=== design 1 ===
**Design 1: wires at chosen ports, followed through buffers**

Scale bar: 20 µm.
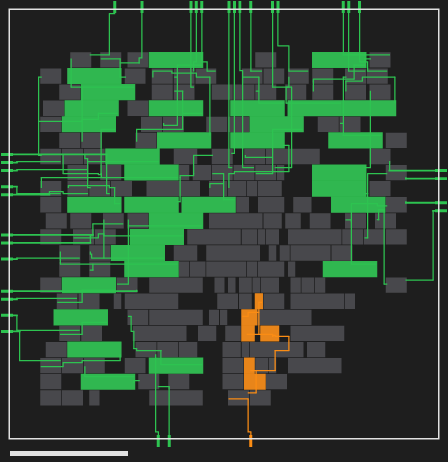

--- src/rtl/dm_to_dmi_resp.sv ---
`default_nettype none
// +-------------------------------------------------------------------------+
// | dm_to_dmi_resp: DMI response path from the DM back to the JTAG DTM.     |
// | Rev 1.0                                                                 |
// +-------------------------------------------------------------------------+
module dm_to_dmi_resp #(
  parameter int unsigned RD_LAT = 1
) (
  input  logic        clk_i,
  input  logic        rst_ni,
  input  logic        dmi_rd_i,
  input  logic        dmi_wr_i,
  input  logic [31:0] dm_do_i,
  input  logic        ack_tgl_i,
  input  logic        err_clr_i,
  output logic [31:0] resp_data_o,
  output logic [1:0]  resp_op_o,
  output logic        resp_tgl_o,
  output logic        busy_o
);

  typedef enum logic [1:0] {
    IDLE = 2'd0,
    WAIT = 2'd1,
    PEND = 2'd2
  } state_e;

  localparam logic [1:0] C_OP_OK   = 2'd0;
  localparam logic [1:0] C_OP_FAIL = 2'd2;
  localparam logic [1:0] C_OP_BUSY = 2'd3;
  localparam logic [3:0] C_LAT_INIT = (RD_LAT == 0) ? 4'd0 : 4'(RD_LAT - 1);

  state_e      state_q, state_d;
  logic [3:0]  lat_cnt_q, lat_cnt_d;
  logic [31:0] data_q, data_d;
  logic [1:0]  op_q, op_d;
  logic        tgl_q, tgl_d;
  logic        ack_q1, ack_q2;
  logic        w_req;
  logic        w_set_busy;
  logic        w_set_fail;

  // Two-flop synchronizer for the TCK-domain acknowledge toggle.
  always_ff @(posedge clk_i or negedge rst_ni) begin
    if (!rst_ni) begin
      ack_q1 <= 1'b0;
      ack_q2 <= 1'b0;
    end else begin
      ack_q1 <= ack_tgl_i;
      ack_q2 <= ack_q1;
    end
  end

  always_ff @(posedge clk_i or negedge rst_ni) begin
    if (!rst_ni) begin
      state_q   <= IDLE;
      lat_cnt_q <= 4'd0;
      data_q    <= 32'd0;
      op_q      <= C_OP_OK;
      tgl_q     <= 1'b0;
    end else begin
      state_q   <= state_d;
      lat_cnt_q <= lat_cnt_d;
      data_q    <= data_d;
      op_q      <= op_d;
      tgl_q     <= tgl_d;
    end
  end

  assign w_req      = dmi_rd_i | dmi_wr_i;
  assign w_set_busy = (state_q != IDLE) && w_req;

  always_comb begin
    state_d    = state_q;
    lat_cnt_d  = lat_cnt_q;
    data_d     = data_q;
    tgl_d      = tgl_q;
    w_set_fail = 1'b0;
    case (state_q)
      IDLE: begin
        if (dmi_rd_i && dmi_wr_i) begin
          // Illegal combination still gets a response so the DTM never hangs.
          w_set_fail = 1'b1;
          data_d     = 32'd0;
          tgl_d      = ~tgl_q;
          state_d    = PEND;
        end else if (dmi_wr_i) begin
          data_d  = 32'd0;
          tgl_d   = ~tgl_q;
          state_d = PEND;
        end else if (dmi_rd_i) begin
          if (RD_LAT == 0) begin
            data_d  = dm_do_i;
            tgl_d   = ~tgl_q;
            state_d = PEND;
          end else begin
            lat_cnt_d = C_LAT_INIT;
            state_d   = WAIT;
          end
        end
      end
      WAIT: begin
        if (lat_cnt_q == 4'd0) begin
          data_d  = dm_do_i;
          tgl_d   = ~tgl_q;
          state_d = PEND;
        end else begin
          lat_cnt_d = lat_cnt_q - 4'd1;
        end
      end
      PEND: begin
        if (ack_q2 == tgl_q) begin
          state_d = IDLE;
        end
      end
      default: begin
        state_d = IDLE;
      end
    endcase
  end

  // Sticky status: busy dominates failed, and any set beats a same-cycle clear.
  always_comb begin
    op_d = op_q;
    if (w_set_busy) begin
      op_d = C_OP_BUSY;
    end else if (w_set_fail) begin
      op_d = (op_q == C_OP_BUSY) ? C_OP_BUSY : C_OP_FAIL;
    end else if (err_clr_i) begin
      op_d = C_OP_OK;
    end
  end

  assign resp_data_o = data_q;
  assign resp_op_o   = op_q;
  assign resp_tgl_o  = tgl_q;
  assign busy_o      = (state_q != IDLE);

endmodule
`default_nettype wire

--- config.mk ---
export PLATFORM = sky130hd
export DESIGN_NAME = dm_to_dmi_resp
export DESIGN_NICKNAME = d
export VERILOG_FILES = /design/src/rtl/dm_to_dmi_resp.sv
export SDC_FILE = /design/constraint.sdc
export NUM_CORES = 1
export LEC_CHECK = 0
export CAP_MARGIN = 20
export CORE_MARGIN = 5
export CORE_UTILIZATION = 45
export CTS_BUF_LIST = sky130_fd_sc_hd__clkbuf_16
export CTS_CLUSTER_DIAMETER = 60
export CTS_CLUSTER_SIZE = 30
export DETAILED_ROUTE_END_ITERATION = 10
export GPL_ROUTABILITY_DRIVEN = 0
export GPL_TIMING_DRIVEN = 0
export PLACE_DENSITY_LB_ADDON = 0.2
export SYNTH_ARGS = -nofsm -noshare
export SYNTH_HDL_FRONTEND = slang
export SYNTH_SLANG_ARGS = --single-unit
--- constraint.sdc ---
create_clock -name clk_i -period 3.74 [get_ports clk_i]
set_input_delay 0.748 -clock clk_i [delete_from_list [all_inputs] [get_ports clk_i]]
set_output_delay 0.748 -clock clk_i [all_outputs]
set_load 0.02 [all_outputs]
=== design 2 ===
$ cat src/rtl/equation.sv
// Registered unsigned adder: z = x + y with one-cycle latency and a valid flag.
// The sum register holds its value between accepted inputs.
module equation (
  input  logic       clk,
  input  logic       rst_n,
  input  logic [1:0] x,
  input  logic [3:0] y,
  input  logic       in_valid,
  output logic [4:0] z,
  output logic       out_valid
);

  logic [4:0] w_sum;
  logic [4:0] r_z;
  logic       r_out_valid;

  // Both operands zero-extended to 5 bits, so 3 + 15 = 18 always fits.
  always_comb begin
    w_sum = {3'b000, x} + {1'b0, y};
  end

  // Capture the sum on accepted inputs; the valid flag follows in_valid.
  always_ff @(posedge clk or negedge rst_n) begin
    if (!rst_n) begin
      r_z         <= 5'd0;
      r_out_valid <= 1'b0;
    end else begin
      r_out_valid <= in_valid;
      if (in_valid) begin
        r_z <= w_sum;
      end else begin
        r_z <= r_z;
      end
    end
  end

  assign z         = r_z;
  assign out_valid = r_out_valid;

endmodule

$ cat config.mk
export PLATFORM = sky130hd
export DESIGN_NAME = equation
export DESIGN_NICKNAME = d
export VERILOG_FILES = /design/src/rtl/equation.sv
export SDC_FILE = /design/constraint.sdc
export NUM_CORES = 1
export LEC_CHECK = 0
export CAP_MARGIN = 40
export CORE_AREA = 3 3 40 42
export DETAILED_ROUTE_END_ITERATION = 10
export DIE_AREA = 0 0 43 45
export PLACE_DENSITY = 0.58
export SLEW_MARGIN = 25
export SYNTH_ARGS = -nofsm -noshare
export SYNTH_HDL_FRONTEND = slang
export SYNTH_SLANG_ARGS = --single-unit
$ cat constraint.sdc
create_clock -name clk -period 0.8 [get_ports clk]
set_input_delay 0.16 -clock clk [delete_from_list [all_inputs] [get_ports clk]]
set_output_delay 0.16 -clock clk [all_outputs]
set_load 0.005 [all_outputs]
=== design 3 ===
File: config.mk
export PLATFORM = sky130hd
export DESIGN_NAME = reg_pair_ctrl
export DESIGN_NICKNAME = d
export VERILOG_FILES = /design/src/rtl/cpu_pkg.sv /design/src/rtl/pair_alu16.sv /design/src/rtl/reg_pair_ctrl.sv
export SDC_FILE = /design/constraint.sdc
export NUM_CORES = 1
export LEC_CHECK = 0
export CAP_MARGIN = 0
export CELL_PAD_IN_SITES_DETAIL_PLACEMENT = 1
export CELL_PAD_IN_SITES_GLOBAL_PLACEMENT = 1
export CORE_MARGIN = 5
export CORE_UTILIZATION = 33
export DETAILED_ROUTE_END_ITERATION = 12
export PLACE_DENSITY = 0.74
export SYNTH_ARGS = -nofsm -noshare
export SYNTH_HDL_FRONTEND = slang
export SYNTH_HIERARCHICAL = 1
export SYNTH_SLANG_ARGS = --single-unit
File: constraint.sdc
create_clock -name i_clk -period 2.72 [get_ports i_clk]
set_input_delay 0.408 -clock i_clk [delete_from_list [all_inputs] [get_ports i_clk]]
set_output_delay 0.408 -clock i_clk [all_outputs]
set_load 0.01 [all_outputs]
File: src/rtl/cpu_pkg.sv
// Shared register-file indices, pair/op encodings and controller state type
// for the CPU register-pair controller.
package cpu_pkg;

  localparam logic [2:0] REG_B = 3'd0;
  localparam logic [2:0] REG_C = 3'd1;
  localparam logic [2:0] REG_D = 3'd2;
  localparam logic [2:0] REG_E = 3'd3;
  localparam logic [2:0] REG_H = 3'd4;
  localparam logic [2:0] REG_L = 3'd5;
  localparam logic [2:0] REG_F = 3'd6;
  localparam logic [2:0] REG_A = 3'd7;

  // Flag register low nibble is hardwired to zero.
  localparam logic [7:0] F_MASK_DEFAULT = 8'hF0;

  typedef enum logic [1:0] {
    PAIR_BC = 2'd0,
    PAIR_DE = 2'd1,
    PAIR_HL = 2'd2,
    PAIR_AF = 2'd3
  } pair_sel_e;

  typedef enum logic [1:0] {
    OP_READ = 2'd0,
    OP_LOAD = 2'd1,
    OP_INC  = 2'd2,
    OP_DEC  = 2'd3
  } pair_op_e;

  typedef enum logic [2:0] {
    ST_IDLE  = 3'd0,
    ST_RD    = 3'd1,
    ST_WR_LO = 3'd2,
    ST_WR_HI = 3'd3,
    ST_DONE  = 3'd4
  } rpc_state_e;

  // High byte register of a pair. AF is the odd one out: A is the high byte.
  function automatic logic [2:0] pair_hi_idx(input pair_sel_e sel);
    logic [2:0] idx;
    case (sel)
      PAIR_BC: idx = REG_B;
      PAIR_DE: idx = REG_D;
      PAIR_HL: idx = REG_H;
      default: idx = REG_A;
    endcase
    return idx;
  endfunction

  // Low byte register of a pair.
  function automatic logic [2:0] pair_lo_idx(input pair_sel_e sel);
    logic [2:0] idx;
    case (sel)
      PAIR_BC: idx = REG_C;
      PAIR_DE: idx = REG_E;
      PAIR_HL: idx = REG_L;
      default: idx = REG_F;
    endcase
    return idx;
  endfunction

endpackage

File: src/rtl/pair_alu16.sv
// Combinational 16-bit pair arithmetic: pass-through (READ), LOAD, INC, DEC,
// with the F byte masked whenever the pair is AF.
module pair_alu16
  import cpu_pkg::*;
#(
  parameter logic [7:0] F_MASK = F_MASK_DEFAULT
) (
  input  pair_op_e    op_i,
  input  pair_sel_e   sel_i,
  input  logic [15:0] operand_i,
  input  logic [15:0] load_data_i,
  output logic [15:0] result_o
);

  logic [15:0] raw;

  // Select the raw 16-bit result, then apply the flag mask to F when targeted.
  always_comb begin
    raw = operand_i;
    case (op_i)
      OP_READ: raw = operand_i;
      OP_LOAD: raw = load_data_i;
      OP_INC:  raw = operand_i + 16'd1;
      OP_DEC:  raw = operand_i - 16'd1;
      default: raw = operand_i;
    endcase
    result_o = raw;
    if (sel_i == PAIR_AF) begin
      result_o[7:0] = raw[7:0] & F_MASK;
    end
  end

endmodule

File: src/rtl/reg_pair_ctrl.sv
// Register-file port owner: passes core byte accesses through while idle and
// sequences 16-bit pair operations (read both bytes, then write low, then high)
// over the single write port, stalling the core meanwhile.
module reg_pair_ctrl
  import cpu_pkg::*;
#(
  parameter logic [7:0] F_MASK = F_MASK_DEFAULT
) (
  input  logic        i_clk,
  input  logic        i_rst,
  input  logic [2:0]  i_core_a_sel,
  input  logic [2:0]  i_core_b_sel,
  input  logic        i_core_wr_en,
  input  logic [2:0]  i_core_wr_sel,
  input  logic [7:0]  i_core_wr_data,
  output logic        o_core_stall,
  input  logic        i_pair_req,
  input  logic [1:0]  i_pair_sel,
  input  logic [1:0]  i_pair_op,
  input  logic [15:0] i_pair_data,
  output logic        o_pair_busy,
  output logic        o_pair_done,
  output logic [15:0] o_pair_result,
  output logic [2:0]  o_rf_a_sel,
  output logic [2:0]  o_rf_b_sel,
  output logic        o_rf_wr_en,
  output logic [2:0]  o_rf_wr_sel,
  output logic [7:0]  o_rf_wr_data,
  input  logic [7:0]  i_rf_a,
  input  logic [7:0]  i_rf_b
);

  // state  | meaning
  // IDLE   | core owns the rf ports; a pending pair request is accepted
  // RD     | both bytes of the pair presented on read ports A(hi)/B(lo)
  // WR_LO  | low byte of the result written
  // WR_HI  | high byte of the result written
  // DONE   | one-cycle completion pulse, no write

  rpc_state_e  state_q, state_d;
  pair_sel_e   sel_q;
  pair_op_e    op_q;
  logic [15:0] data_q;
  logic [15:0] result_q;
  logic [15:0] alu_result;
  logic [2:0]  hi_idx, lo_idx;
  logic        accept;

  assign hi_idx = pair_hi_idx(sel_q);
  assign lo_idx = pair_lo_idx(sel_q);
  assign accept = (state_q == ST_IDLE) && i_pair_req;

  pair_alu16 #(.F_MASK(F_MASK)) u_alu (
    .op_i        (op_q),
    .sel_i       (sel_q),
    .operand_i   ({i_rf_a, i_rf_b}),
    .load_data_i (data_q),
    .result_o    (alu_result)
  );

  // State register plus operand latch at accept and result capture in RD.
  always_ff @(posedge i_clk or posedge i_rst) begin
    if (i_rst) begin
      state_q  <= ST_IDLE;
      sel_q    <= PAIR_BC;
      op_q     <= OP_READ;
      data_q   <= '0;
      result_q <= '0;
    end else begin
      state_q <= state_d;
      if (accept) begin
        sel_q  <= pair_sel_e'(i_pair_sel);
        op_q   <= pair_op_e'(i_pair_op);
        data_q <= i_pair_data;
      end
      if (state_q == ST_RD) begin
        result_q <= alu_result;
      end
    end
  end

  // Next-state and rf port muxing; core passes through only while idle.
  always_comb begin
    state_d      = state_q;
    o_core_stall = 1'b1;
    o_pair_done  = 1'b0;
    o_rf_a_sel   = hi_idx;
    o_rf_b_sel   = lo_idx;
    o_rf_wr_en   = 1'b0;
    o_rf_wr_sel  = lo_idx;
    o_rf_wr_data = result_q[7:0];
    case (state_q)
      ST_IDLE: begin
        o_core_stall = 1'b0;
        o_rf_a_sel   = i_core_a_sel;
        o_rf_b_sel   = i_core_b_sel;
        o_rf_wr_en   = i_core_wr_en;
        o_rf_wr_sel  = i_core_wr_sel;
        o_rf_wr_data = (i_core_wr_sel == REG_F) ? (i_core_wr_data & F_MASK)
                                                : i_core_wr_data;
        if (i_pair_req) state_d = ST_RD;
      end
      ST_RD: begin
        state_d = (op_q == OP_READ) ? ST_DONE : ST_WR_LO;
      end
      ST_WR_LO: begin
        o_rf_wr_en = 1'b1;
        state_d    = ST_WR_HI;
      end
      ST_WR_HI: begin
        o_rf_wr_en   = 1'b1;
        o_rf_wr_sel  = hi_idx;
        o_rf_wr_data = result_q[15:8];
        state_d      = ST_DONE;
      end
      ST_DONE: begin
        o_pair_done = 1'b1;
        state_d     = ST_IDLE;
      end
      default: begin
        state_d = ST_IDLE;
      end
    endcase
  end

  assign o_pair_busy   = o_core_stall;
  assign o_pair_result = result_q;

endmodule


==> notes/layouts.md <==
Pictures saved along the way, in no particular order.

Routing congestion.
picture 1
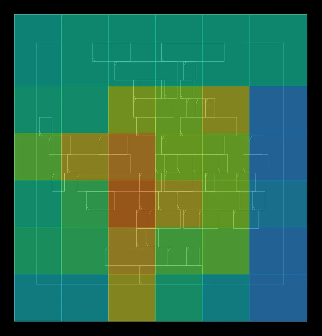
picture 2
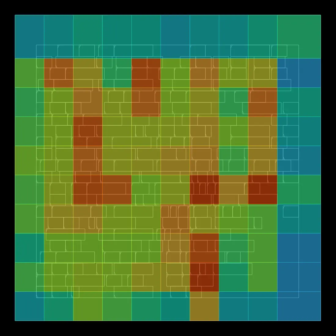
picture 3
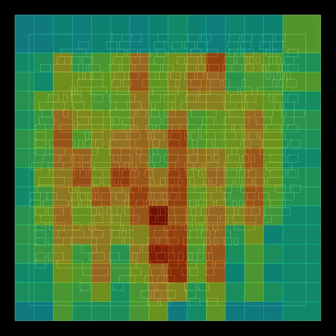
Design 3 is picture 3.
Design 2 is picture 1.
Design 1 is picture 2.
- lowest track usage: picture 1

**Design 2: gate-type map**

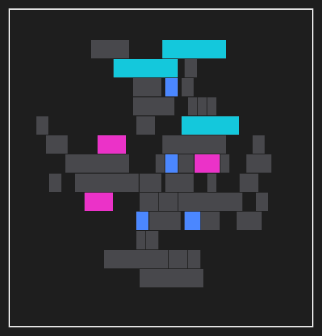
legend:
  aoi and oai cells:
    color: blue
    cells: 4
  mux cells:
    color: magenta
    cells: 3
  fa/ha/maj cells:
    color: cyan
    cells: 3
fin cells: 62
Comb/total area: 0.312
most numerous logic cell after layout: buf_2

==> results.ini, design 2 <==
[worst_setup_path]
cp.required_ns=0.92
critPathCaptureType=flop
crit_start=x[0]

[global_route]
grt_util_met3=0.0558
grtUsageMet2=0.132

[detailed_routing]
wl_um=670

[logic_synthesis]
yosys_most_used_dff=dfrtp_1
synth-edff-count=0
postSynthCellCount=27
ys_top_cells_by_count=dfrtp_1, inv_1, ha_1, mux2_2, o21ai_0
synthDominantCellAreaShare=0.494
synthDistinctLibCells=15

[placed_design]
post-place-ws_ns=-0.933
io_buffers=14

[sta]
setup_violations=10
hold_viol=0
setup_ws_ns=-0.224
max_freq_mhz=976

[clock_network]
hold_buffers=0
htreeDepth=1
clkTransAtPathRegs_ns=0.05

[cells_and_area]
inverters=6
synthToLayoutAreaGrowth_pct=70.0

[outcome]
status=finished with violations
violations=negative setup slack

[floorplanning]
floorplan.core_util=0.237
core_mm2=0.00128

[power]
pg_comb_w=0.000214
p_seq_w=0.000358

## design 2: metrics by stage
step / power (W) / hold slack, ns / util
after floorplan: 0.000443 / -0.136 / -
after global placement: 0.000599 / 0.416 / 0.395
after detailed placement: 0.000603 / 0.428 / 0.395
after CTS: 0.000857 / 0.169 / 0.394
after global routing: 0.000924 / 0.172 / 0.402
final: 0.000846 / 0.164 / 0.402
## design 2: cell families after synthesis
group,count (synthesis),share of synthesized area
buf+inv,7,0.0905
xor+xnor,1,0.0288
compound gates,4,0.0700
simple gates,3,0.0617
mux,3,0.107
fa+ha+maj,3,0.148
flops,6,0.494
**Design 1: close-up of the layout**

Scale bar: 10 µm. Region (6, 6) to (31, 31) µm. Cells in gray, sequential cells in the stronger gray; small squares are vias.
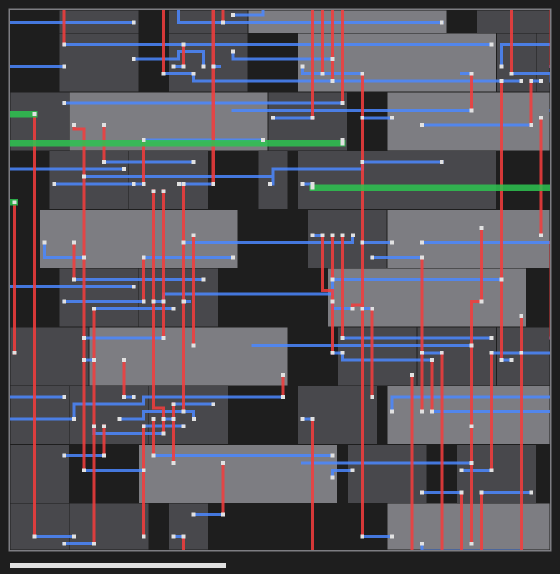
legend:
  M1:
    color: blue
  M3:
    color: green
  M2:
    color: red
cells with their middle in the window: 36
netlist names of flops here include: resp_data_o (6)
most frequent: clkdlybuf4s50_1 (15), dfrtp_1 (10), a22o_2 (6)
sequential cells in the window: 10

About 'wires at chosen ports, followed through buffers' of design 1:
legend:
  dmi_rd_i:
    color: orange
    direction: input
    edge: bottom
    end_cells: 6
    buffers: 1
    wire: 44.3 µm
  resp_data_o:
    color: green
    direction: output
    edge: 14 top, 12 left, 4 right, 2 bottom
    end_cells: 32
    buffers: 32
    wire: 1030 µm
port bufs: 73
IO Pins: 74

==> results.ini, design 1 <==
[outcome]
status=complete, no violations

[min_path]
hold_end=ack_q2$_DFF_PN0_
worstHoldStart=ack_q1$_DFF_PN0_

[cells_and_area]
largest_register_ffs=32
drive_above_1_share=0.229
diodes=0
design_area_mm2=0.00268
synthToLayoutAreaGrowth_pct=53.0

[logic_synthesis]
ys_sh_xor=0.0100
synthDistinctLibCells=29
yosys_area_mm2=0.00175
ys_top_cells_by_count=dfrtp_1, a22o_2, inv_1
logic_family=AND-OR/OR-AND gates
ys_sh_adder=0.0143
synth-edff-count=0
ys_cells=124
synth_flops=43
postSynthSeqShare=0.615

[global_route]
grt_use_met1=0.216
grtUsageMet2=0.293
grt-ovfl-total=0

[flow_run]
cap_violations=0

[sta]
setup_ws_ns=1.24
worst_pin_slew_ns=0.920
fin_worst_skew_ns=0.00238
min_period_over_period=0.669

[detailed_routing]
wl_um=4360
vias_per_cell=5.34
first_pass_iters=4
wl_per_cell_um=17.2

[worst_setup_path]
cp.required_ns=2.99
cp_num_buf_inv=3

[floorplanning]
core_mm2=0.00372

[power]
pg_comb_w=0.00111
clockPowerShare=0.179
intPower_w=0.00150
p_seq_w=0.000794
p_leak_nw=1.25

[clock_network]
clkTransAtPathRegs_ns=0.06
cts_buffers=5
clockRootBuffer=clkbuf_16

-- design 1: metal layers --
layer	share of wire	wire (µm)
met1	0.40	1760
met2	0.52	2260
met3	0.063	276
met4	0.013	57
met5	0	0
-- design 1: layout make-up --
cell class / count / area (µm²)
Timing Repair Buffer: 73 / 726
Sequential cell: 43 / 1080
Clock inverter: 3 / 16.3
Clock buffer: 5 / 125
Fill cell: 267 / 1040
Inverter: 5 / 18.8
Multi-Input combinational cell: 68 / 598
Tap cell: 48 / 60.1
Buffer: 8 / 57.6
**Design 3: gate-type map**

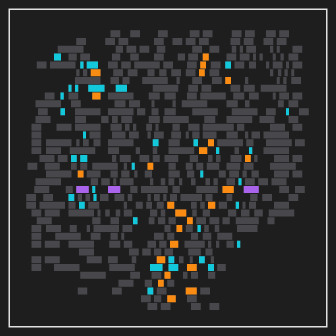
legend:
  and/or cells:
    color: orange
    cells: 24
  fa/ha/maj cells:
    color: purple
    cells: 3
  nor cells:
    color: cyan
    cells: 35
most numerous logic cell after layout: clkdlybuf4s50_1
Comb/total area: 0.461

==> results.ini, design 3 <==
[sta]
min_period_over_period=0.974
worst_pin_slew_ns=0.521
min_period_ns=2.65

[cells_and_area]
final_cell_mix=clkdlybuf4s50_1, dfrtp_1, nand2_1
buffers_excl_clock=125
flops=39
nClkBuffers=6
fin_cells=571
logic_area_mm2=0.00211
seq-cell-share=0.213
diodes=0

[detailed_routing]
top_layer=met4
postRouteAntennaNets=0
drt-met1-wl_um=4450

[power]
pg_comb_w=0.00348
p_leak_nw=1.95
switching_power_w=0.00214
clockPowerShare=0.102
intPower_w=0.00305

[worst_setup_path]
reg2regPathDepth=10
critPathCaptureType=flop
cp.required_ns=2.90
rrSetupSlack_ns=0.16
critPathTopFamily=AND-OR/OR-AND gates

[floorplanning]
die_x_um=110
die_h_um=110
boundaryPins=94

[outcome]
status=complete, no violations

[logic_synthesis]
ys_sh_adder=0.0113
synthDominantCellAreaShare=0.294

[min_path]
worstHoldStart=data_q[8]$_DFFE_PP0P_

[clock_network]
cts.sinks=39
post_cts_resized=1

[flow_run]
warning_count=26

[global_route]
grt_pass1_wl_um=16400
grt_util_met3=0.0280

## design 3: sequential cells by signal, summed over array words and instances, names as in the netlist
register,flops
data_q,16
state_q,3
sel_q,2
op_q,2
o_pair_result,16
## design 3: through the flow
stage               worst slack [ns]  setup TNS [ns]  area (µm²)  power (W)
floorplan                     0.0299               0        3320    0.00337
global placement              -0.213          -0.435        4420    0.00456
detailed placement            -0.248          -0.687        4420    0.00468
CTS                           0.0205               0        4540    0.00523
global route                 -0.0134         -0.0187        4580    0.00558
finish                        0.0715               0        4580    0.00520

=== design 4 ===
**Design 4: routing congestion**

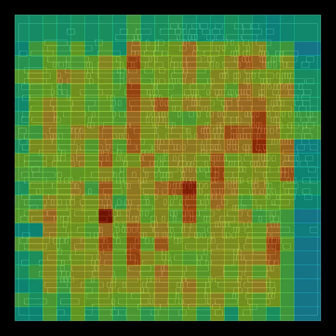

<file path="src/rtl/demux_pkg.sv">
// Shared widths, channel count, serializer state encoding and select-width helper
// for the word-to-packet demultiplexer.
package demux_pkg;

  localparam int DEF_MST_DWIDTH = 32;
  localparam int DEF_SYS_DWIDTH = 8;
  localparam int DEF_NUM_CH     = 3;
  localparam int DEF_FIFO_DEPTH = 4;

  typedef enum logic {
    ST_IDLE = 1'b0,
    ST_SEND = 1'b1
  } demux_state_t;

  // A single channel still needs one select bit on the port.
  function automatic int sel_width(input int num_ch);
    return (num_ch > 1) ? $clog2(num_ch) : 1;
  endfunction

endpackage

</file>
<file path="src/rtl/sync_fifo.sv">
// Show-ahead synchronous FIFO: rd_data is always the head entry, and pop consumes it.
// Push while full and pop while empty are ignored.
module sync_fifo #(
  parameter int  WIDTH = 8,
  parameter int  DEPTH = 4,
  localparam int AW    = $clog2(DEPTH)
) (
  input  logic             clk_mst,
  input  logic             rst_n,
  input  logic             push,
  input  logic             pop,
  input  logic [WIDTH-1:0] wr_data,
  output logic [WIDTH-1:0] rd_data,
  output logic             full,
  output logic             empty,
  output logic [AW:0]      level
);

  logic [WIDTH-1:0] mem [DEPTH];
  logic [AW-1:0]    wr_ptr;
  logic [AW-1:0]    rd_ptr;
  logic             do_push;
  logic             do_pop;

  assign full    = (level == (AW+1)'(DEPTH));
  assign empty   = (level == '0);
  assign do_push = push & ~full;
  assign do_pop  = pop & ~empty;
  assign rd_data = mem[rd_ptr];

  // DEPTH is a power of two, so the pointers wrap naturally.
  always_ff @(posedge clk_mst) begin
    if (!rst_n) begin
      wr_ptr <= '0;
      rd_ptr <= '0;
      level  <= '0;
    end else begin
      if (do_push) wr_ptr <= wr_ptr + 1'b1;
      if (do_pop)  rd_ptr <= rd_ptr + 1'b1;
      case ({do_push, do_pop})
        2'b10:   level <= level + 1'b1;
        2'b01:   level <= level - 1'b1;
        default: level <= level;
      endcase
    end
  end

  always_ff @(posedge clk_mst) begin
    if (do_push) mem[wr_ptr] <= wr_data;
  end

endmodule

</file>
<file path="src/rtl/packet_demux.sv">
// Buffers {sel, word} pairs and serializes each word LSB slice first onto the
// selected output channel with a valid/ready handshake.
//
// state   | meaning
// --------+-------------------------------------------------------------
// ST_IDLE | no word in flight; pops head (forwards or discards bad sel)
// ST_SEND | presenting packet cnt of word on channel sel
module packet_demux
  import demux_pkg::*;
#(
  parameter int  MST_DWIDTH = DEF_MST_DWIDTH,
  parameter int  SYS_DWIDTH = DEF_SYS_DWIDTH,
  parameter int  NUM_CH     = DEF_NUM_CH,
  parameter int  FIFO_DEPTH = DEF_FIFO_DEPTH,
  localparam int SEL_W      = sel_width(NUM_CH),
  localparam int LVL_W      = $clog2(FIFO_DEPTH) + 1
) (
  input  logic                         clk_mst,
  input  logic                         rst_n,
  input  logic [MST_DWIDTH-1:0]        data_i,
  input  logic [SEL_W-1:0]             sel_i,
  input  logic                         valid_i,
  output logic                         ready_o,
  output logic [NUM_CH*SYS_DWIDTH-1:0] data_o,
  output logic [NUM_CH-1:0]            valid_o,
  output logic [NUM_CH-1:0]            last_o,
  input  logic [NUM_CH-1:0]            ready_i,
  output logic                         err_o,
  output logic [LVL_W-1:0]             level_o
);

  localparam int RATIO = MST_DWIDTH / SYS_DWIDTH;
  localparam int CNT_W = $clog2(RATIO);
  localparam int FW    = SEL_W + MST_DWIDTH;
  localparam logic [CNT_W-1:0] CNT_LAST = CNT_W'(RATIO - 1);

  logic                  ready_en;
  logic                  fifo_full;
  logic                  fifo_empty;
  logic [FW-1:0]         fifo_rd;
  logic                  push;
  logic                  pop;
  logic [SEL_W-1:0]      head_sel;
  logic [MST_DWIDTH-1:0] head_data;
  logic                  head_ok;

  demux_state_t          state;
  logic [CNT_W-1:0]      cnt;
  logic [CNT_W-1:0]      cnt_nxt;
  logic [MST_DWIDTH-1:0] word;
  logic [SEL_W-1:0]      sel;
  logic                  hs;
  logic                  at_last;
  logic                  take_head;

  function automatic logic [NUM_CH-1:0] ch_mask(input logic [SEL_W-1:0] s);
    ch_mask = '0;
    for (int k = 0; k < NUM_CH; k++)
      if (int'(s) == k) ch_mask[k] = 1'b1;
  endfunction

  function automatic logic [NUM_CH*SYS_DWIDTH-1:0] place(
    input logic [MST_DWIDTH-1:0] w,
    input logic [CNT_W-1:0]      idx,
    input logic [SEL_W-1:0]      s
  );
    logic [MST_DWIDTH-1:0] sh;
    sh    = w >> (int'(idx) * SYS_DWIDTH);
    place = '0;
    for (int k = 0; k < NUM_CH; k++)
      if (int'(s) == k) place[k*SYS_DWIDTH +: SYS_DWIDTH] = sh[SYS_DWIDTH-1:0];
  endfunction

  // ready_o depends on occupancy only, so a pop never frees a slot in the same cycle.
  assign ready_o = ready_en & ~fifo_full;
  assign push    = valid_i & ready_o;

  sync_fifo #(
    .WIDTH (FW),
    .DEPTH (FIFO_DEPTH)
  ) u_fifo (
    .clk_mst (clk_mst),
    .rst_n   (rst_n),
    .push    (push),
    .pop     (pop),
    .wr_data ({sel_i, data_i}),
    .rd_data (fifo_rd),
    .full    (fifo_full),
    .empty   (fifo_empty),
    .level   (level_o)
  );

  assign {head_sel, head_data} = fifo_rd;
  assign head_ok   = ~fifo_empty && (int'(head_sel) < NUM_CH);
  assign hs        = (state == ST_SEND) && ready_i[sel];
  assign at_last   = (cnt == CNT_LAST);
  assign cnt_nxt   = cnt + 1'b1;
  assign take_head = ((state == ST_IDLE) && ~fifo_empty) || (hs && at_last);

  always_comb begin
    pop = 1'b0;
    if (take_head) pop = ~fifo_empty;
  end

  always_ff @(posedge clk_mst) begin
    if (!rst_n) begin
      state    <= ST_IDLE;
      cnt      <= '0;
      word     <= '0;
      sel      <= '0;
      data_o   <= '0;
      valid_o  <= '0;
      last_o   <= '0;
      err_o    <= 1'b0;
      ready_en <= 1'b0;
    end else begin
      ready_en <= 1'b1;
      err_o    <= 1'b0;
      if (take_head) begin
        if (head_ok) begin
          // Chaining here on the last handshake gives back-to-back words with no bubble.
          state   <= ST_SEND;
          cnt     <= '0;
          word    <= head_data;
          sel     <= head_sel;
          data_o  <= place(head_data, '0, head_sel);
          valid_o <= ch_mask(head_sel);
          last_o  <= '0;
        end else begin
          state   <= ST_IDLE;
          data_o  <= '0;
          valid_o <= '0;
          last_o  <= '0;
          err_o   <= ~fifo_empty;
        end
      end else if (hs) begin
        cnt    <= cnt_nxt;
        data_o <= place(word, cnt_nxt, sel);
        last_o <= (cnt_nxt == CNT_LAST) ? ch_mask(sel) : '0;
      end
    end
  end

endmodule

</file>
<file path="config.mk">
export PLATFORM = sky130hd
export DESIGN_NAME = packet_demux
export DESIGN_NICKNAME = d
export VERILOG_FILES = /design/src/rtl/demux_pkg.sv /design/src/rtl/sync_fifo.sv /design/src/rtl/packet_demux.sv
export SDC_FILE = /design/constraint.sdc
export NUM_CORES = 1
export LEC_CHECK = 0
export ABC_AREA = 1
export CORE_MARGIN = 1.5
export CORE_UTILIZATION = 40
export CTS_CLUSTER_SIZE = 28
export DETAILED_ROUTE_END_ITERATION = 12
export PLACE_DENSITY_LB_ADDON = 0.1
export SYNTH_ARGS = -nofsm -noshare
export SYNTH_HDL_FRONTEND = slang
export SYNTH_SLANG_ARGS = --single-unit
</file>
<file path="constraint.sdc">
create_clock -name clk_mst -period 3.8 [get_ports clk_mst]
set_clock_uncertainty 0.2 [all_clocks]
set_input_delay 0.38 -clock clk_mst [delete_from_list [all_inputs] [get_ports clk_mst]]
set_output_delay 0.38 -clock clk_mst [all_outputs]
set_load 0.005 [all_outputs]
</file>
=== design 5 ===
File: config.mk
export PLATFORM = sky130hd
export DESIGN_NAME = seg7_scanner
export DESIGN_NICKNAME = d
export VERILOG_FILES = /design/src/rtl/seg7_pkg.sv /design/src/rtl/seg7_scanner_hex_to_seg7.sv /design/src/rtl/seg7_scanner.sv
export SDC_FILE = /design/constraint.sdc
export NUM_CORES = 1
export LEC_CHECK = 0
export CORE_ASPECT_RATIO = 1.25
export CORE_UTILIZATION = 49
export DETAILED_ROUTE_END_ITERATION = 6
export GPL_ROUTABILITY_DRIVEN = 0
export GPL_TIMING_DRIVEN = 0
export PLACE_DENSITY = 0.83
export SLEW_MARGIN = 25
export SYNTH_ARGS = -nofsm -noshare
export SYNTH_HDL_FRONTEND = slang
export SYNTH_SLANG_ARGS = --single-unit
File: constraint.sdc
create_clock -name i_clk -period 2.6 [get_ports i_clk]
set_clock_uncertainty 0.05 [all_clocks]
set_input_delay 0.52 -clock i_clk [delete_from_list [all_inputs] [get_ports i_clk]]
set_output_delay 0.52 -clock i_clk [all_outputs]
set_load 0.005 [all_outputs]
File: src/rtl/seg7_pkg.sv
// Shared seven-segment types and the active-low hex glyph table.
package seg7_pkg;

  typedef logic [6:0] seg7_t;

  localparam seg7_t SEG7_BLANK = 7'h7F;

  // Active-low glyphs for 0..F; bit0 = a ... bit6 = g.
  localparam seg7_t HEX_SEG7 [16] = '{
    7'h40, 7'h79, 7'h24, 7'h30, 7'h19, 7'h12, 7'h02, 7'h78,
    7'h00, 7'h10, 7'h08, 7'h03, 7'h46, 7'h21, 7'h06, 7'h0E
  };

endpackage

File: src/rtl/seg7_scanner_hex_to_seg7.sv
// Combinational hex nibble to active-low seven-segment glyph decoder.
module hex_to_seg7
  import seg7_pkg::*;
(
  input  logic [3:0] hex,
  output seg7_t      seg
);

  always_comb begin
    seg = HEX_SEG7[hex];
  end

endmodule

File: src/rtl/seg7_scanner.sv
// Multiplexed common-anode seven-segment scanner; advances one digit per
// rising edge of the divider's tick level, with per-scan input snapshots.
module seg7_scanner
  import seg7_pkg::*;
#(
  parameter int unsigned DIGITS = 4
) (
  input  logic                  i_clk,
  input  logic                  i_rst,
  input  logic                  i_tick,
  input  logic [4*DIGITS-1:0]   i_data,
  input  logic [DIGITS-1:0]     i_blank,
  input  logic [DIGITS-1:0]     i_dp,
  output logic [DIGITS-1:0]     o_an,
  output seg7_t                 o_seg,
  output logic                  o_dp
);

  localparam int unsigned IDX_W = $clog2(DIGITS);
  localparam logic [IDX_W-1:0] LAST_IDX = IDX_W'(DIGITS - 1);

  logic [IDX_W-1:0]    idx;
  logic                tick_q;
  logic [4*DIGITS-1:0] data_q;
  logic [DIGITS-1:0]   blank_q;
  logic [DIGITS-1:0]   dp_q;

  logic                step;
  logic                wrap;
  logic [3:0]          sel_nib;
  logic                sel_blank;
  logic                sel_dp;
  logic [DIGITS-1:0]   an_next;
  seg7_t               seg_dec;

  assign step = i_tick & ~tick_q;
  assign wrap = step && (idx == LAST_IDX);

  // Explicit compare-mux keeps selects in range for non-power-of-two DIGITS.
  always_comb begin
    sel_nib   = '0;
    sel_blank = 1'b0;
    sel_dp    = 1'b0;
    an_next   = '1;
    for (int unsigned k = 0; k < DIGITS; k++) begin
      if (idx == IDX_W'(k)) begin
        sel_nib    = data_q[4*k +: 4];
        sel_blank  = blank_q[k];
        sel_dp     = dp_q[k];
        an_next[k] = 1'b0;
      end
    end
    if (sel_blank) begin
      an_next = '1;
    end
  end

  hex_to_seg7 u_dec (
    .hex (sel_nib),
    .seg (seg_dec)
  );

  always_ff @(posedge i_clk) begin
    if (i_rst) begin
      idx     <= '0;
      tick_q  <= 1'b1;
      data_q  <= i_data;
      blank_q <= i_blank;
      dp_q    <= i_dp;
      o_an    <= '1;
      o_seg   <= SEG7_BLANK;
      o_dp    <= 1'b1;
    end else begin
      tick_q <= i_tick;
      if (step) begin
        idx <= wrap ? '0 : idx + IDX_W'(1);
      end
      // Snapshot only at the start of a new scan so a scan never tears.
      if (wrap) begin
        data_q  <= i_data;
        blank_q <= i_blank;
        dp_q    <= i_dp;
      end
      o_an  <= an_next;
      o_seg <= sel_blank ? SEG7_BLANK : seg_dec;
      o_dp  <= sel_blank | ~sel_dp;
    end
  end

endmodule
**Design 5: sequential cells colored by netlist name**

Scale bar: 20 µm. Other sequential cells in the stronger gray, the rest of the logic in the fainter gray.
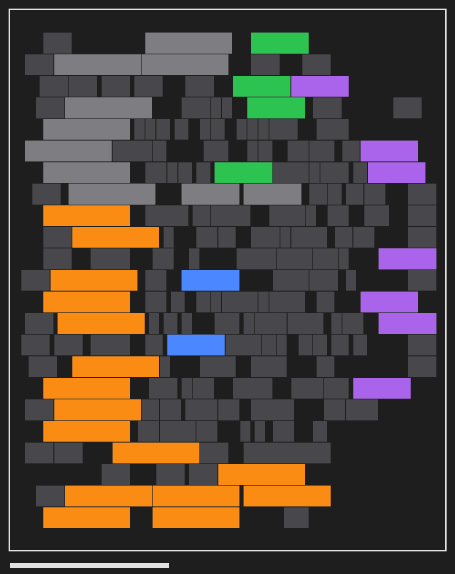
legend:
  idx:
    color: blue
    sequential_cells: 2
  o_an:
    color: green
    sequential_cells: 4
    where: top center
  data_q:
    color: orange
    sequential_cells: 16
  o_seg:
    color: purple
    sequential_cells: 7
Final Core Density: 0.690
Reg area: 0.00102 mm²
flop share of the area: 0.451
Seq. pwr: 0.000712 W

==> results.ini, design 5 <==
[floorplanning]
tap_cells=37
die_h_um=68.1
core_mm2=0.00328

[clock_network]
cts_tree=done
cts_buffers=5

[cells_and_area]
synthToLayoutAreaGrowth_pct=32.2
nClkBuffers=6
bufAreaShareNonClock=0.199
largest_cell_class=sequential cells
drive_above_1_share=0.130
flops=39
fillCellCount=251

[worst_setup_path]
reg2regPathDepth=9
crit_start=idx[1]$_SDFFE_PP0P_
critPathKind=flop to flop
max_stage_delay_ns=0.36

[power]
netSwitchingFraction=0.220
clockPowerShare=0.350

[outcome]
status=complete, no violations

[global_route]
grt_antenna_before_repair=0
grt_util_met3=0.0400
grt-ovfl-total=0
grtUsageMet2=0.322

[sta]
max_freq_mhz=421
worst_pin_slew_ns=0.909

[logic_synthesis]
yosys.area.top_type=edfxtp_1
ys_sh_xor=0.00511
synthDistinctLibCells=36

design 5: power groups by stage:
stage          Clock [W]  Combinational [W]  Sequential [W]
5_1_grt         0.000551           0.000267        0.000716
3_5_place_dp           0           0.000239        0.000726
3_3_place_gp           0           0.000230        0.000725
4_1_cts         0.000525           0.000239        0.000712
6_report        0.000515           0.000242        0.000712
2_1_floorplan          0           0.000134        0.000726
design 5: registers in the layout (all words and copies together) (netlist names):
name,flops
o_an,4
dp_q,4
o_dp,1
blank_q,4
data_q,16
o_seg,7
tick_q,1
idx,2
**Design 4: gate-type map**

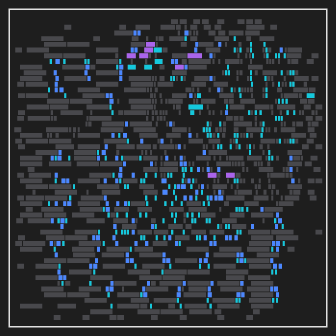
legend:
  nor cells:
    color: cyan
    cells: 215
  aoi and oai cells:
    color: blue
    cells: 161
    where: spread over the die
  fa/ha/maj cells:
    color: purple
    cells: 8
    where: top center
fin cells: 1257
most numerous logic cell after layout: nor2_1

**Design 4: wires at chosen ports, followed through buffers**

Scale bar: 50 µm.
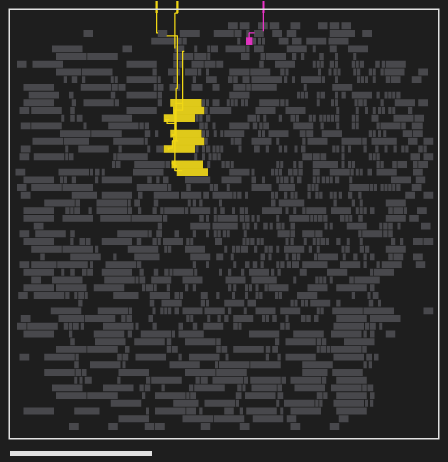
legend:
  ready_o:
    color: magenta
    direction: output
    edge: top
    end_cells: 1
    buffers: 1
    wire: 13.0 µm
  sel_i:
    color: yellow
    direction: input
    edge: top
    end_cells: 8
    buffers: 2
    wire: 130 µm
port bufs: 74
IO Pins: 75

About 'routing congestion' of design 4:
met3 Use GR: 0.0280
Tot GR Track Use: 0.185
M1 GR Usage: 0.272
busiest grt layer: met2
Final Core Density: 0.494

==> results.ini, design 4 <==
[cells_and_area]
fillCellCount=1997
final_cell_mix=nor2_1, nand2_1, edfxtp_1
design_area_mm2=0.0105

[worst_setup_path]
crit_start=cnt[0]$_SDFFE_PN0P_
rrSetupSlack_ns=1.01
arrival_ns=3.04
max_stage_delay_ns=0.51
critPathKind=flop to flop
cp_slowest_cell=ha_1

[logic_synthesis]
avgSynthCellArea_um2=9.78
yosys_warnings=0

[detailed_routing]
wl_met3_um=864
top_layer=met4
vias_per_cell=5.00

[power]
intPower_w=0.00458

[outcome]
status=complete, no violations

[clock_network]
cts_setup_buffers=0
post_cts_resized=0

design 4: registers in the layout, summed over array words and instances, names as in the netlist, 2 cells and up, named ones only:
name	count
u_fifo.mem	136
word	32
data_o	24
last_o	3
u_fifo.level	3
valid_o	3
cnt	2
sel	2
u_fifo.rd_ptr	2
u_fifo.wr_ptr	2
design 4: final cells by class:
type / count / area, µm² / area share
clock buffer: 27 / 612 / 0.0582
timing repair buffer: 88 / 846 / 0.0804
tap: 275 / 344 / 0.0327
clock inverter: 16 / 149 / 0.0142
sequential: 214 / 5650 / 0.537
inverter: 44 / 168 / 0.0159
multi-input combinational: 593 / 2750 / 0.261

=== design 6 ===
**Design 6: wires at chosen ports, followed through buffers**

Scale bar: 20 µm.
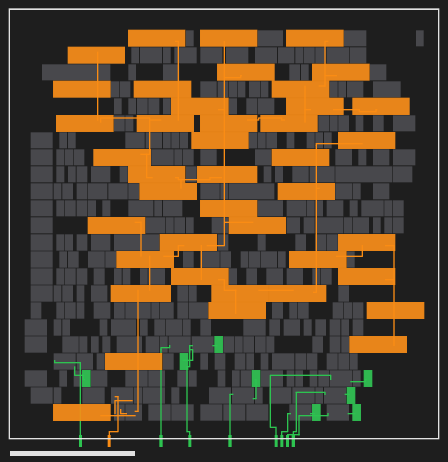

### config.mk
export PLATFORM = sky130hd
export DESIGN_NAME = serial_add_arb
export DESIGN_NICKNAME = d
export VERILOG_FILES = /design/src/rtl/serial_add_arb.sv
export SDC_FILE = /design/constraint.sdc
export NUM_CORES = 1
export LEC_CHECK = 0
export ABC_AREA = 1
export CORE_MARGIN = 2
export CORE_UTILIZATION = 51
export CTS_BUF_LIST = sky130_fd_sc_hd__clkbuf_4
export DETAILED_ROUTE_END_ITERATION = 8
export PLACE_DENSITY = 0.81
export SYNTH_ARGS = -nofsm -noshare
export SYNTH_HDL_FRONTEND = slang
export SYNTH_SLANG_ARGS = --single-unit
### constraint.sdc
create_clock -name clk -period 1.71 [get_ports clk]
set_clock_uncertainty 0.15 [all_clocks]
set_input_delay 0.2565 -clock clk [delete_from_list [all_inputs] [get_ports clk]]
set_output_delay 0.2565 -clock clk [all_outputs]
set_load 0.005 [all_outputs]
### src/rtl/serial_add_arb.sv
// Bit-serial adder shared round-robin between two requesters; one result per WIDTH+2 cycles.
// Optional signed-overflow output enabled by defining SERIAL_ADD_OVF_EN.
module serial_add_arb #(
    parameter int unsigned WIDTH = 8
) (
    input  logic             clk,
    input  logic             rst_n,
    input  logic             req0,
    input  logic [WIDTH-1:0] a0,
    input  logic [WIDTH-1:0] b0,
    input  logic             cin0,
    input  logic             req1,
    input  logic [WIDTH-1:0] a1,
    input  logic [WIDTH-1:0] b1,
    input  logic             cin1,
    output logic             gnt0,
    output logic             gnt1,
    output logic             busy,
    output logic             done,
    output logic [WIDTH-1:0] sum,
    output logic             cout,
    output logic             ovf,
    output logic             owner
);

    localparam int unsigned CW = $clog2(WIDTH);

    typedef enum logic [1:0] {
        IDLE,
        ADD,
        DONE
    } state_t;

    state_t           state;
    state_t           state_nx;
    logic [WIDTH-1:0] sh_a;
    logic [WIDTH-1:0] sh_b;
    logic [WIDTH-1:0] res;
    logic [WIDTH-1:0] res_nx;
    logic [CW-1:0]    cnt;
    logic             carry;
    logic             pend_owner;
    logic             last_srv;
    logic             any_req;
    logic             winner;
    logic             last_bit;
    logic             s_bit;
    logic             c_bit;

    assign any_req  = req0 | req1;
    assign last_bit = (cnt == CW'(WIDTH - 1));
    assign s_bit    = sh_a[0] ^ sh_b[0] ^ carry;
    assign c_bit    = (sh_a[0] & sh_b[0]) | ((sh_a[0] ^ sh_b[0]) & carry);
    // Sum bit enters at the MSB; after WIDTH steps bit 0 of the operands sits at bit 0.
    assign res_nx   = WIDTH'({s_bit, res} >> 1);

    // last_srv resets to 1 so that requester 0 wins the first contested round.
    always_comb begin
        winner = 1'b0;
        if (req0 && req1) begin
            winner = ~last_srv;
        end else if (req1) begin
            winner = 1'b1;
        end
    end

    always_ff @(posedge clk or negedge rst_n) begin
        if (!rst_n) begin
            state <= IDLE;
        end else begin
            state <= state_nx;
        end
    end

    always_comb begin
        state_nx = state;
        unique case (state)
            IDLE:    if (any_req) state_nx = ADD;
            ADD:     if (last_bit) state_nx = DONE;
            DONE:    state_nx = IDLE;
            default: state_nx = IDLE;
        endcase
    end

    always_comb begin
        busy = (state != IDLE);
        done = (state == DONE);
        gnt0 = (state == ADD) && (cnt == '0) && !pend_owner;
        gnt1 = (state == ADD) && (cnt == '0) && pend_owner;
    end

    always_ff @(posedge clk or negedge rst_n) begin
        if (!rst_n) begin
            sh_a       <= '0;
            sh_b       <= '0;
            res        <= '0;
            cnt        <= '0;
            carry      <= 1'b0;
            pend_owner <= 1'b0;
            last_srv   <= 1'b1;
        end else if (state == IDLE) begin
            if (any_req) begin
                sh_a       <= winner ? a1 : a0;
                sh_b       <= winner ? b1 : b0;
                carry      <= winner ? cin1 : cin0;
                pend_owner <= winner;
                last_srv   <= winner;
                cnt        <= '0;
            end
        end else if (state == ADD) begin
            sh_a  <= sh_a >> 1;
            sh_b  <= sh_b >> 1;
            res   <= res_nx;
            carry <= c_bit;
            cnt   <= cnt + 1'b1;
        end
    end

    always_ff @(posedge clk or negedge rst_n) begin
        if (!rst_n) begin
            sum   <= '0;
            cout  <= 1'b0;
            owner <= 1'b0;
        end else if ((state == ADD) && last_bit) begin
            sum   <= res_nx;
            cout  <= c_bit;
            owner <= pend_owner;
        end
    end

`ifdef SERIAL_ADD_OVF_EN
    // On the last step the carry register holds the carry into the MSB.
    always_ff @(posedge clk or negedge rst_n) begin
        if (!rst_n) begin
            ovf <= 1'b0;
        end else if ((state == ADD) && last_bit) begin
            ovf <= carry ^ c_bit;
        end
    end
`else
    assign ovf = 1'b0;
`endif

endmodule

=== design 7 ===
[src/rtl/registers_bank_mp_pkg.sv]
// Shared defaults and dump-engine state encoding for the multi-port register bank.
package registers_bank_mp_pkg;

  // Default parameter values used by the bank and its dump engine.
  localparam int DEFAULT_REGISTERS_BANK_SIZE = 32;
  localparam int DEFAULT_REGISTERS_SIZE      = 32;
  localparam int DEFAULT_NUM_READ_PORTS      = 2;
  localparam int DEFAULT_NUM_WRITE_PORTS     = 1;
  localparam int DEFAULT_HARDWIRED_ZERO      = 1;
  localparam int DEFAULT_BYPASS_ENABLE       = 1;

  // Dump engine states; encodings are visible to the debug unit.
  typedef enum logic [1:0] {
    DUMP_IDLE = 2'b00,
    DUMP_SEND = 2'b01,
    DUMP_DONE = 2'b10
  } dump_state_e;

endpackage

[src/rtl/registers_bank_dump_fsm.sv]
// Sequential dump engine: walks every register index with a valid/ready
// handshake and pulses done for one cycle after the last accepted beat.
// Only the index is produced here; the bank muxes the register data.
module registers_bank_dump_fsm
  import registers_bank_mp_pkg::*;
#(
  parameter int  REGISTERS_BANK_SIZE = DEFAULT_REGISTERS_BANK_SIZE,
  localparam int AW                  = $clog2(REGISTERS_BANK_SIZE)
) (
  input  logic          i_clk,
  input  logic          i_reset,
  input  logic          i_start,
  input  logic          i_ready,
  output logic          o_valid,
  output logic [AW-1:0] o_index,
  output logic          o_done
);

  localparam logic [AW-1:0] LAST_INDEX = AW'(REGISTERS_BANK_SIZE - 1);
  localparam logic [AW-1:0] INDEX_ONE  = AW'(1);

  dump_state_e   state_q, state_d;
  logic [AW-1:0] index_q, index_d;
  logic          valid_q, valid_d;
  logic          done_q,  done_d;

  // State, index and handshake flags; reset aborts a dump with no done pulse.
  always_ff @(posedge i_clk or posedge i_reset) begin
    if (i_reset) begin
      state_q <= DUMP_IDLE;
      index_q <= {AW{1'b0}};
      valid_q <= 1'b0;
      done_q  <= 1'b0;
    end else begin
      state_q <= state_d;
      index_q <= index_d;
      valid_q <= valid_d;
      done_q  <= done_d;
    end
  end

  // Next state and index; start is only honoured in IDLE, index never wraps.
  always_comb begin
    state_d = state_q;
    index_d = index_q;
    case (state_q)
      DUMP_IDLE: begin
        if (i_start) begin
          state_d = DUMP_SEND;
          index_d = {AW{1'b0}};
        end else begin
          state_d = DUMP_IDLE;
          index_d = {AW{1'b0}};
        end
      end
      DUMP_SEND: begin
        if (valid_q && i_ready) begin
          if (index_q == LAST_INDEX) begin
            state_d = DUMP_DONE;
            index_d = index_q;
          end else begin
            state_d = DUMP_SEND;
            index_d = index_q + INDEX_ONE;
          end
        end else begin
          state_d = DUMP_SEND;
          index_d = index_q;
        end
      end
      DUMP_DONE: begin
        state_d = DUMP_IDLE;
        index_d = {AW{1'b0}};
      end
      default: begin
        state_d = DUMP_IDLE;
        index_d = {AW{1'b0}};
      end
    endcase
    valid_d = (state_d == DUMP_SEND);
    done_d  = (state_d == DUMP_DONE);
  end

  assign o_valid = valid_q;
  assign o_index = index_q;
  assign o_done  = done_q;

endmodule

[src/rtl/registers_bank_mp.sv]
// Multi-port register bank: NR combinational read ports, NW synchronous write
// ports (highest index wins on a shared address), optional same-cycle bypass,
// optional hardwired zero register, flat debug view and a handshaked dump.
module registers_bank_mp
  import registers_bank_mp_pkg::*;
#(
  parameter int  REGISTERS_BANK_SIZE = DEFAULT_REGISTERS_BANK_SIZE,
  parameter int  REGISTERS_SIZE      = DEFAULT_REGISTERS_SIZE,
  parameter int  NUM_READ_PORTS      = DEFAULT_NUM_READ_PORTS,
  parameter int  NUM_WRITE_PORTS     = DEFAULT_NUM_WRITE_PORTS,
  parameter int  HARDWIRED_ZERO      = DEFAULT_HARDWIRED_ZERO,
  parameter int  BYPASS_ENABLE       = DEFAULT_BYPASS_ENABLE,
  localparam int AW                  = $clog2(REGISTERS_BANK_SIZE),
  localparam int W                   = REGISTERS_SIZE
) (
  input  logic                              i_clk,
  input  logic                              i_reset,
  input  logic                              i_flush,
  input  logic [NUM_WRITE_PORTS-1:0]        i_write_enable,
  input  logic [NUM_WRITE_PORTS*AW-1:0]     i_addr_wr,
  input  logic [NUM_WRITE_PORTS*W-1:0]      i_bus_wr,
  input  logic [NUM_READ_PORTS*AW-1:0]      i_addr_rd,
  output logic [NUM_READ_PORTS*W-1:0]       o_bus_rd,
  input  logic                              i_dump_start,
  input  logic                              i_dump_ready,
  output logic                              o_dump_valid,
  output logic [AW-1:0]                     o_dump_addr,
  output logic [W-1:0]                      o_dump_data,
  output logic                              o_dump_done,
  output logic [REGISTERS_BANK_SIZE*W-1:0]  o_bus_debug
);

  localparam int N  = REGISTERS_BANK_SIZE;
  localparam int NR = NUM_READ_PORTS;
  localparam int NW = NUM_WRITE_PORTS;

  logic [W-1:0]  regs_q [N];
  logic [W-1:0]  regs_d [N];
  logic [AW-1:0] wr_addr [NW];
  logic [W-1:0]  wr_data [NW];
  logic [AW-1:0] dump_index;

  // Unpack the flat write buses into per-port views.
  for (genvar k = 0; k < NW; k++) begin : g_wr_unpack
    assign wr_addr[k] = i_addr_wr[k*AW +: AW];
    assign wr_data[k] = i_bus_wr[k*W +: W];
  end

  // Next register contents: flush clears everything; otherwise ports apply in
  // ascending order so the highest enabled port owns a shared address.
  always_comb begin
    for (int j = 0; j < N; j++) begin
      regs_d[j] = regs_q[j];
    end
    if (i_flush) begin
      for (int j = 0; j < N; j++) begin
        regs_d[j] = {W{1'b0}};
      end
    end else begin
      for (int k = 0; k < NW; k++) begin
        for (int j = 0; j < N; j++) begin
          regs_d[j] = (i_write_enable[k] && (wr_addr[k] == AW'(j))) ? wr_data[k] : regs_d[j];
        end
      end
    end
    regs_d[0] = (HARDWIRED_ZERO != 0) ? {W{1'b0}} : regs_d[0];
  end

  // Register storage.
  always_ff @(posedge i_clk or posedge i_reset) begin
    if (i_reset) begin
      for (int j = 0; j < N; j++) begin
        regs_q[j] <= {W{1'b0}};
      end
    end else begin
      for (int j = 0; j < N; j++) begin
        regs_q[j] <= regs_d[j];
      end
    end
  end

  // One combinational read path per port.
  for (genvar r = 0; r < NR; r++) begin : g_rd
    logic [AW-1:0] rd_addr;
    logic          byp_hit;
    logic [W-1:0]  byp_data;
    logic [W-1:0]  rd_data;

    assign rd_addr = i_addr_rd[r*AW +: AW];

    // Winning same-cycle write for this port's address (last match wins).
    always_comb begin
      byp_hit  = 1'b0;
      byp_data = {W{1'b0}};
      for (int k = 0; k < NW; k++) begin
        byp_data = (i_write_enable[k] && (wr_addr[k] == rd_addr)) ? wr_data[k] : byp_data;
        byp_hit  = byp_hit | (i_write_enable[k] && (wr_addr[k] == rd_addr));
      end
    end

    // Read mux: zero register first, then bypass (zeroed by flush), then storage.
    always_comb begin
      if ((HARDWIRED_ZERO != 0) && (rd_addr == {AW{1'b0}})) begin
        rd_data = {W{1'b0}};
      end else if ((BYPASS_ENABLE != 0) && byp_hit) begin
        rd_data = i_flush ? {W{1'b0}} : byp_data;
      end else begin
        rd_data = regs_q[rd_addr];
      end
    end

    assign o_bus_rd[r*W +: W] = rd_data;
  end

  // Flat debug view always reflects stored values.
  for (genvar j = 0; j < N; j++) begin : g_debug
    assign o_bus_debug[j*W +: W] = regs_q[j];
  end

  registers_bank_dump_fsm #(
    .REGISTERS_BANK_SIZE (N)
  ) u_dump_fsm (
    .i_clk   (i_clk),
    .i_reset (i_reset),
    .i_start (i_dump_start),
    .i_ready (i_dump_ready),
    .o_valid (o_dump_valid),
    .o_index (dump_index),
    .o_done  (o_dump_done)
  );

  // Dump data is read live, so a flush mid-dump shows up in later beats.
  assign o_dump_addr = dump_index;
  assign o_dump_data = regs_q[dump_index];

endmodule

[config.mk]
export PLATFORM = sky130hd
export DESIGN_NAME = registers_bank_mp
export DESIGN_NICKNAME = d
export VERILOG_FILES = /design/src/rtl/registers_bank_mp_pkg.sv /design/src/rtl/registers_bank_dump_fsm.sv /design/src/rtl/registers_bank_mp.sv
export SDC_FILE = /design/constraint.sdc
export NUM_CORES = 2
export LEC_CHECK = 0
export CAP_MARGIN = 30
export CORE_MARGIN = 3
export CORE_UTILIZATION = 30
export DETAILED_ROUTE_END_ITERATION = 10
export PLACE_DENSITY = 0.61
export SLEW_MARGIN = 15
export SYNTH_ARGS = -nofsm -noshare
export SYNTH_HDL_FRONTEND = slang
export SYNTH_SLANG_ARGS = --single-unit
[constraint.sdc]
create_clock -name i_clk -period 41.7 [get_ports i_clk]
set_input_delay 4.17 -clock i_clk [delete_from_list [all_inputs] [get_ports i_clk]]
set_output_delay 4.17 -clock i_clk [all_outputs]
set_load 0.02 [all_outputs]
=== design 8 ===
<file path="config.mk">
export PLATFORM = sky130hd
export DESIGN_NAME = sht40_sequencer_flat
export DESIGN_NICKNAME = d
export VERILOG_FILES = /design/src/rtl/sht40_pkg.sv /design/src/rtl/sht40_sequencer_if.sv /design/src/rtl/sht40_crc8.sv /design/src/rtl/sht40_sequencer.sv /design/src/flat_wrapper.sv
export SDC_FILE = /design/constraint.sdc
export NUM_CORES = 1
export LEC_CHECK = 0
export ABC_AREA = 1
export CORE_MARGIN = 4
export CORE_UTILIZATION = 45
export DETAILED_ROUTE_END_ITERATION = 10
export PLACE_DENSITY = 0.75
export SETUP_SLACK_MARGIN = 0.02
export SYNTH_ARGS = -nofsm -noshare
export SYNTH_HDL_FRONTEND = slang
export SYNTH_HIERARCHICAL = 1
export SYNTH_SLANG_ARGS = --single-unit
</file>
<file path="constraint.sdc">
create_clock -name clk -period 8.5 [get_ports clk]
set_input_delay 1.275 -clock clk [delete_from_list [all_inputs] [get_ports clk]]
set_output_delay 1.275 -clock clk [all_outputs]
set_load 0.02 [all_outputs]
</file>
<file path="src/rtl/sht40_pkg.sv">
// sht40_pkg: shared FSM states, master codes, CRC constants and byte slot map
package sht40_pkg;
  typedef enum logic [3:0] {
    S_IDLE, S_CMD_REQ, S_CMD_BUSY, S_WAIT, S_RD_REQ, S_RD_BUSY, S_CHECK, S_RETRY, S_FAIL
  } state_t;
  localparam logic [2:0] MST_IDLE = 3'b000;
  localparam logic [2:0] MST_END  = 3'b110;
  localparam logic [7:0] CRC_POLY = 8'h31;
  localparam logic [7:0] CRC_INIT = 8'hFF;
  localparam int T_MSB   = 0;
  localparam int T_LSB   = 1;
  localparam int T_CRC   = 2;
  localparam int RH_MSB  = 3;
  localparam int RH_LSB  = 4;
  localparam int RH_CRC  = 5;
  localparam int N_BYTES = 6;
endpackage

</file>
<file path="src/rtl/sht40_sequencer_if.sv">
// sht40_sequencer_if: request/status bus between the sequencer and the I2C master
interface sht40_sequencer_if;
  logic       Processor_Ready;
  logic [6:0] Peripheral_Address;
  logic [7:0] Command_Data_Frames;
  logic       i2c_writes;
  logic [3:0] SHT_Reads;
  logic [2:0] Master_State_Out;
  logic [3:0] Bytes_Received;
  logic [7:0] Data_Received;
  modport master (
    output Processor_Ready, Peripheral_Address, Command_Data_Frames, i2c_writes, SHT_Reads,
    input  Master_State_Out, Bytes_Received, Data_Received
  );
  modport slave (
    input  Processor_Ready, Peripheral_Address, Command_Data_Frames, i2c_writes, SHT_Reads,
    output Master_State_Out, Bytes_Received, Data_Received
  );
endinterface

</file>
<file path="src/rtl/sht40_crc8.sv">
// sht40_crc8: combinational CRC-8 (poly 0x31, init 0xFF) over one 16-bit word, MSB first
module sht40_crc8
  import sht40_pkg::*;
(
  input  logic [15:0] i_data,
  output logic [7:0]  o_crc
);
  // Bit-serial CRC unrolled across all 16 data bits
  always_comb begin
    o_crc = CRC_INIT;
    for (int i = 15; i >= 0; i--)
      o_crc = {o_crc[6:0], 1'b0} ^ ((o_crc[7] ^ i_data[i]) ? CRC_POLY : 8'h00);
  end
endmodule

</file>
<file path="src/rtl/sht40_sequencer.sv">
// sht40_sequencer: issues SHT40 measure command, waits, reads six bytes, CRC-checks and retries
module sht40_sequencer
  import sht40_pkg::*;
#(
  parameter logic [6:0] SHT_ADDR  = 7'h44,
  parameter logic [7:0] MEAS_CMD  = 8'hFD,
  parameter int         MEAS_WAIT = 100000,
  parameter int         TIMEOUT   = 200000,
  parameter int         MAX_RETRY = 3
) (
  input  logic               clk,
  input  logic               rst,
  input  logic               start,
  sht40_sequencer_if.master  bus,
  output logic [15:0]        temp_raw,
  output logic [15:0]        rh_raw,
  output logic               meas_valid,
  output logic               busy,
  output logic               crc_fail,
  output logic               timeout_err,
  output logic               fail
);
  state_t      r_state, w_next;
  logic [31:0] r_tmo, r_wait, r_retry;
  logic [2:0]  r_idx;
  logic [3:0]  r_last;
  logic [7:0]  r_bytes [N_BYTES];
  logic [15:0] r_temp, r_rh;
  logic        r_valid, r_crc_fail, r_tmo_err, r_fail;
  logic [7:0]  w_crc_t, w_crc_h;
  logic        w_timed, w_tmo, w_good, w_mst_idle, w_can_retry, w_accept;
  sht40_crc8 u_crc_t (.i_data({r_bytes[T_MSB], r_bytes[T_LSB]}), .o_crc(w_crc_t));
  sht40_crc8 u_crc_h (.i_data({r_bytes[RH_MSB], r_bytes[RH_LSB]}), .o_crc(w_crc_h));
  assign w_timed     = r_state inside {S_CMD_REQ, S_CMD_BUSY, S_RD_REQ, S_RD_BUSY};
  assign w_tmo       = w_timed && r_tmo == 32'(TIMEOUT - 1);
  assign w_good      = r_idx == 3'(N_BYTES) && w_crc_t == r_bytes[T_CRC] && w_crc_h == r_bytes[RH_CRC];
  assign w_mst_idle  = bus.Master_State_Out == MST_IDLE;
  assign w_can_retry = r_retry < 32'(MAX_RETRY);
  assign w_accept    = r_state == S_IDLE && start;
  assign bus.Processor_Ready     = r_state == S_CMD_REQ || r_state == S_RD_REQ;
  assign bus.i2c_writes          = r_state == S_CMD_REQ || r_state == S_CMD_BUSY;
  assign bus.Peripheral_Address  = SHT_ADDR;
  assign bus.Command_Data_Frames = MEAS_CMD;
  assign bus.SHT_Reads           = 4'd6;
  assign busy        = r_state != S_IDLE;
  assign temp_raw    = r_temp;
  assign rh_raw      = r_rh;
  assign meas_valid  = r_valid;
  assign crc_fail    = r_crc_fail;
  assign timeout_err = r_tmo_err;
  assign fail        = r_fail;
  // Next-state decode; a transaction timeout overrides the normal handshake progress
  always_comb begin
    w_next = r_state;
    case (r_state)
      S_IDLE:     w_next = start ? S_CMD_REQ : S_IDLE;
      S_CMD_REQ:  w_next = w_tmo ? S_RETRY : !w_mst_idle ? S_CMD_BUSY : S_CMD_REQ;
      S_CMD_BUSY: w_next = w_tmo ? S_RETRY : w_mst_idle ? S_WAIT : S_CMD_BUSY;
      S_WAIT:     w_next = r_wait + 1 >= 32'(MEAS_WAIT) ? S_RD_REQ : S_WAIT;
      S_RD_REQ:   w_next = w_tmo ? S_RETRY : !w_mst_idle ? S_RD_BUSY : S_RD_REQ;
      S_RD_BUSY:  w_next = w_tmo ? S_RETRY : w_mst_idle ? S_CHECK : S_RD_BUSY;
      S_CHECK:    w_next = w_good ? S_IDLE : S_RETRY;
      S_RETRY:    w_next = w_can_retry ? S_CMD_REQ : S_FAIL;
      default:    w_next = S_IDLE;
    endcase
  end
  // State register
  always_ff @(posedge clk or posedge rst)
    if (rst) r_state <= S_IDLE;
    else r_state <= w_next;
  // Timeout counter restarts whenever a transaction phase begins; wait counter runs only in WAIT
  always_ff @(posedge clk or posedge rst)
    if (rst) begin
      r_tmo  <= '0;
      r_wait <= '0;
    end else begin
      r_tmo  <= w_timed ? r_tmo + 1 : '0;
      r_wait <= r_state == S_WAIT ? r_wait + 1 : '0;
    end
  // Byte capture keyed on any change of the master byte counter, including wrap-around
  always_ff @(posedge clk or posedge rst)
    if (rst) begin
      r_idx  <= '0;
      r_last <= '0;
      for (int i = 0; i < N_BYTES; i++) r_bytes[i] <= '0;
    end else if (r_state != S_RD_REQ && w_next == S_RD_REQ) begin
      r_idx  <= '0;
      r_last <= bus.Bytes_Received;
    end else if (r_state == S_RD_BUSY && bus.Bytes_Received != r_last) begin
      r_last <= bus.Bytes_Received;
      if (r_idx < 3'(N_BYTES)) begin
        r_bytes[r_idx] <= bus.Data_Received;
        r_idx          <= r_idx + 3'd1;
      end
    end
  // Sticky error flags and retry count, cleared only by an accepted start
  always_ff @(posedge clk or posedge rst)
    if (rst) begin
      r_crc_fail <= 1'b0;
      r_tmo_err  <= 1'b0;
      r_fail     <= 1'b0;
      r_retry    <= '0;
    end else if (w_accept) begin
      r_crc_fail <= 1'b0;
      r_tmo_err  <= 1'b0;
      r_fail     <= 1'b0;
      r_retry    <= '0;
    end else begin
      r_tmo_err  <= r_tmo_err | w_tmo;
      r_crc_fail <= r_crc_fail | (r_state == S_CHECK && !w_good);
      r_fail     <= r_fail | (r_state == S_RETRY && !w_can_retry);
      r_retry    <= r_retry + 32'(r_state == S_RETRY && w_can_retry);
    end
  // Result words load only on a clean CHECK, with a matching one-cycle valid pulse
  always_ff @(posedge clk or posedge rst)
    if (rst) begin
      r_temp  <= '0;
      r_rh    <= '0;
      r_valid <= 1'b0;
    end else begin
      r_valid <= r_state == S_CHECK && w_good;
      if (r_state == S_CHECK && w_good) begin
        r_temp <= {r_bytes[T_MSB], r_bytes[T_LSB]};
        r_rh   <= {r_bytes[RH_MSB], r_bytes[RH_LSB]};
      end
    end
endmodule

</file>
<file path="src/flat_wrapper.sv">
// flat-port wrapper written by rule: the top's interface ports become plain ports
module sht40_sequencer_flat import sht40_pkg::*;
#(
  parameter logic [6:0] SHT_ADDR  = 7'h44,
  parameter logic [7:0] MEAS_CMD  = 8'hFD,
  parameter int         MEAS_WAIT = 100000,
  parameter int         TIMEOUT   = 200000,
  parameter int         MAX_RETRY = 3
)
  (clk, rst, start, temp_raw, rh_raw, meas_valid, busy, crc_fail, timeout_err, fail, bus_Processor_Ready, bus_Peripheral_Address, bus_Command_Data_Frames, bus_i2c_writes, bus_SHT_Reads, bus_Master_State_Out, bus_Bytes_Received, bus_Data_Received);
  sht40_sequencer_if bus_i ();
  input  logic clk;
  input  logic rst;
  input  logic start;
  output logic [15:0] temp_raw;
  output logic [15:0] rh_raw;
  output logic meas_valid;
  output logic busy;
  output logic crc_fail;
  output logic timeout_err;
  output logic fail;
  output wire logic [$bits(bus_i.Processor_Ready)-1:0] bus_Processor_Ready;
  output wire logic [$bits(bus_i.Peripheral_Address)-1:0] bus_Peripheral_Address;
  output wire logic [$bits(bus_i.Command_Data_Frames)-1:0] bus_Command_Data_Frames;
  output wire logic [$bits(bus_i.i2c_writes)-1:0] bus_i2c_writes;
  output wire logic [$bits(bus_i.SHT_Reads)-1:0] bus_SHT_Reads;
  input wire logic [$bits(bus_i.Master_State_Out)-1:0] bus_Master_State_Out;
  input wire logic [$bits(bus_i.Bytes_Received)-1:0] bus_Bytes_Received;
  input wire logic [$bits(bus_i.Data_Received)-1:0] bus_Data_Received;
  assign bus_Processor_Ready = bus_i.Processor_Ready;
  assign bus_Peripheral_Address = bus_i.Peripheral_Address;
  assign bus_Command_Data_Frames = bus_i.Command_Data_Frames;
  assign bus_i2c_writes = bus_i.i2c_writes;
  assign bus_SHT_Reads = bus_i.SHT_Reads;
  assign bus_i.Master_State_Out = bus_Master_State_Out;
  assign bus_i.Bytes_Received = bus_Bytes_Received;
  assign bus_i.Data_Received = bus_Data_Received;
  sht40_sequencer #(.SHT_ADDR(SHT_ADDR), .MEAS_CMD(MEAS_CMD), .MEAS_WAIT(MEAS_WAIT), .TIMEOUT(TIMEOUT), .MAX_RETRY(MAX_RETRY)) u_core (.clk(clk), .rst(rst), .start(start), .bus(bus_i), .temp_raw(temp_raw), .rh_raw(rh_raw), .meas_valid(meas_valid), .busy(busy), .crc_fail(crc_fail), .timeout_err(timeout_err), .fail(fail));
endmodule
</file>
=== design 9 ===
--- src/rtl/flag_bank_stack.sv ---
// flag_bank_stack
//   A bank of NUM_FLAGS status bits with per-bit masked write, set, clear and
//   toggle. It also has a save/restore stack of STACK_DEPTH entries. Control
//   flow pushes the live flags on entry to a subroutine or loop and pops them
//   back on exit.
//
// Ports
//   CLK       clock; every state update happens on the rising edge
//   RST_N     asynchronous active-low reset
//   op        00 hold, 01 masked write, 10 set, 11 clear
//   toggle    XOR mask onto the op result in the same cycle
//   mask      per-bit enable for op and toggle
//   din       data for masked write
//   push      save the current flags onto the stack
//   pop       restore the flags from the top of the stack
//   clr_err   clear the sticky error bits (a new error in the same cycle wins)
//   flagsout  live flags, registered
//   depth     number of stack entries in use
//   empty     depth == 0
//   full      depth == STACK_DEPTH
//   ovf_err   sticky: a push was made while the stack was full
//   unf_err   sticky: a pop was made while the stack was empty
module flag_bank_stack #(
  parameter int                 NUM_FLAGS   = 2,
  parameter int                 STACK_DEPTH = 4,
  parameter logic [NUM_FLAGS-1:0] RESET_VAL = '0,
  localparam int                DW          = $clog2(STACK_DEPTH + 1)
) (
  input  logic                 CLK,
  input  logic                 RST_N,
  input  logic [1:0]           op,
  input  logic                 toggle,
  input  logic [NUM_FLAGS-1:0] mask,
  input  logic [NUM_FLAGS-1:0] din,
  input  logic                 push,
  input  logic                 pop,
  input  logic                 clr_err,
  output logic [NUM_FLAGS-1:0] flagsout,
  output logic [DW-1:0]        depth,
  output logic                 empty,
  output logic                 full,
  output logic                 ovf_err,
  output logic                 unf_err
);

  localparam logic [DW-1:0] FULL_DEPTH = DW'(STACK_DEPTH);

  logic [NUM_FLAGS-1:0] flags_q, flags_d;
  logic [NUM_FLAGS-1:0] stack_q [STACK_DEPTH];
  logic [NUM_FLAGS-1:0] stack_d [STACK_DEPTH];
  logic [DW-1:0]        depth_q, depth_d;
  logic                 ovf_q, ovf_d;
  logic                 unf_q, unf_d;

  logic                 is_empty, is_full;
  logic [DW-1:0]        top_idx;
  logic [NUM_FLAGS-1:0] top_val;
  logic [NUM_FLAGS-1:0] op_val;

  assign is_empty = (depth_q == '0);
  assign is_full  = (depth_q == FULL_DEPTH);
  // This value is only used when the stack is not empty, so the wrap at
  // depth 0 does no harm.
  assign top_idx  = depth_q - 1'b1;

  // Read the top entry by comparing every slot with top_idx. The slot
  // number is never used as an array index, so the array can have any size.
  always_comb begin
    top_val = '0;
    for (int i = 0; i < STACK_DEPTH; i++) begin
      if (DW'(i) == top_idx) top_val = stack_q[i];
    end
  end

  // Result of op and toggle on the live flags. Bits with mask=0 keep their value.
  always_comb begin
    op_val = flags_q;
    unique case (op)
      2'b01:   op_val = (flags_q & ~mask) | (din & mask);
      2'b10:   op_val = flags_q | mask;
      2'b11:   op_val = flags_q & ~mask;
      default: op_val = flags_q;
    endcase
    if (toggle) op_val = op_val ^ mask;
  end

  always_comb begin
    flags_d = op_val;
    depth_d = depth_q;
    stack_d = stack_q;
    ovf_d   = ovf_q & ~clr_err;
    unf_d   = unf_q & ~clr_err;

    if (pop && !is_empty) begin
      // A pop that takes effect has priority over op and toggle. If push is
      // also set, the top entry and the live flags swap places. This works
      // even when the stack is full.
      flags_d = top_val;
      if (push) begin
        for (int i = 0; i < STACK_DEPTH; i++) begin
          if (DW'(i) == top_idx) stack_d[i] = flags_q;
        end
      end else begin
        depth_d = depth_q - 1'b1;
      end
    end else begin
      // Here op and toggle apply. A pop on an empty stack only sets the
      // error bit. A push still takes effect.
      if (pop) unf_d = 1'b1;
      if (push) begin
        if (is_full) begin
          ovf_d = 1'b1;
        end else begin
          for (int i = 0; i < STACK_DEPTH; i++) begin
            if (DW'(i) == depth_q) stack_d[i] = flags_q;
          end
          depth_d = depth_q + 1'b1;
        end
      end
    end
  end

  always_ff @(posedge CLK or negedge RST_N) begin
    if (!RST_N) begin
      flags_q <= RESET_VAL;
      depth_q <= '0;
      ovf_q   <= 1'b0;
      unf_q   <= 1'b0;
      for (int i = 0; i < STACK_DEPTH; i++) stack_q[i] <= '0;
    end else begin
      flags_q <= flags_d;
      depth_q <= depth_d;
      ovf_q   <= ovf_d;
      unf_q   <= unf_d;
      for (int i = 0; i < STACK_DEPTH; i++) stack_q[i] <= stack_d[i];
    end
  end

  assign flagsout = flags_q;
  assign depth    = depth_q;
  assign empty    = is_empty;
  assign full     = is_full;
  assign ovf_err  = ovf_q;
  assign unf_err  = unf_q;

endmodule

--- config.mk ---
export PLATFORM = sky130hd
export DESIGN_NAME = flag_bank_stack
export DESIGN_NICKNAME = d
export VERILOG_FILES = /design/src/rtl/flag_bank_stack.sv
export SDC_FILE = /design/constraint.sdc
export NUM_CORES = 1
export LEC_CHECK = 0
export ABC_AREA = 1
export ABC_CLOCK_PERIOD_IN_PS = 2400
export CAP_MARGIN = 20
export CORE_MARGIN = 2
export CORE_UTILIZATION = 55
export DETAILED_ROUTE_END_ITERATION = 7
export PLACE_DENSITY = 0.89
export SYNTH_ARGS = -nofsm -noshare
export SYNTH_HDL_FRONTEND = slang
export SYNTH_SLANG_ARGS = --single-unit
--- constraint.sdc ---
create_clock -name CLK -period 2.4 [get_ports CLK]
set_input_delay 0.24 -clock CLK [delete_from_list [all_inputs] [get_ports CLK]]
set_output_delay 0.24 -clock CLK [all_outputs]
set_load 0.005 [all_outputs]
**Design 9: routing congestion**

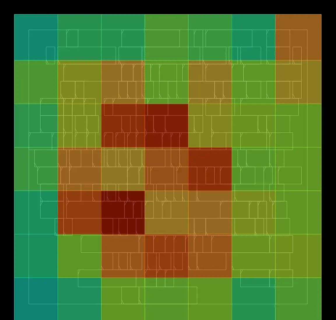
met3 Use GR: 0.0401
busiest grt layer: met2
M1 GR Usage: 0.249

**Design 9: gate-type map**

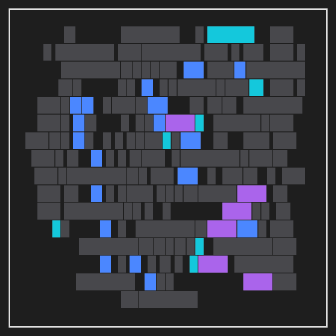
legend:
  nor cells:
    color: cyan
    cells: 7
  fa/ha/maj cells:
    color: purple
    cells: 6
  aoi and oai cells:
    color: blue
    cells: 18
fin cells: 189
Comb/total area: 0.451
most numerous logic cell after layout: nand2_1

==> results.ini, design 9 <==
[sta]
worst_pin_slew_ns=0.711
maxSlewHeadroom=0.525
setup_violations=0
min_period_over_period=0.889
max_freq_mhz=469
tns_ns=0

[placed_design]
place.gp.congestion=0.827
numPlacedInstances=185
io_buffers=20

[cells_and_area]
buffers_excl_clock=20
regArea_um2=375
finish.utilization=0.701
nClkBuffers=4
synthToLayoutAreaGrowth_pct=22.7
flops=15
logic_area_um2=608

[global_route]
grt_antenna_before_repair=0
grt-ovfl-total=0

[logic_synthesis]
synth-edff-count=0
syn_nets=157
yosys_area_mm2=0.00110
synthMuxAreaShare=0

[worst_setup_path]
cp_slowest_cell=clkdlybuf4s50_1
critPathCaptureType=output port
reg2regPathDepth=10
max_stage_delay_ns=0.50
cp.required_ns=2.16

[floorplanning]
boundaryPins=21
die_x_um=48.7
die_area_mm2=0.00237

[detailed_routing]
postRouteAntennaNets=0
drc=0
vias_per_cell=5.17

[outcome]
status=complete, no violations

[flow_run]
warning_count=30

[power]
finalPower_w=0.00155
power.density_mw_per_mm2=1150

[clock_network]
cts_setup_buffers=0

[design 9: flip-flops by register name, summed over array words and instances (netlist names)]
name and cells:
ovf_err 1, depth 3, flagsout 2, stack_q 8
unf_err 1
[design 9: where the power goes]
group | switching [W] | total, W | internal [W]
Sequential | 0.0000776 | 0.000442 | 0.000364
Clock | 0.0000835 | 0.000148 | 0.0000648
Combinational | 0.000560 | 0.000960 | 0.000400
Total | 0.000721 | 0.00155 | 0.000829
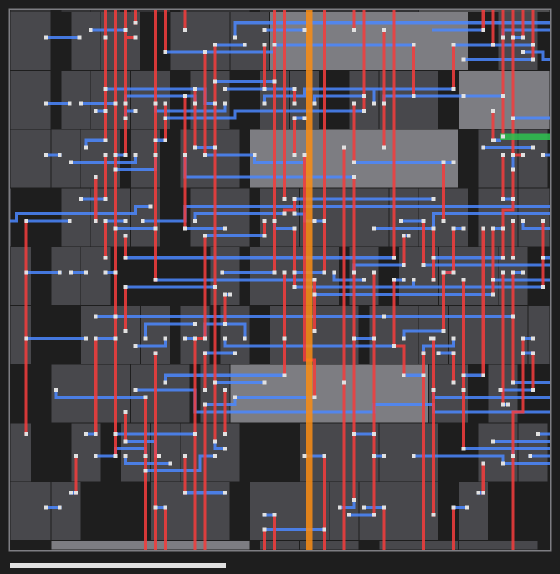
**Above:** design 6 (close-up of the layout).
Scale bar: 10 µm. Region (5, 5) to (30, 30) µm. Cells in gray, sequential cells in the stronger gray; small squares are vias.
legend:
  M4:
    color: orange
  M3:
    color: green
  M1:
    color: blue
  M2:
    color: red
sequential cells in the window: 3
cells with their middle in the window: 70
most frequent: inv_1 (15), nand2_1 (12)

**Design 6: sequential cells colored by netlist name**

Scale bar: 20 µm. Other sequential cells in the stronger gray, the rest of the logic in the fainter gray.
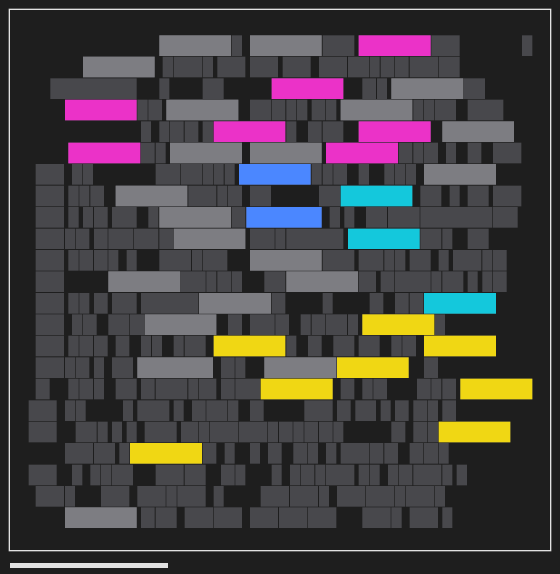
legend:
  sh_b:
    color: yellow
    sequential_cells: 8
  res:
    color: magenta
    sequential_cells: 7
  state:
    color: blue
    sequential_cells: 2
  cnt:
    color: cyan
    sequential_cells: 3
Final Core Density: 0.738
Reg area: 0.00103 mm²

## Picture notes: 'wires at chosen ports, followed through buffers' of design 6
legend:
  b0:
    color: green
    direction: input
    edge: bottom
    end_cells: 8
    buffers: 8
    wire: 120 µm
  rst_n:
    color: orange
    direction: input
    edge: bottom
    end_cells: 41
    buffers: 3
    wire: 263 µm
port bufs: 51
IO Pins: 53

==> results.ini, design 6 <==
[cells_and_area]
fillCellCount=302
inverters=51
synthToLayoutAreaGrowth_pct=39.4
flops=41
layout.nets=383
design_area_mm2=0.00295

[logic_synthesis]
postSynthSeqShare=0.485
synthMuxAreaShare=0
topCellsByArea=dfrtp_1, inv_1, nand2_1, nand3_1, o21ai_0
synthDominantCellAreaShare=0.473
ys_cells=266
ys_top_cells_by_count=inv_1, nand2_1, dfrtp_1
yosys_area_mm2=0.00212

[power]
maxPowerGroup=combinational cells
intPower_w=0.00287

[sta]
maxSlewViolCount=0
min_period_ns=1.68

[detailed_routing]
drc=0
drt-met1-wl_um=2130
vias_per_cell=4.90
wl_per_cell_um=12.4
wl_met3_um=144
dr_wl_met2_um=2500
first_pass_iters=4
postRouteAntennaNets=0

[worst_setup_path]
cp_max_fo=9
crit_start=state[1]$_DFFE_PN0P_
critPathKind=flop to flop
crit_chain=buf_4, buf_6, nor2_4, buf_4, buf_4, nand2_4, buf_6, o21ai_1, a21oi_2
startpoint_type=flop
cp_num_buf_inv=5
arrival_ns=1.79
reg2regPathDepth=9

[min_path]
hold_class=primary input to asynchronous set/reset pin

[floorplanning]
rows=23
core_mm2=0.00400

[flow_run]
cap_violations=0

[clock_network]
cts.sinks=41
cts_buffer_depth=2

[placed_design]
place.gp.congestion=0.789
numPlacedInstances=368

[outcome]
status=complete, no violations

[global_route]
grt_antenna_before_repair=0
grtUsageMet2=0.388

==> design 6: worst reg2reg max path: stages, from the launching register on <==
cell and delay [ns]:
dfrtp_1 0.41, buf_4 0.14, buf_6 0.11, nor2_4 0.10, buf_4 0.14, buf_4 0.12, nand2_4 0.08, buf_6 0.15
o21ai_1 0.10, a21oi_2 0.07
==> design 6: flip-flops by register name, summed over array words and instances, names as in the netlist <==
| name | cells |
|---|---|
| pend_owner | 1 |
| carry | 1 |
| res | 7 |
| sum | 8 |
| last_srv | 1 |
| owner | 1 |
| cout | 1 |
| sh_a | 8 |
| sh_b | 8 |
| state | 2 |
| cnt | 3 |
**Design 8: sequential cells colored by netlist name**

Scale bar: 50 µm. Other sequential cells in the stronger gray, the rest of the logic in the fainter gray.
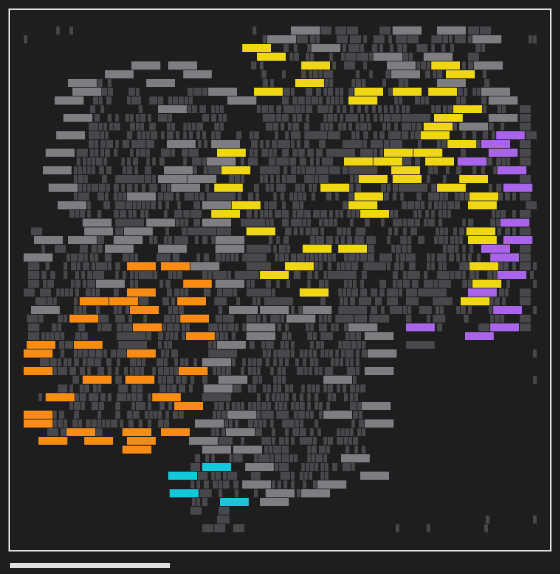
legend:
  u_core/temp_raw:
    color: purple
    sequential_cells: 16
    where: middle right
  u_core/r_bytes:
    color: yellow
    sequential_cells: 48
  u_core/r_retry:
    color: orange
    sequential_cells: 32
  u_core/r_last:
    color: cyan
    sequential_cells: 4
not colored: 91
Final Core Density: 0.513
Seq. pwr: 0.000910 W
flop share of the area: 0.369
Reg area: 0.00478 mm²

==> results.ini, design 8 <==
[outcome]
status=complete, no violations

[worst_setup_path]
critPathKind=flop to flop
r2r_end=u_core/temp_raw[9]$_DFFE_PP0P_
cp_num_buf_inv=2

[cells_and_area]
comb_share=0.445
design_area_mm2=0.0130
nClkBuffers=17
diodes=0
largest_cell_class=logic gates

[placed_design]
io_buffers=56

[detailed_routing]
top_layer=met4
postRouteAntennaNets=0
wl_um=26100

[logic_synthesis]
async_flop_share=1.00
postSynthCellCount=1577
logic_family=simple AND/OR/NAND/NOR gates
synth-edff-count=0

[global_route]
busiest_layer=met2
grt_pass1_vias=9625

[floorplanning]
rows=58
boundaryPins=76

[clock_network]
cts_buffers=17
clkTransAtPathRegs_ns=0.08
clockRootBuffer=clkbuf_16

[flow_run]
warning_count=29

[sta]
maxSlewHeadroom=0.258

[min_path]
hold_end=u_core/temp_raw[2]$_DFFE_PP0P_

[design 8: flip-flops by register name (all words and copies together), names as in the netlist, 3 cells and up]
name	flops
u_core/rh_raw	16
u_core/r_bytes	48
u_core/r_retry	32
u_core/r_wait	32
u_core/r_state	4
u_core/temp_raw	16
u_core/r_last	4
u_core/r_idx	3
u_core/r_tmo	32
[design 8: power breakdown]
part           switching, W  internal (W)  total (W)
combinational     0.0000337    0.00000939  0.0000431
clock              0.000388      0.000391   0.000779
sequential      0.000000693      0.000909   0.000910
**Design 7: sequential cells colored by netlist name**

Scale bar: 100 µm. Other sequential cells in the stronger gray, the rest of the logic in the fainter gray.
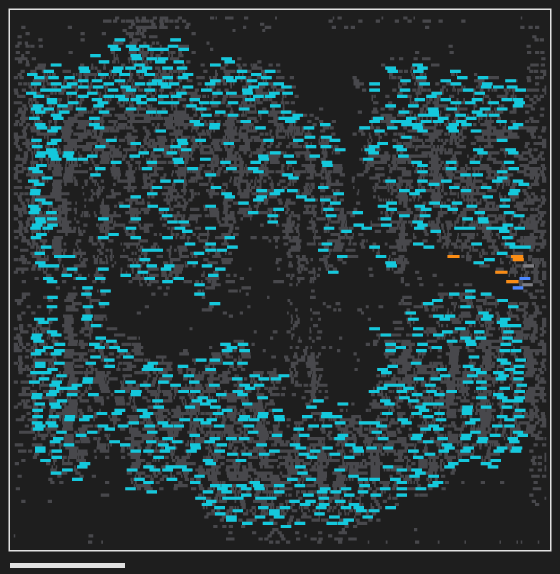
legend:
  u_dump_fsm.state_q:
    color: blue
    sequential_cells: 2
  u_dump_fsm.o_index:
    color: orange
    sequential_cells: 5
    where: middle right
  o_bus_debug:
    color: cyan
    sequential_cells: 992
    where: spread over the die
Final Core Density: 0.392
Reg area: 0.0251 mm²
flop share of the area: 0.304

==> results.ini, design 7 <==
[cells_and_area]
inverters=2
comb_share=0.439

[power]
maxPowerGroup=the clock network
intPower_w=0.00186
ir_drop_mv=0.0348

[clock_network]
clkTransAtPathRegs_ns=0.06

[floorplanning]
tap_cells=2805
floorplan.core_util=0.304
rows=168

[min_path]
whs_path_depth=1

[logic_synthesis]
simple_gate_share=0.148
yosys_area_mm2=0.0640
postSynthSeqShare=0.391

[sta]
fin_worst_skew_ns=0.00932
maxSlewHeadroom=0.0811

[global_route]
grt_antenna_before_repair=29

[detailed_routing]
dr_wl_met2_um=193000

[outcome]
status=complete, no violations

[worst_setup_path]
crit_cells=11

-- design 7: through the flow --
step	instance area, µm²	setup WS [ns]
after detailed placement	78100	28.07
after global routing	82500	27.92
final	82600	28.01
after floorplan	64100	9.37
after CTS	82300	28.06
after global placement	78000	27.84
-- design 7: worst register-to-register path: stages (launching register included) --
cell and delay [ns]:
dfrtp_4 0.74, buf_4 0.53, buf_4 0.60, buf_4 0.82, ha_1 0.31, and3_1 0.16
ha_1 0.18, nor2_1 0.11, xnor2_1 0.14, nor2_1 0.22


==> gallery <==
Gate-type map.
(a)
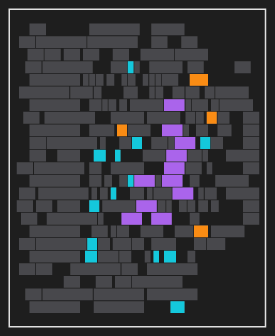
(b)
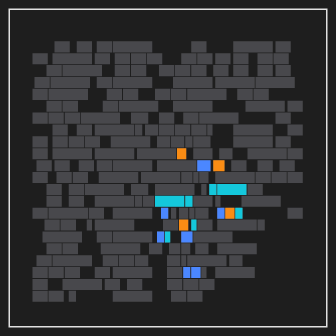
(c)
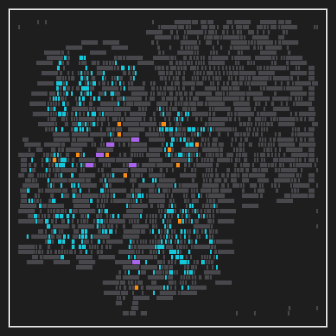
(d)
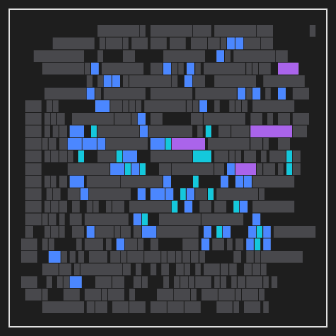
| picture | from |
|---|---|
| (b) | design 1 |
| (a) | design 5 |
| (d) | design 6 |
| (c) | design 8 |
The one with the most cells is (c).


## Gallery

Wires at chosen ports, followed through buffers.
shot_01.png
Scale bar: 50 µm.
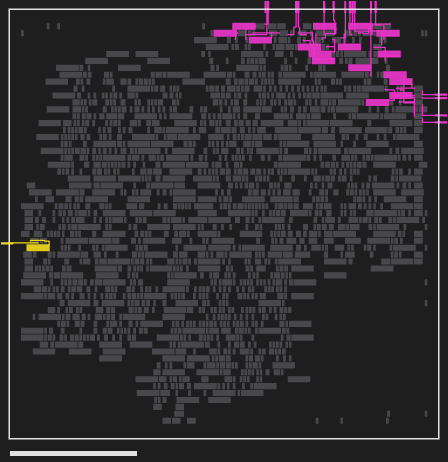
shot_02.png
Scale bar: 100 µm.
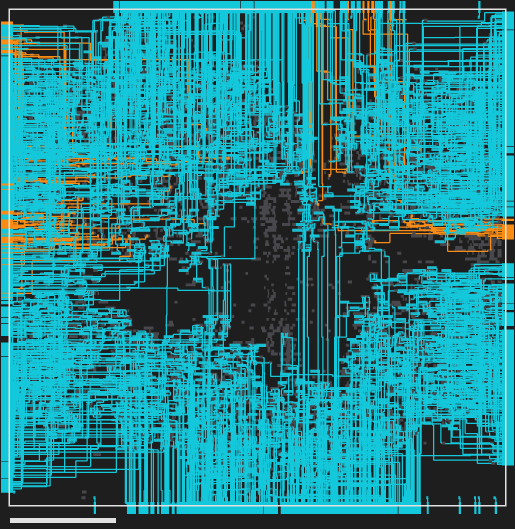
shot_03.png
Scale bar: 10 µm.
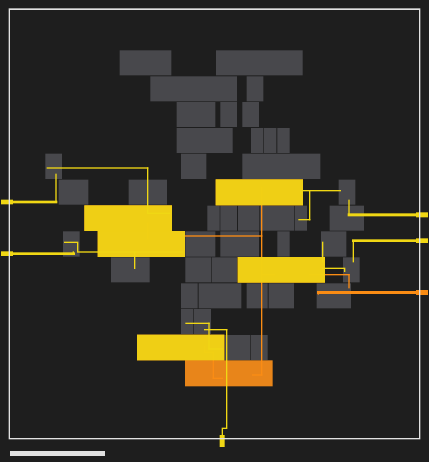
shot_04.png
Scale bar: 20 µm.
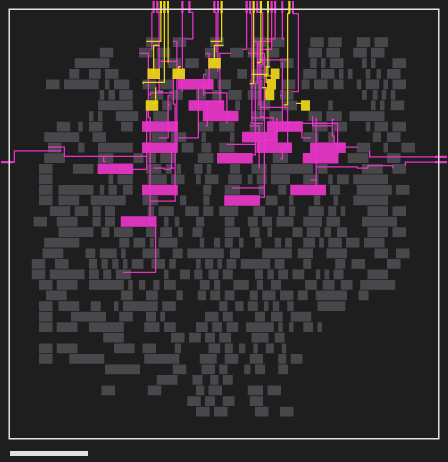
shot_05.png
Scale bar: 20 µm.
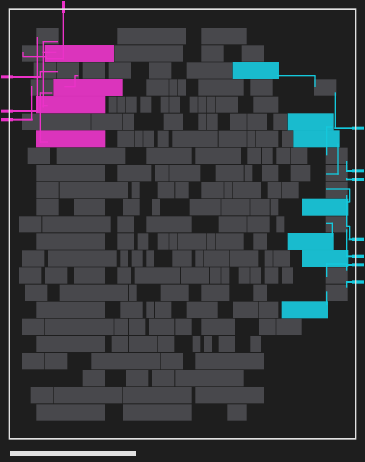
shot_06.png
Scale bar: 10 µm.
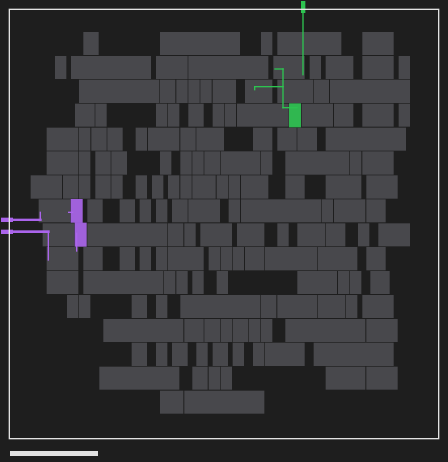
shot_01.png: design 8
shot_04.png: design 3
shot_05.png: design 5
shot_02.png: design 7
shot_06.png: design 9
shot_03.png: design 2
Of these, smallest die: shot_03.png
Of these, fewest cells: shot_03.png

Key to shot_02.png:
legend:
  o_bus_debug:
    color: cyan
    direction: output
    edge: 276 left, 266 right, 261 bottom, 221 top
    end_cells: 1024
    buffers: 992
    wire: 162 mm
  o_bus_rd:
    color: orange
    direction: output
    edge: 37 left, 16 top, 11 right
    end_cells: 64
    buffers: 71
    wire: 9220 µm

No activity file was given, so power comes from the tool's default toggle rates.
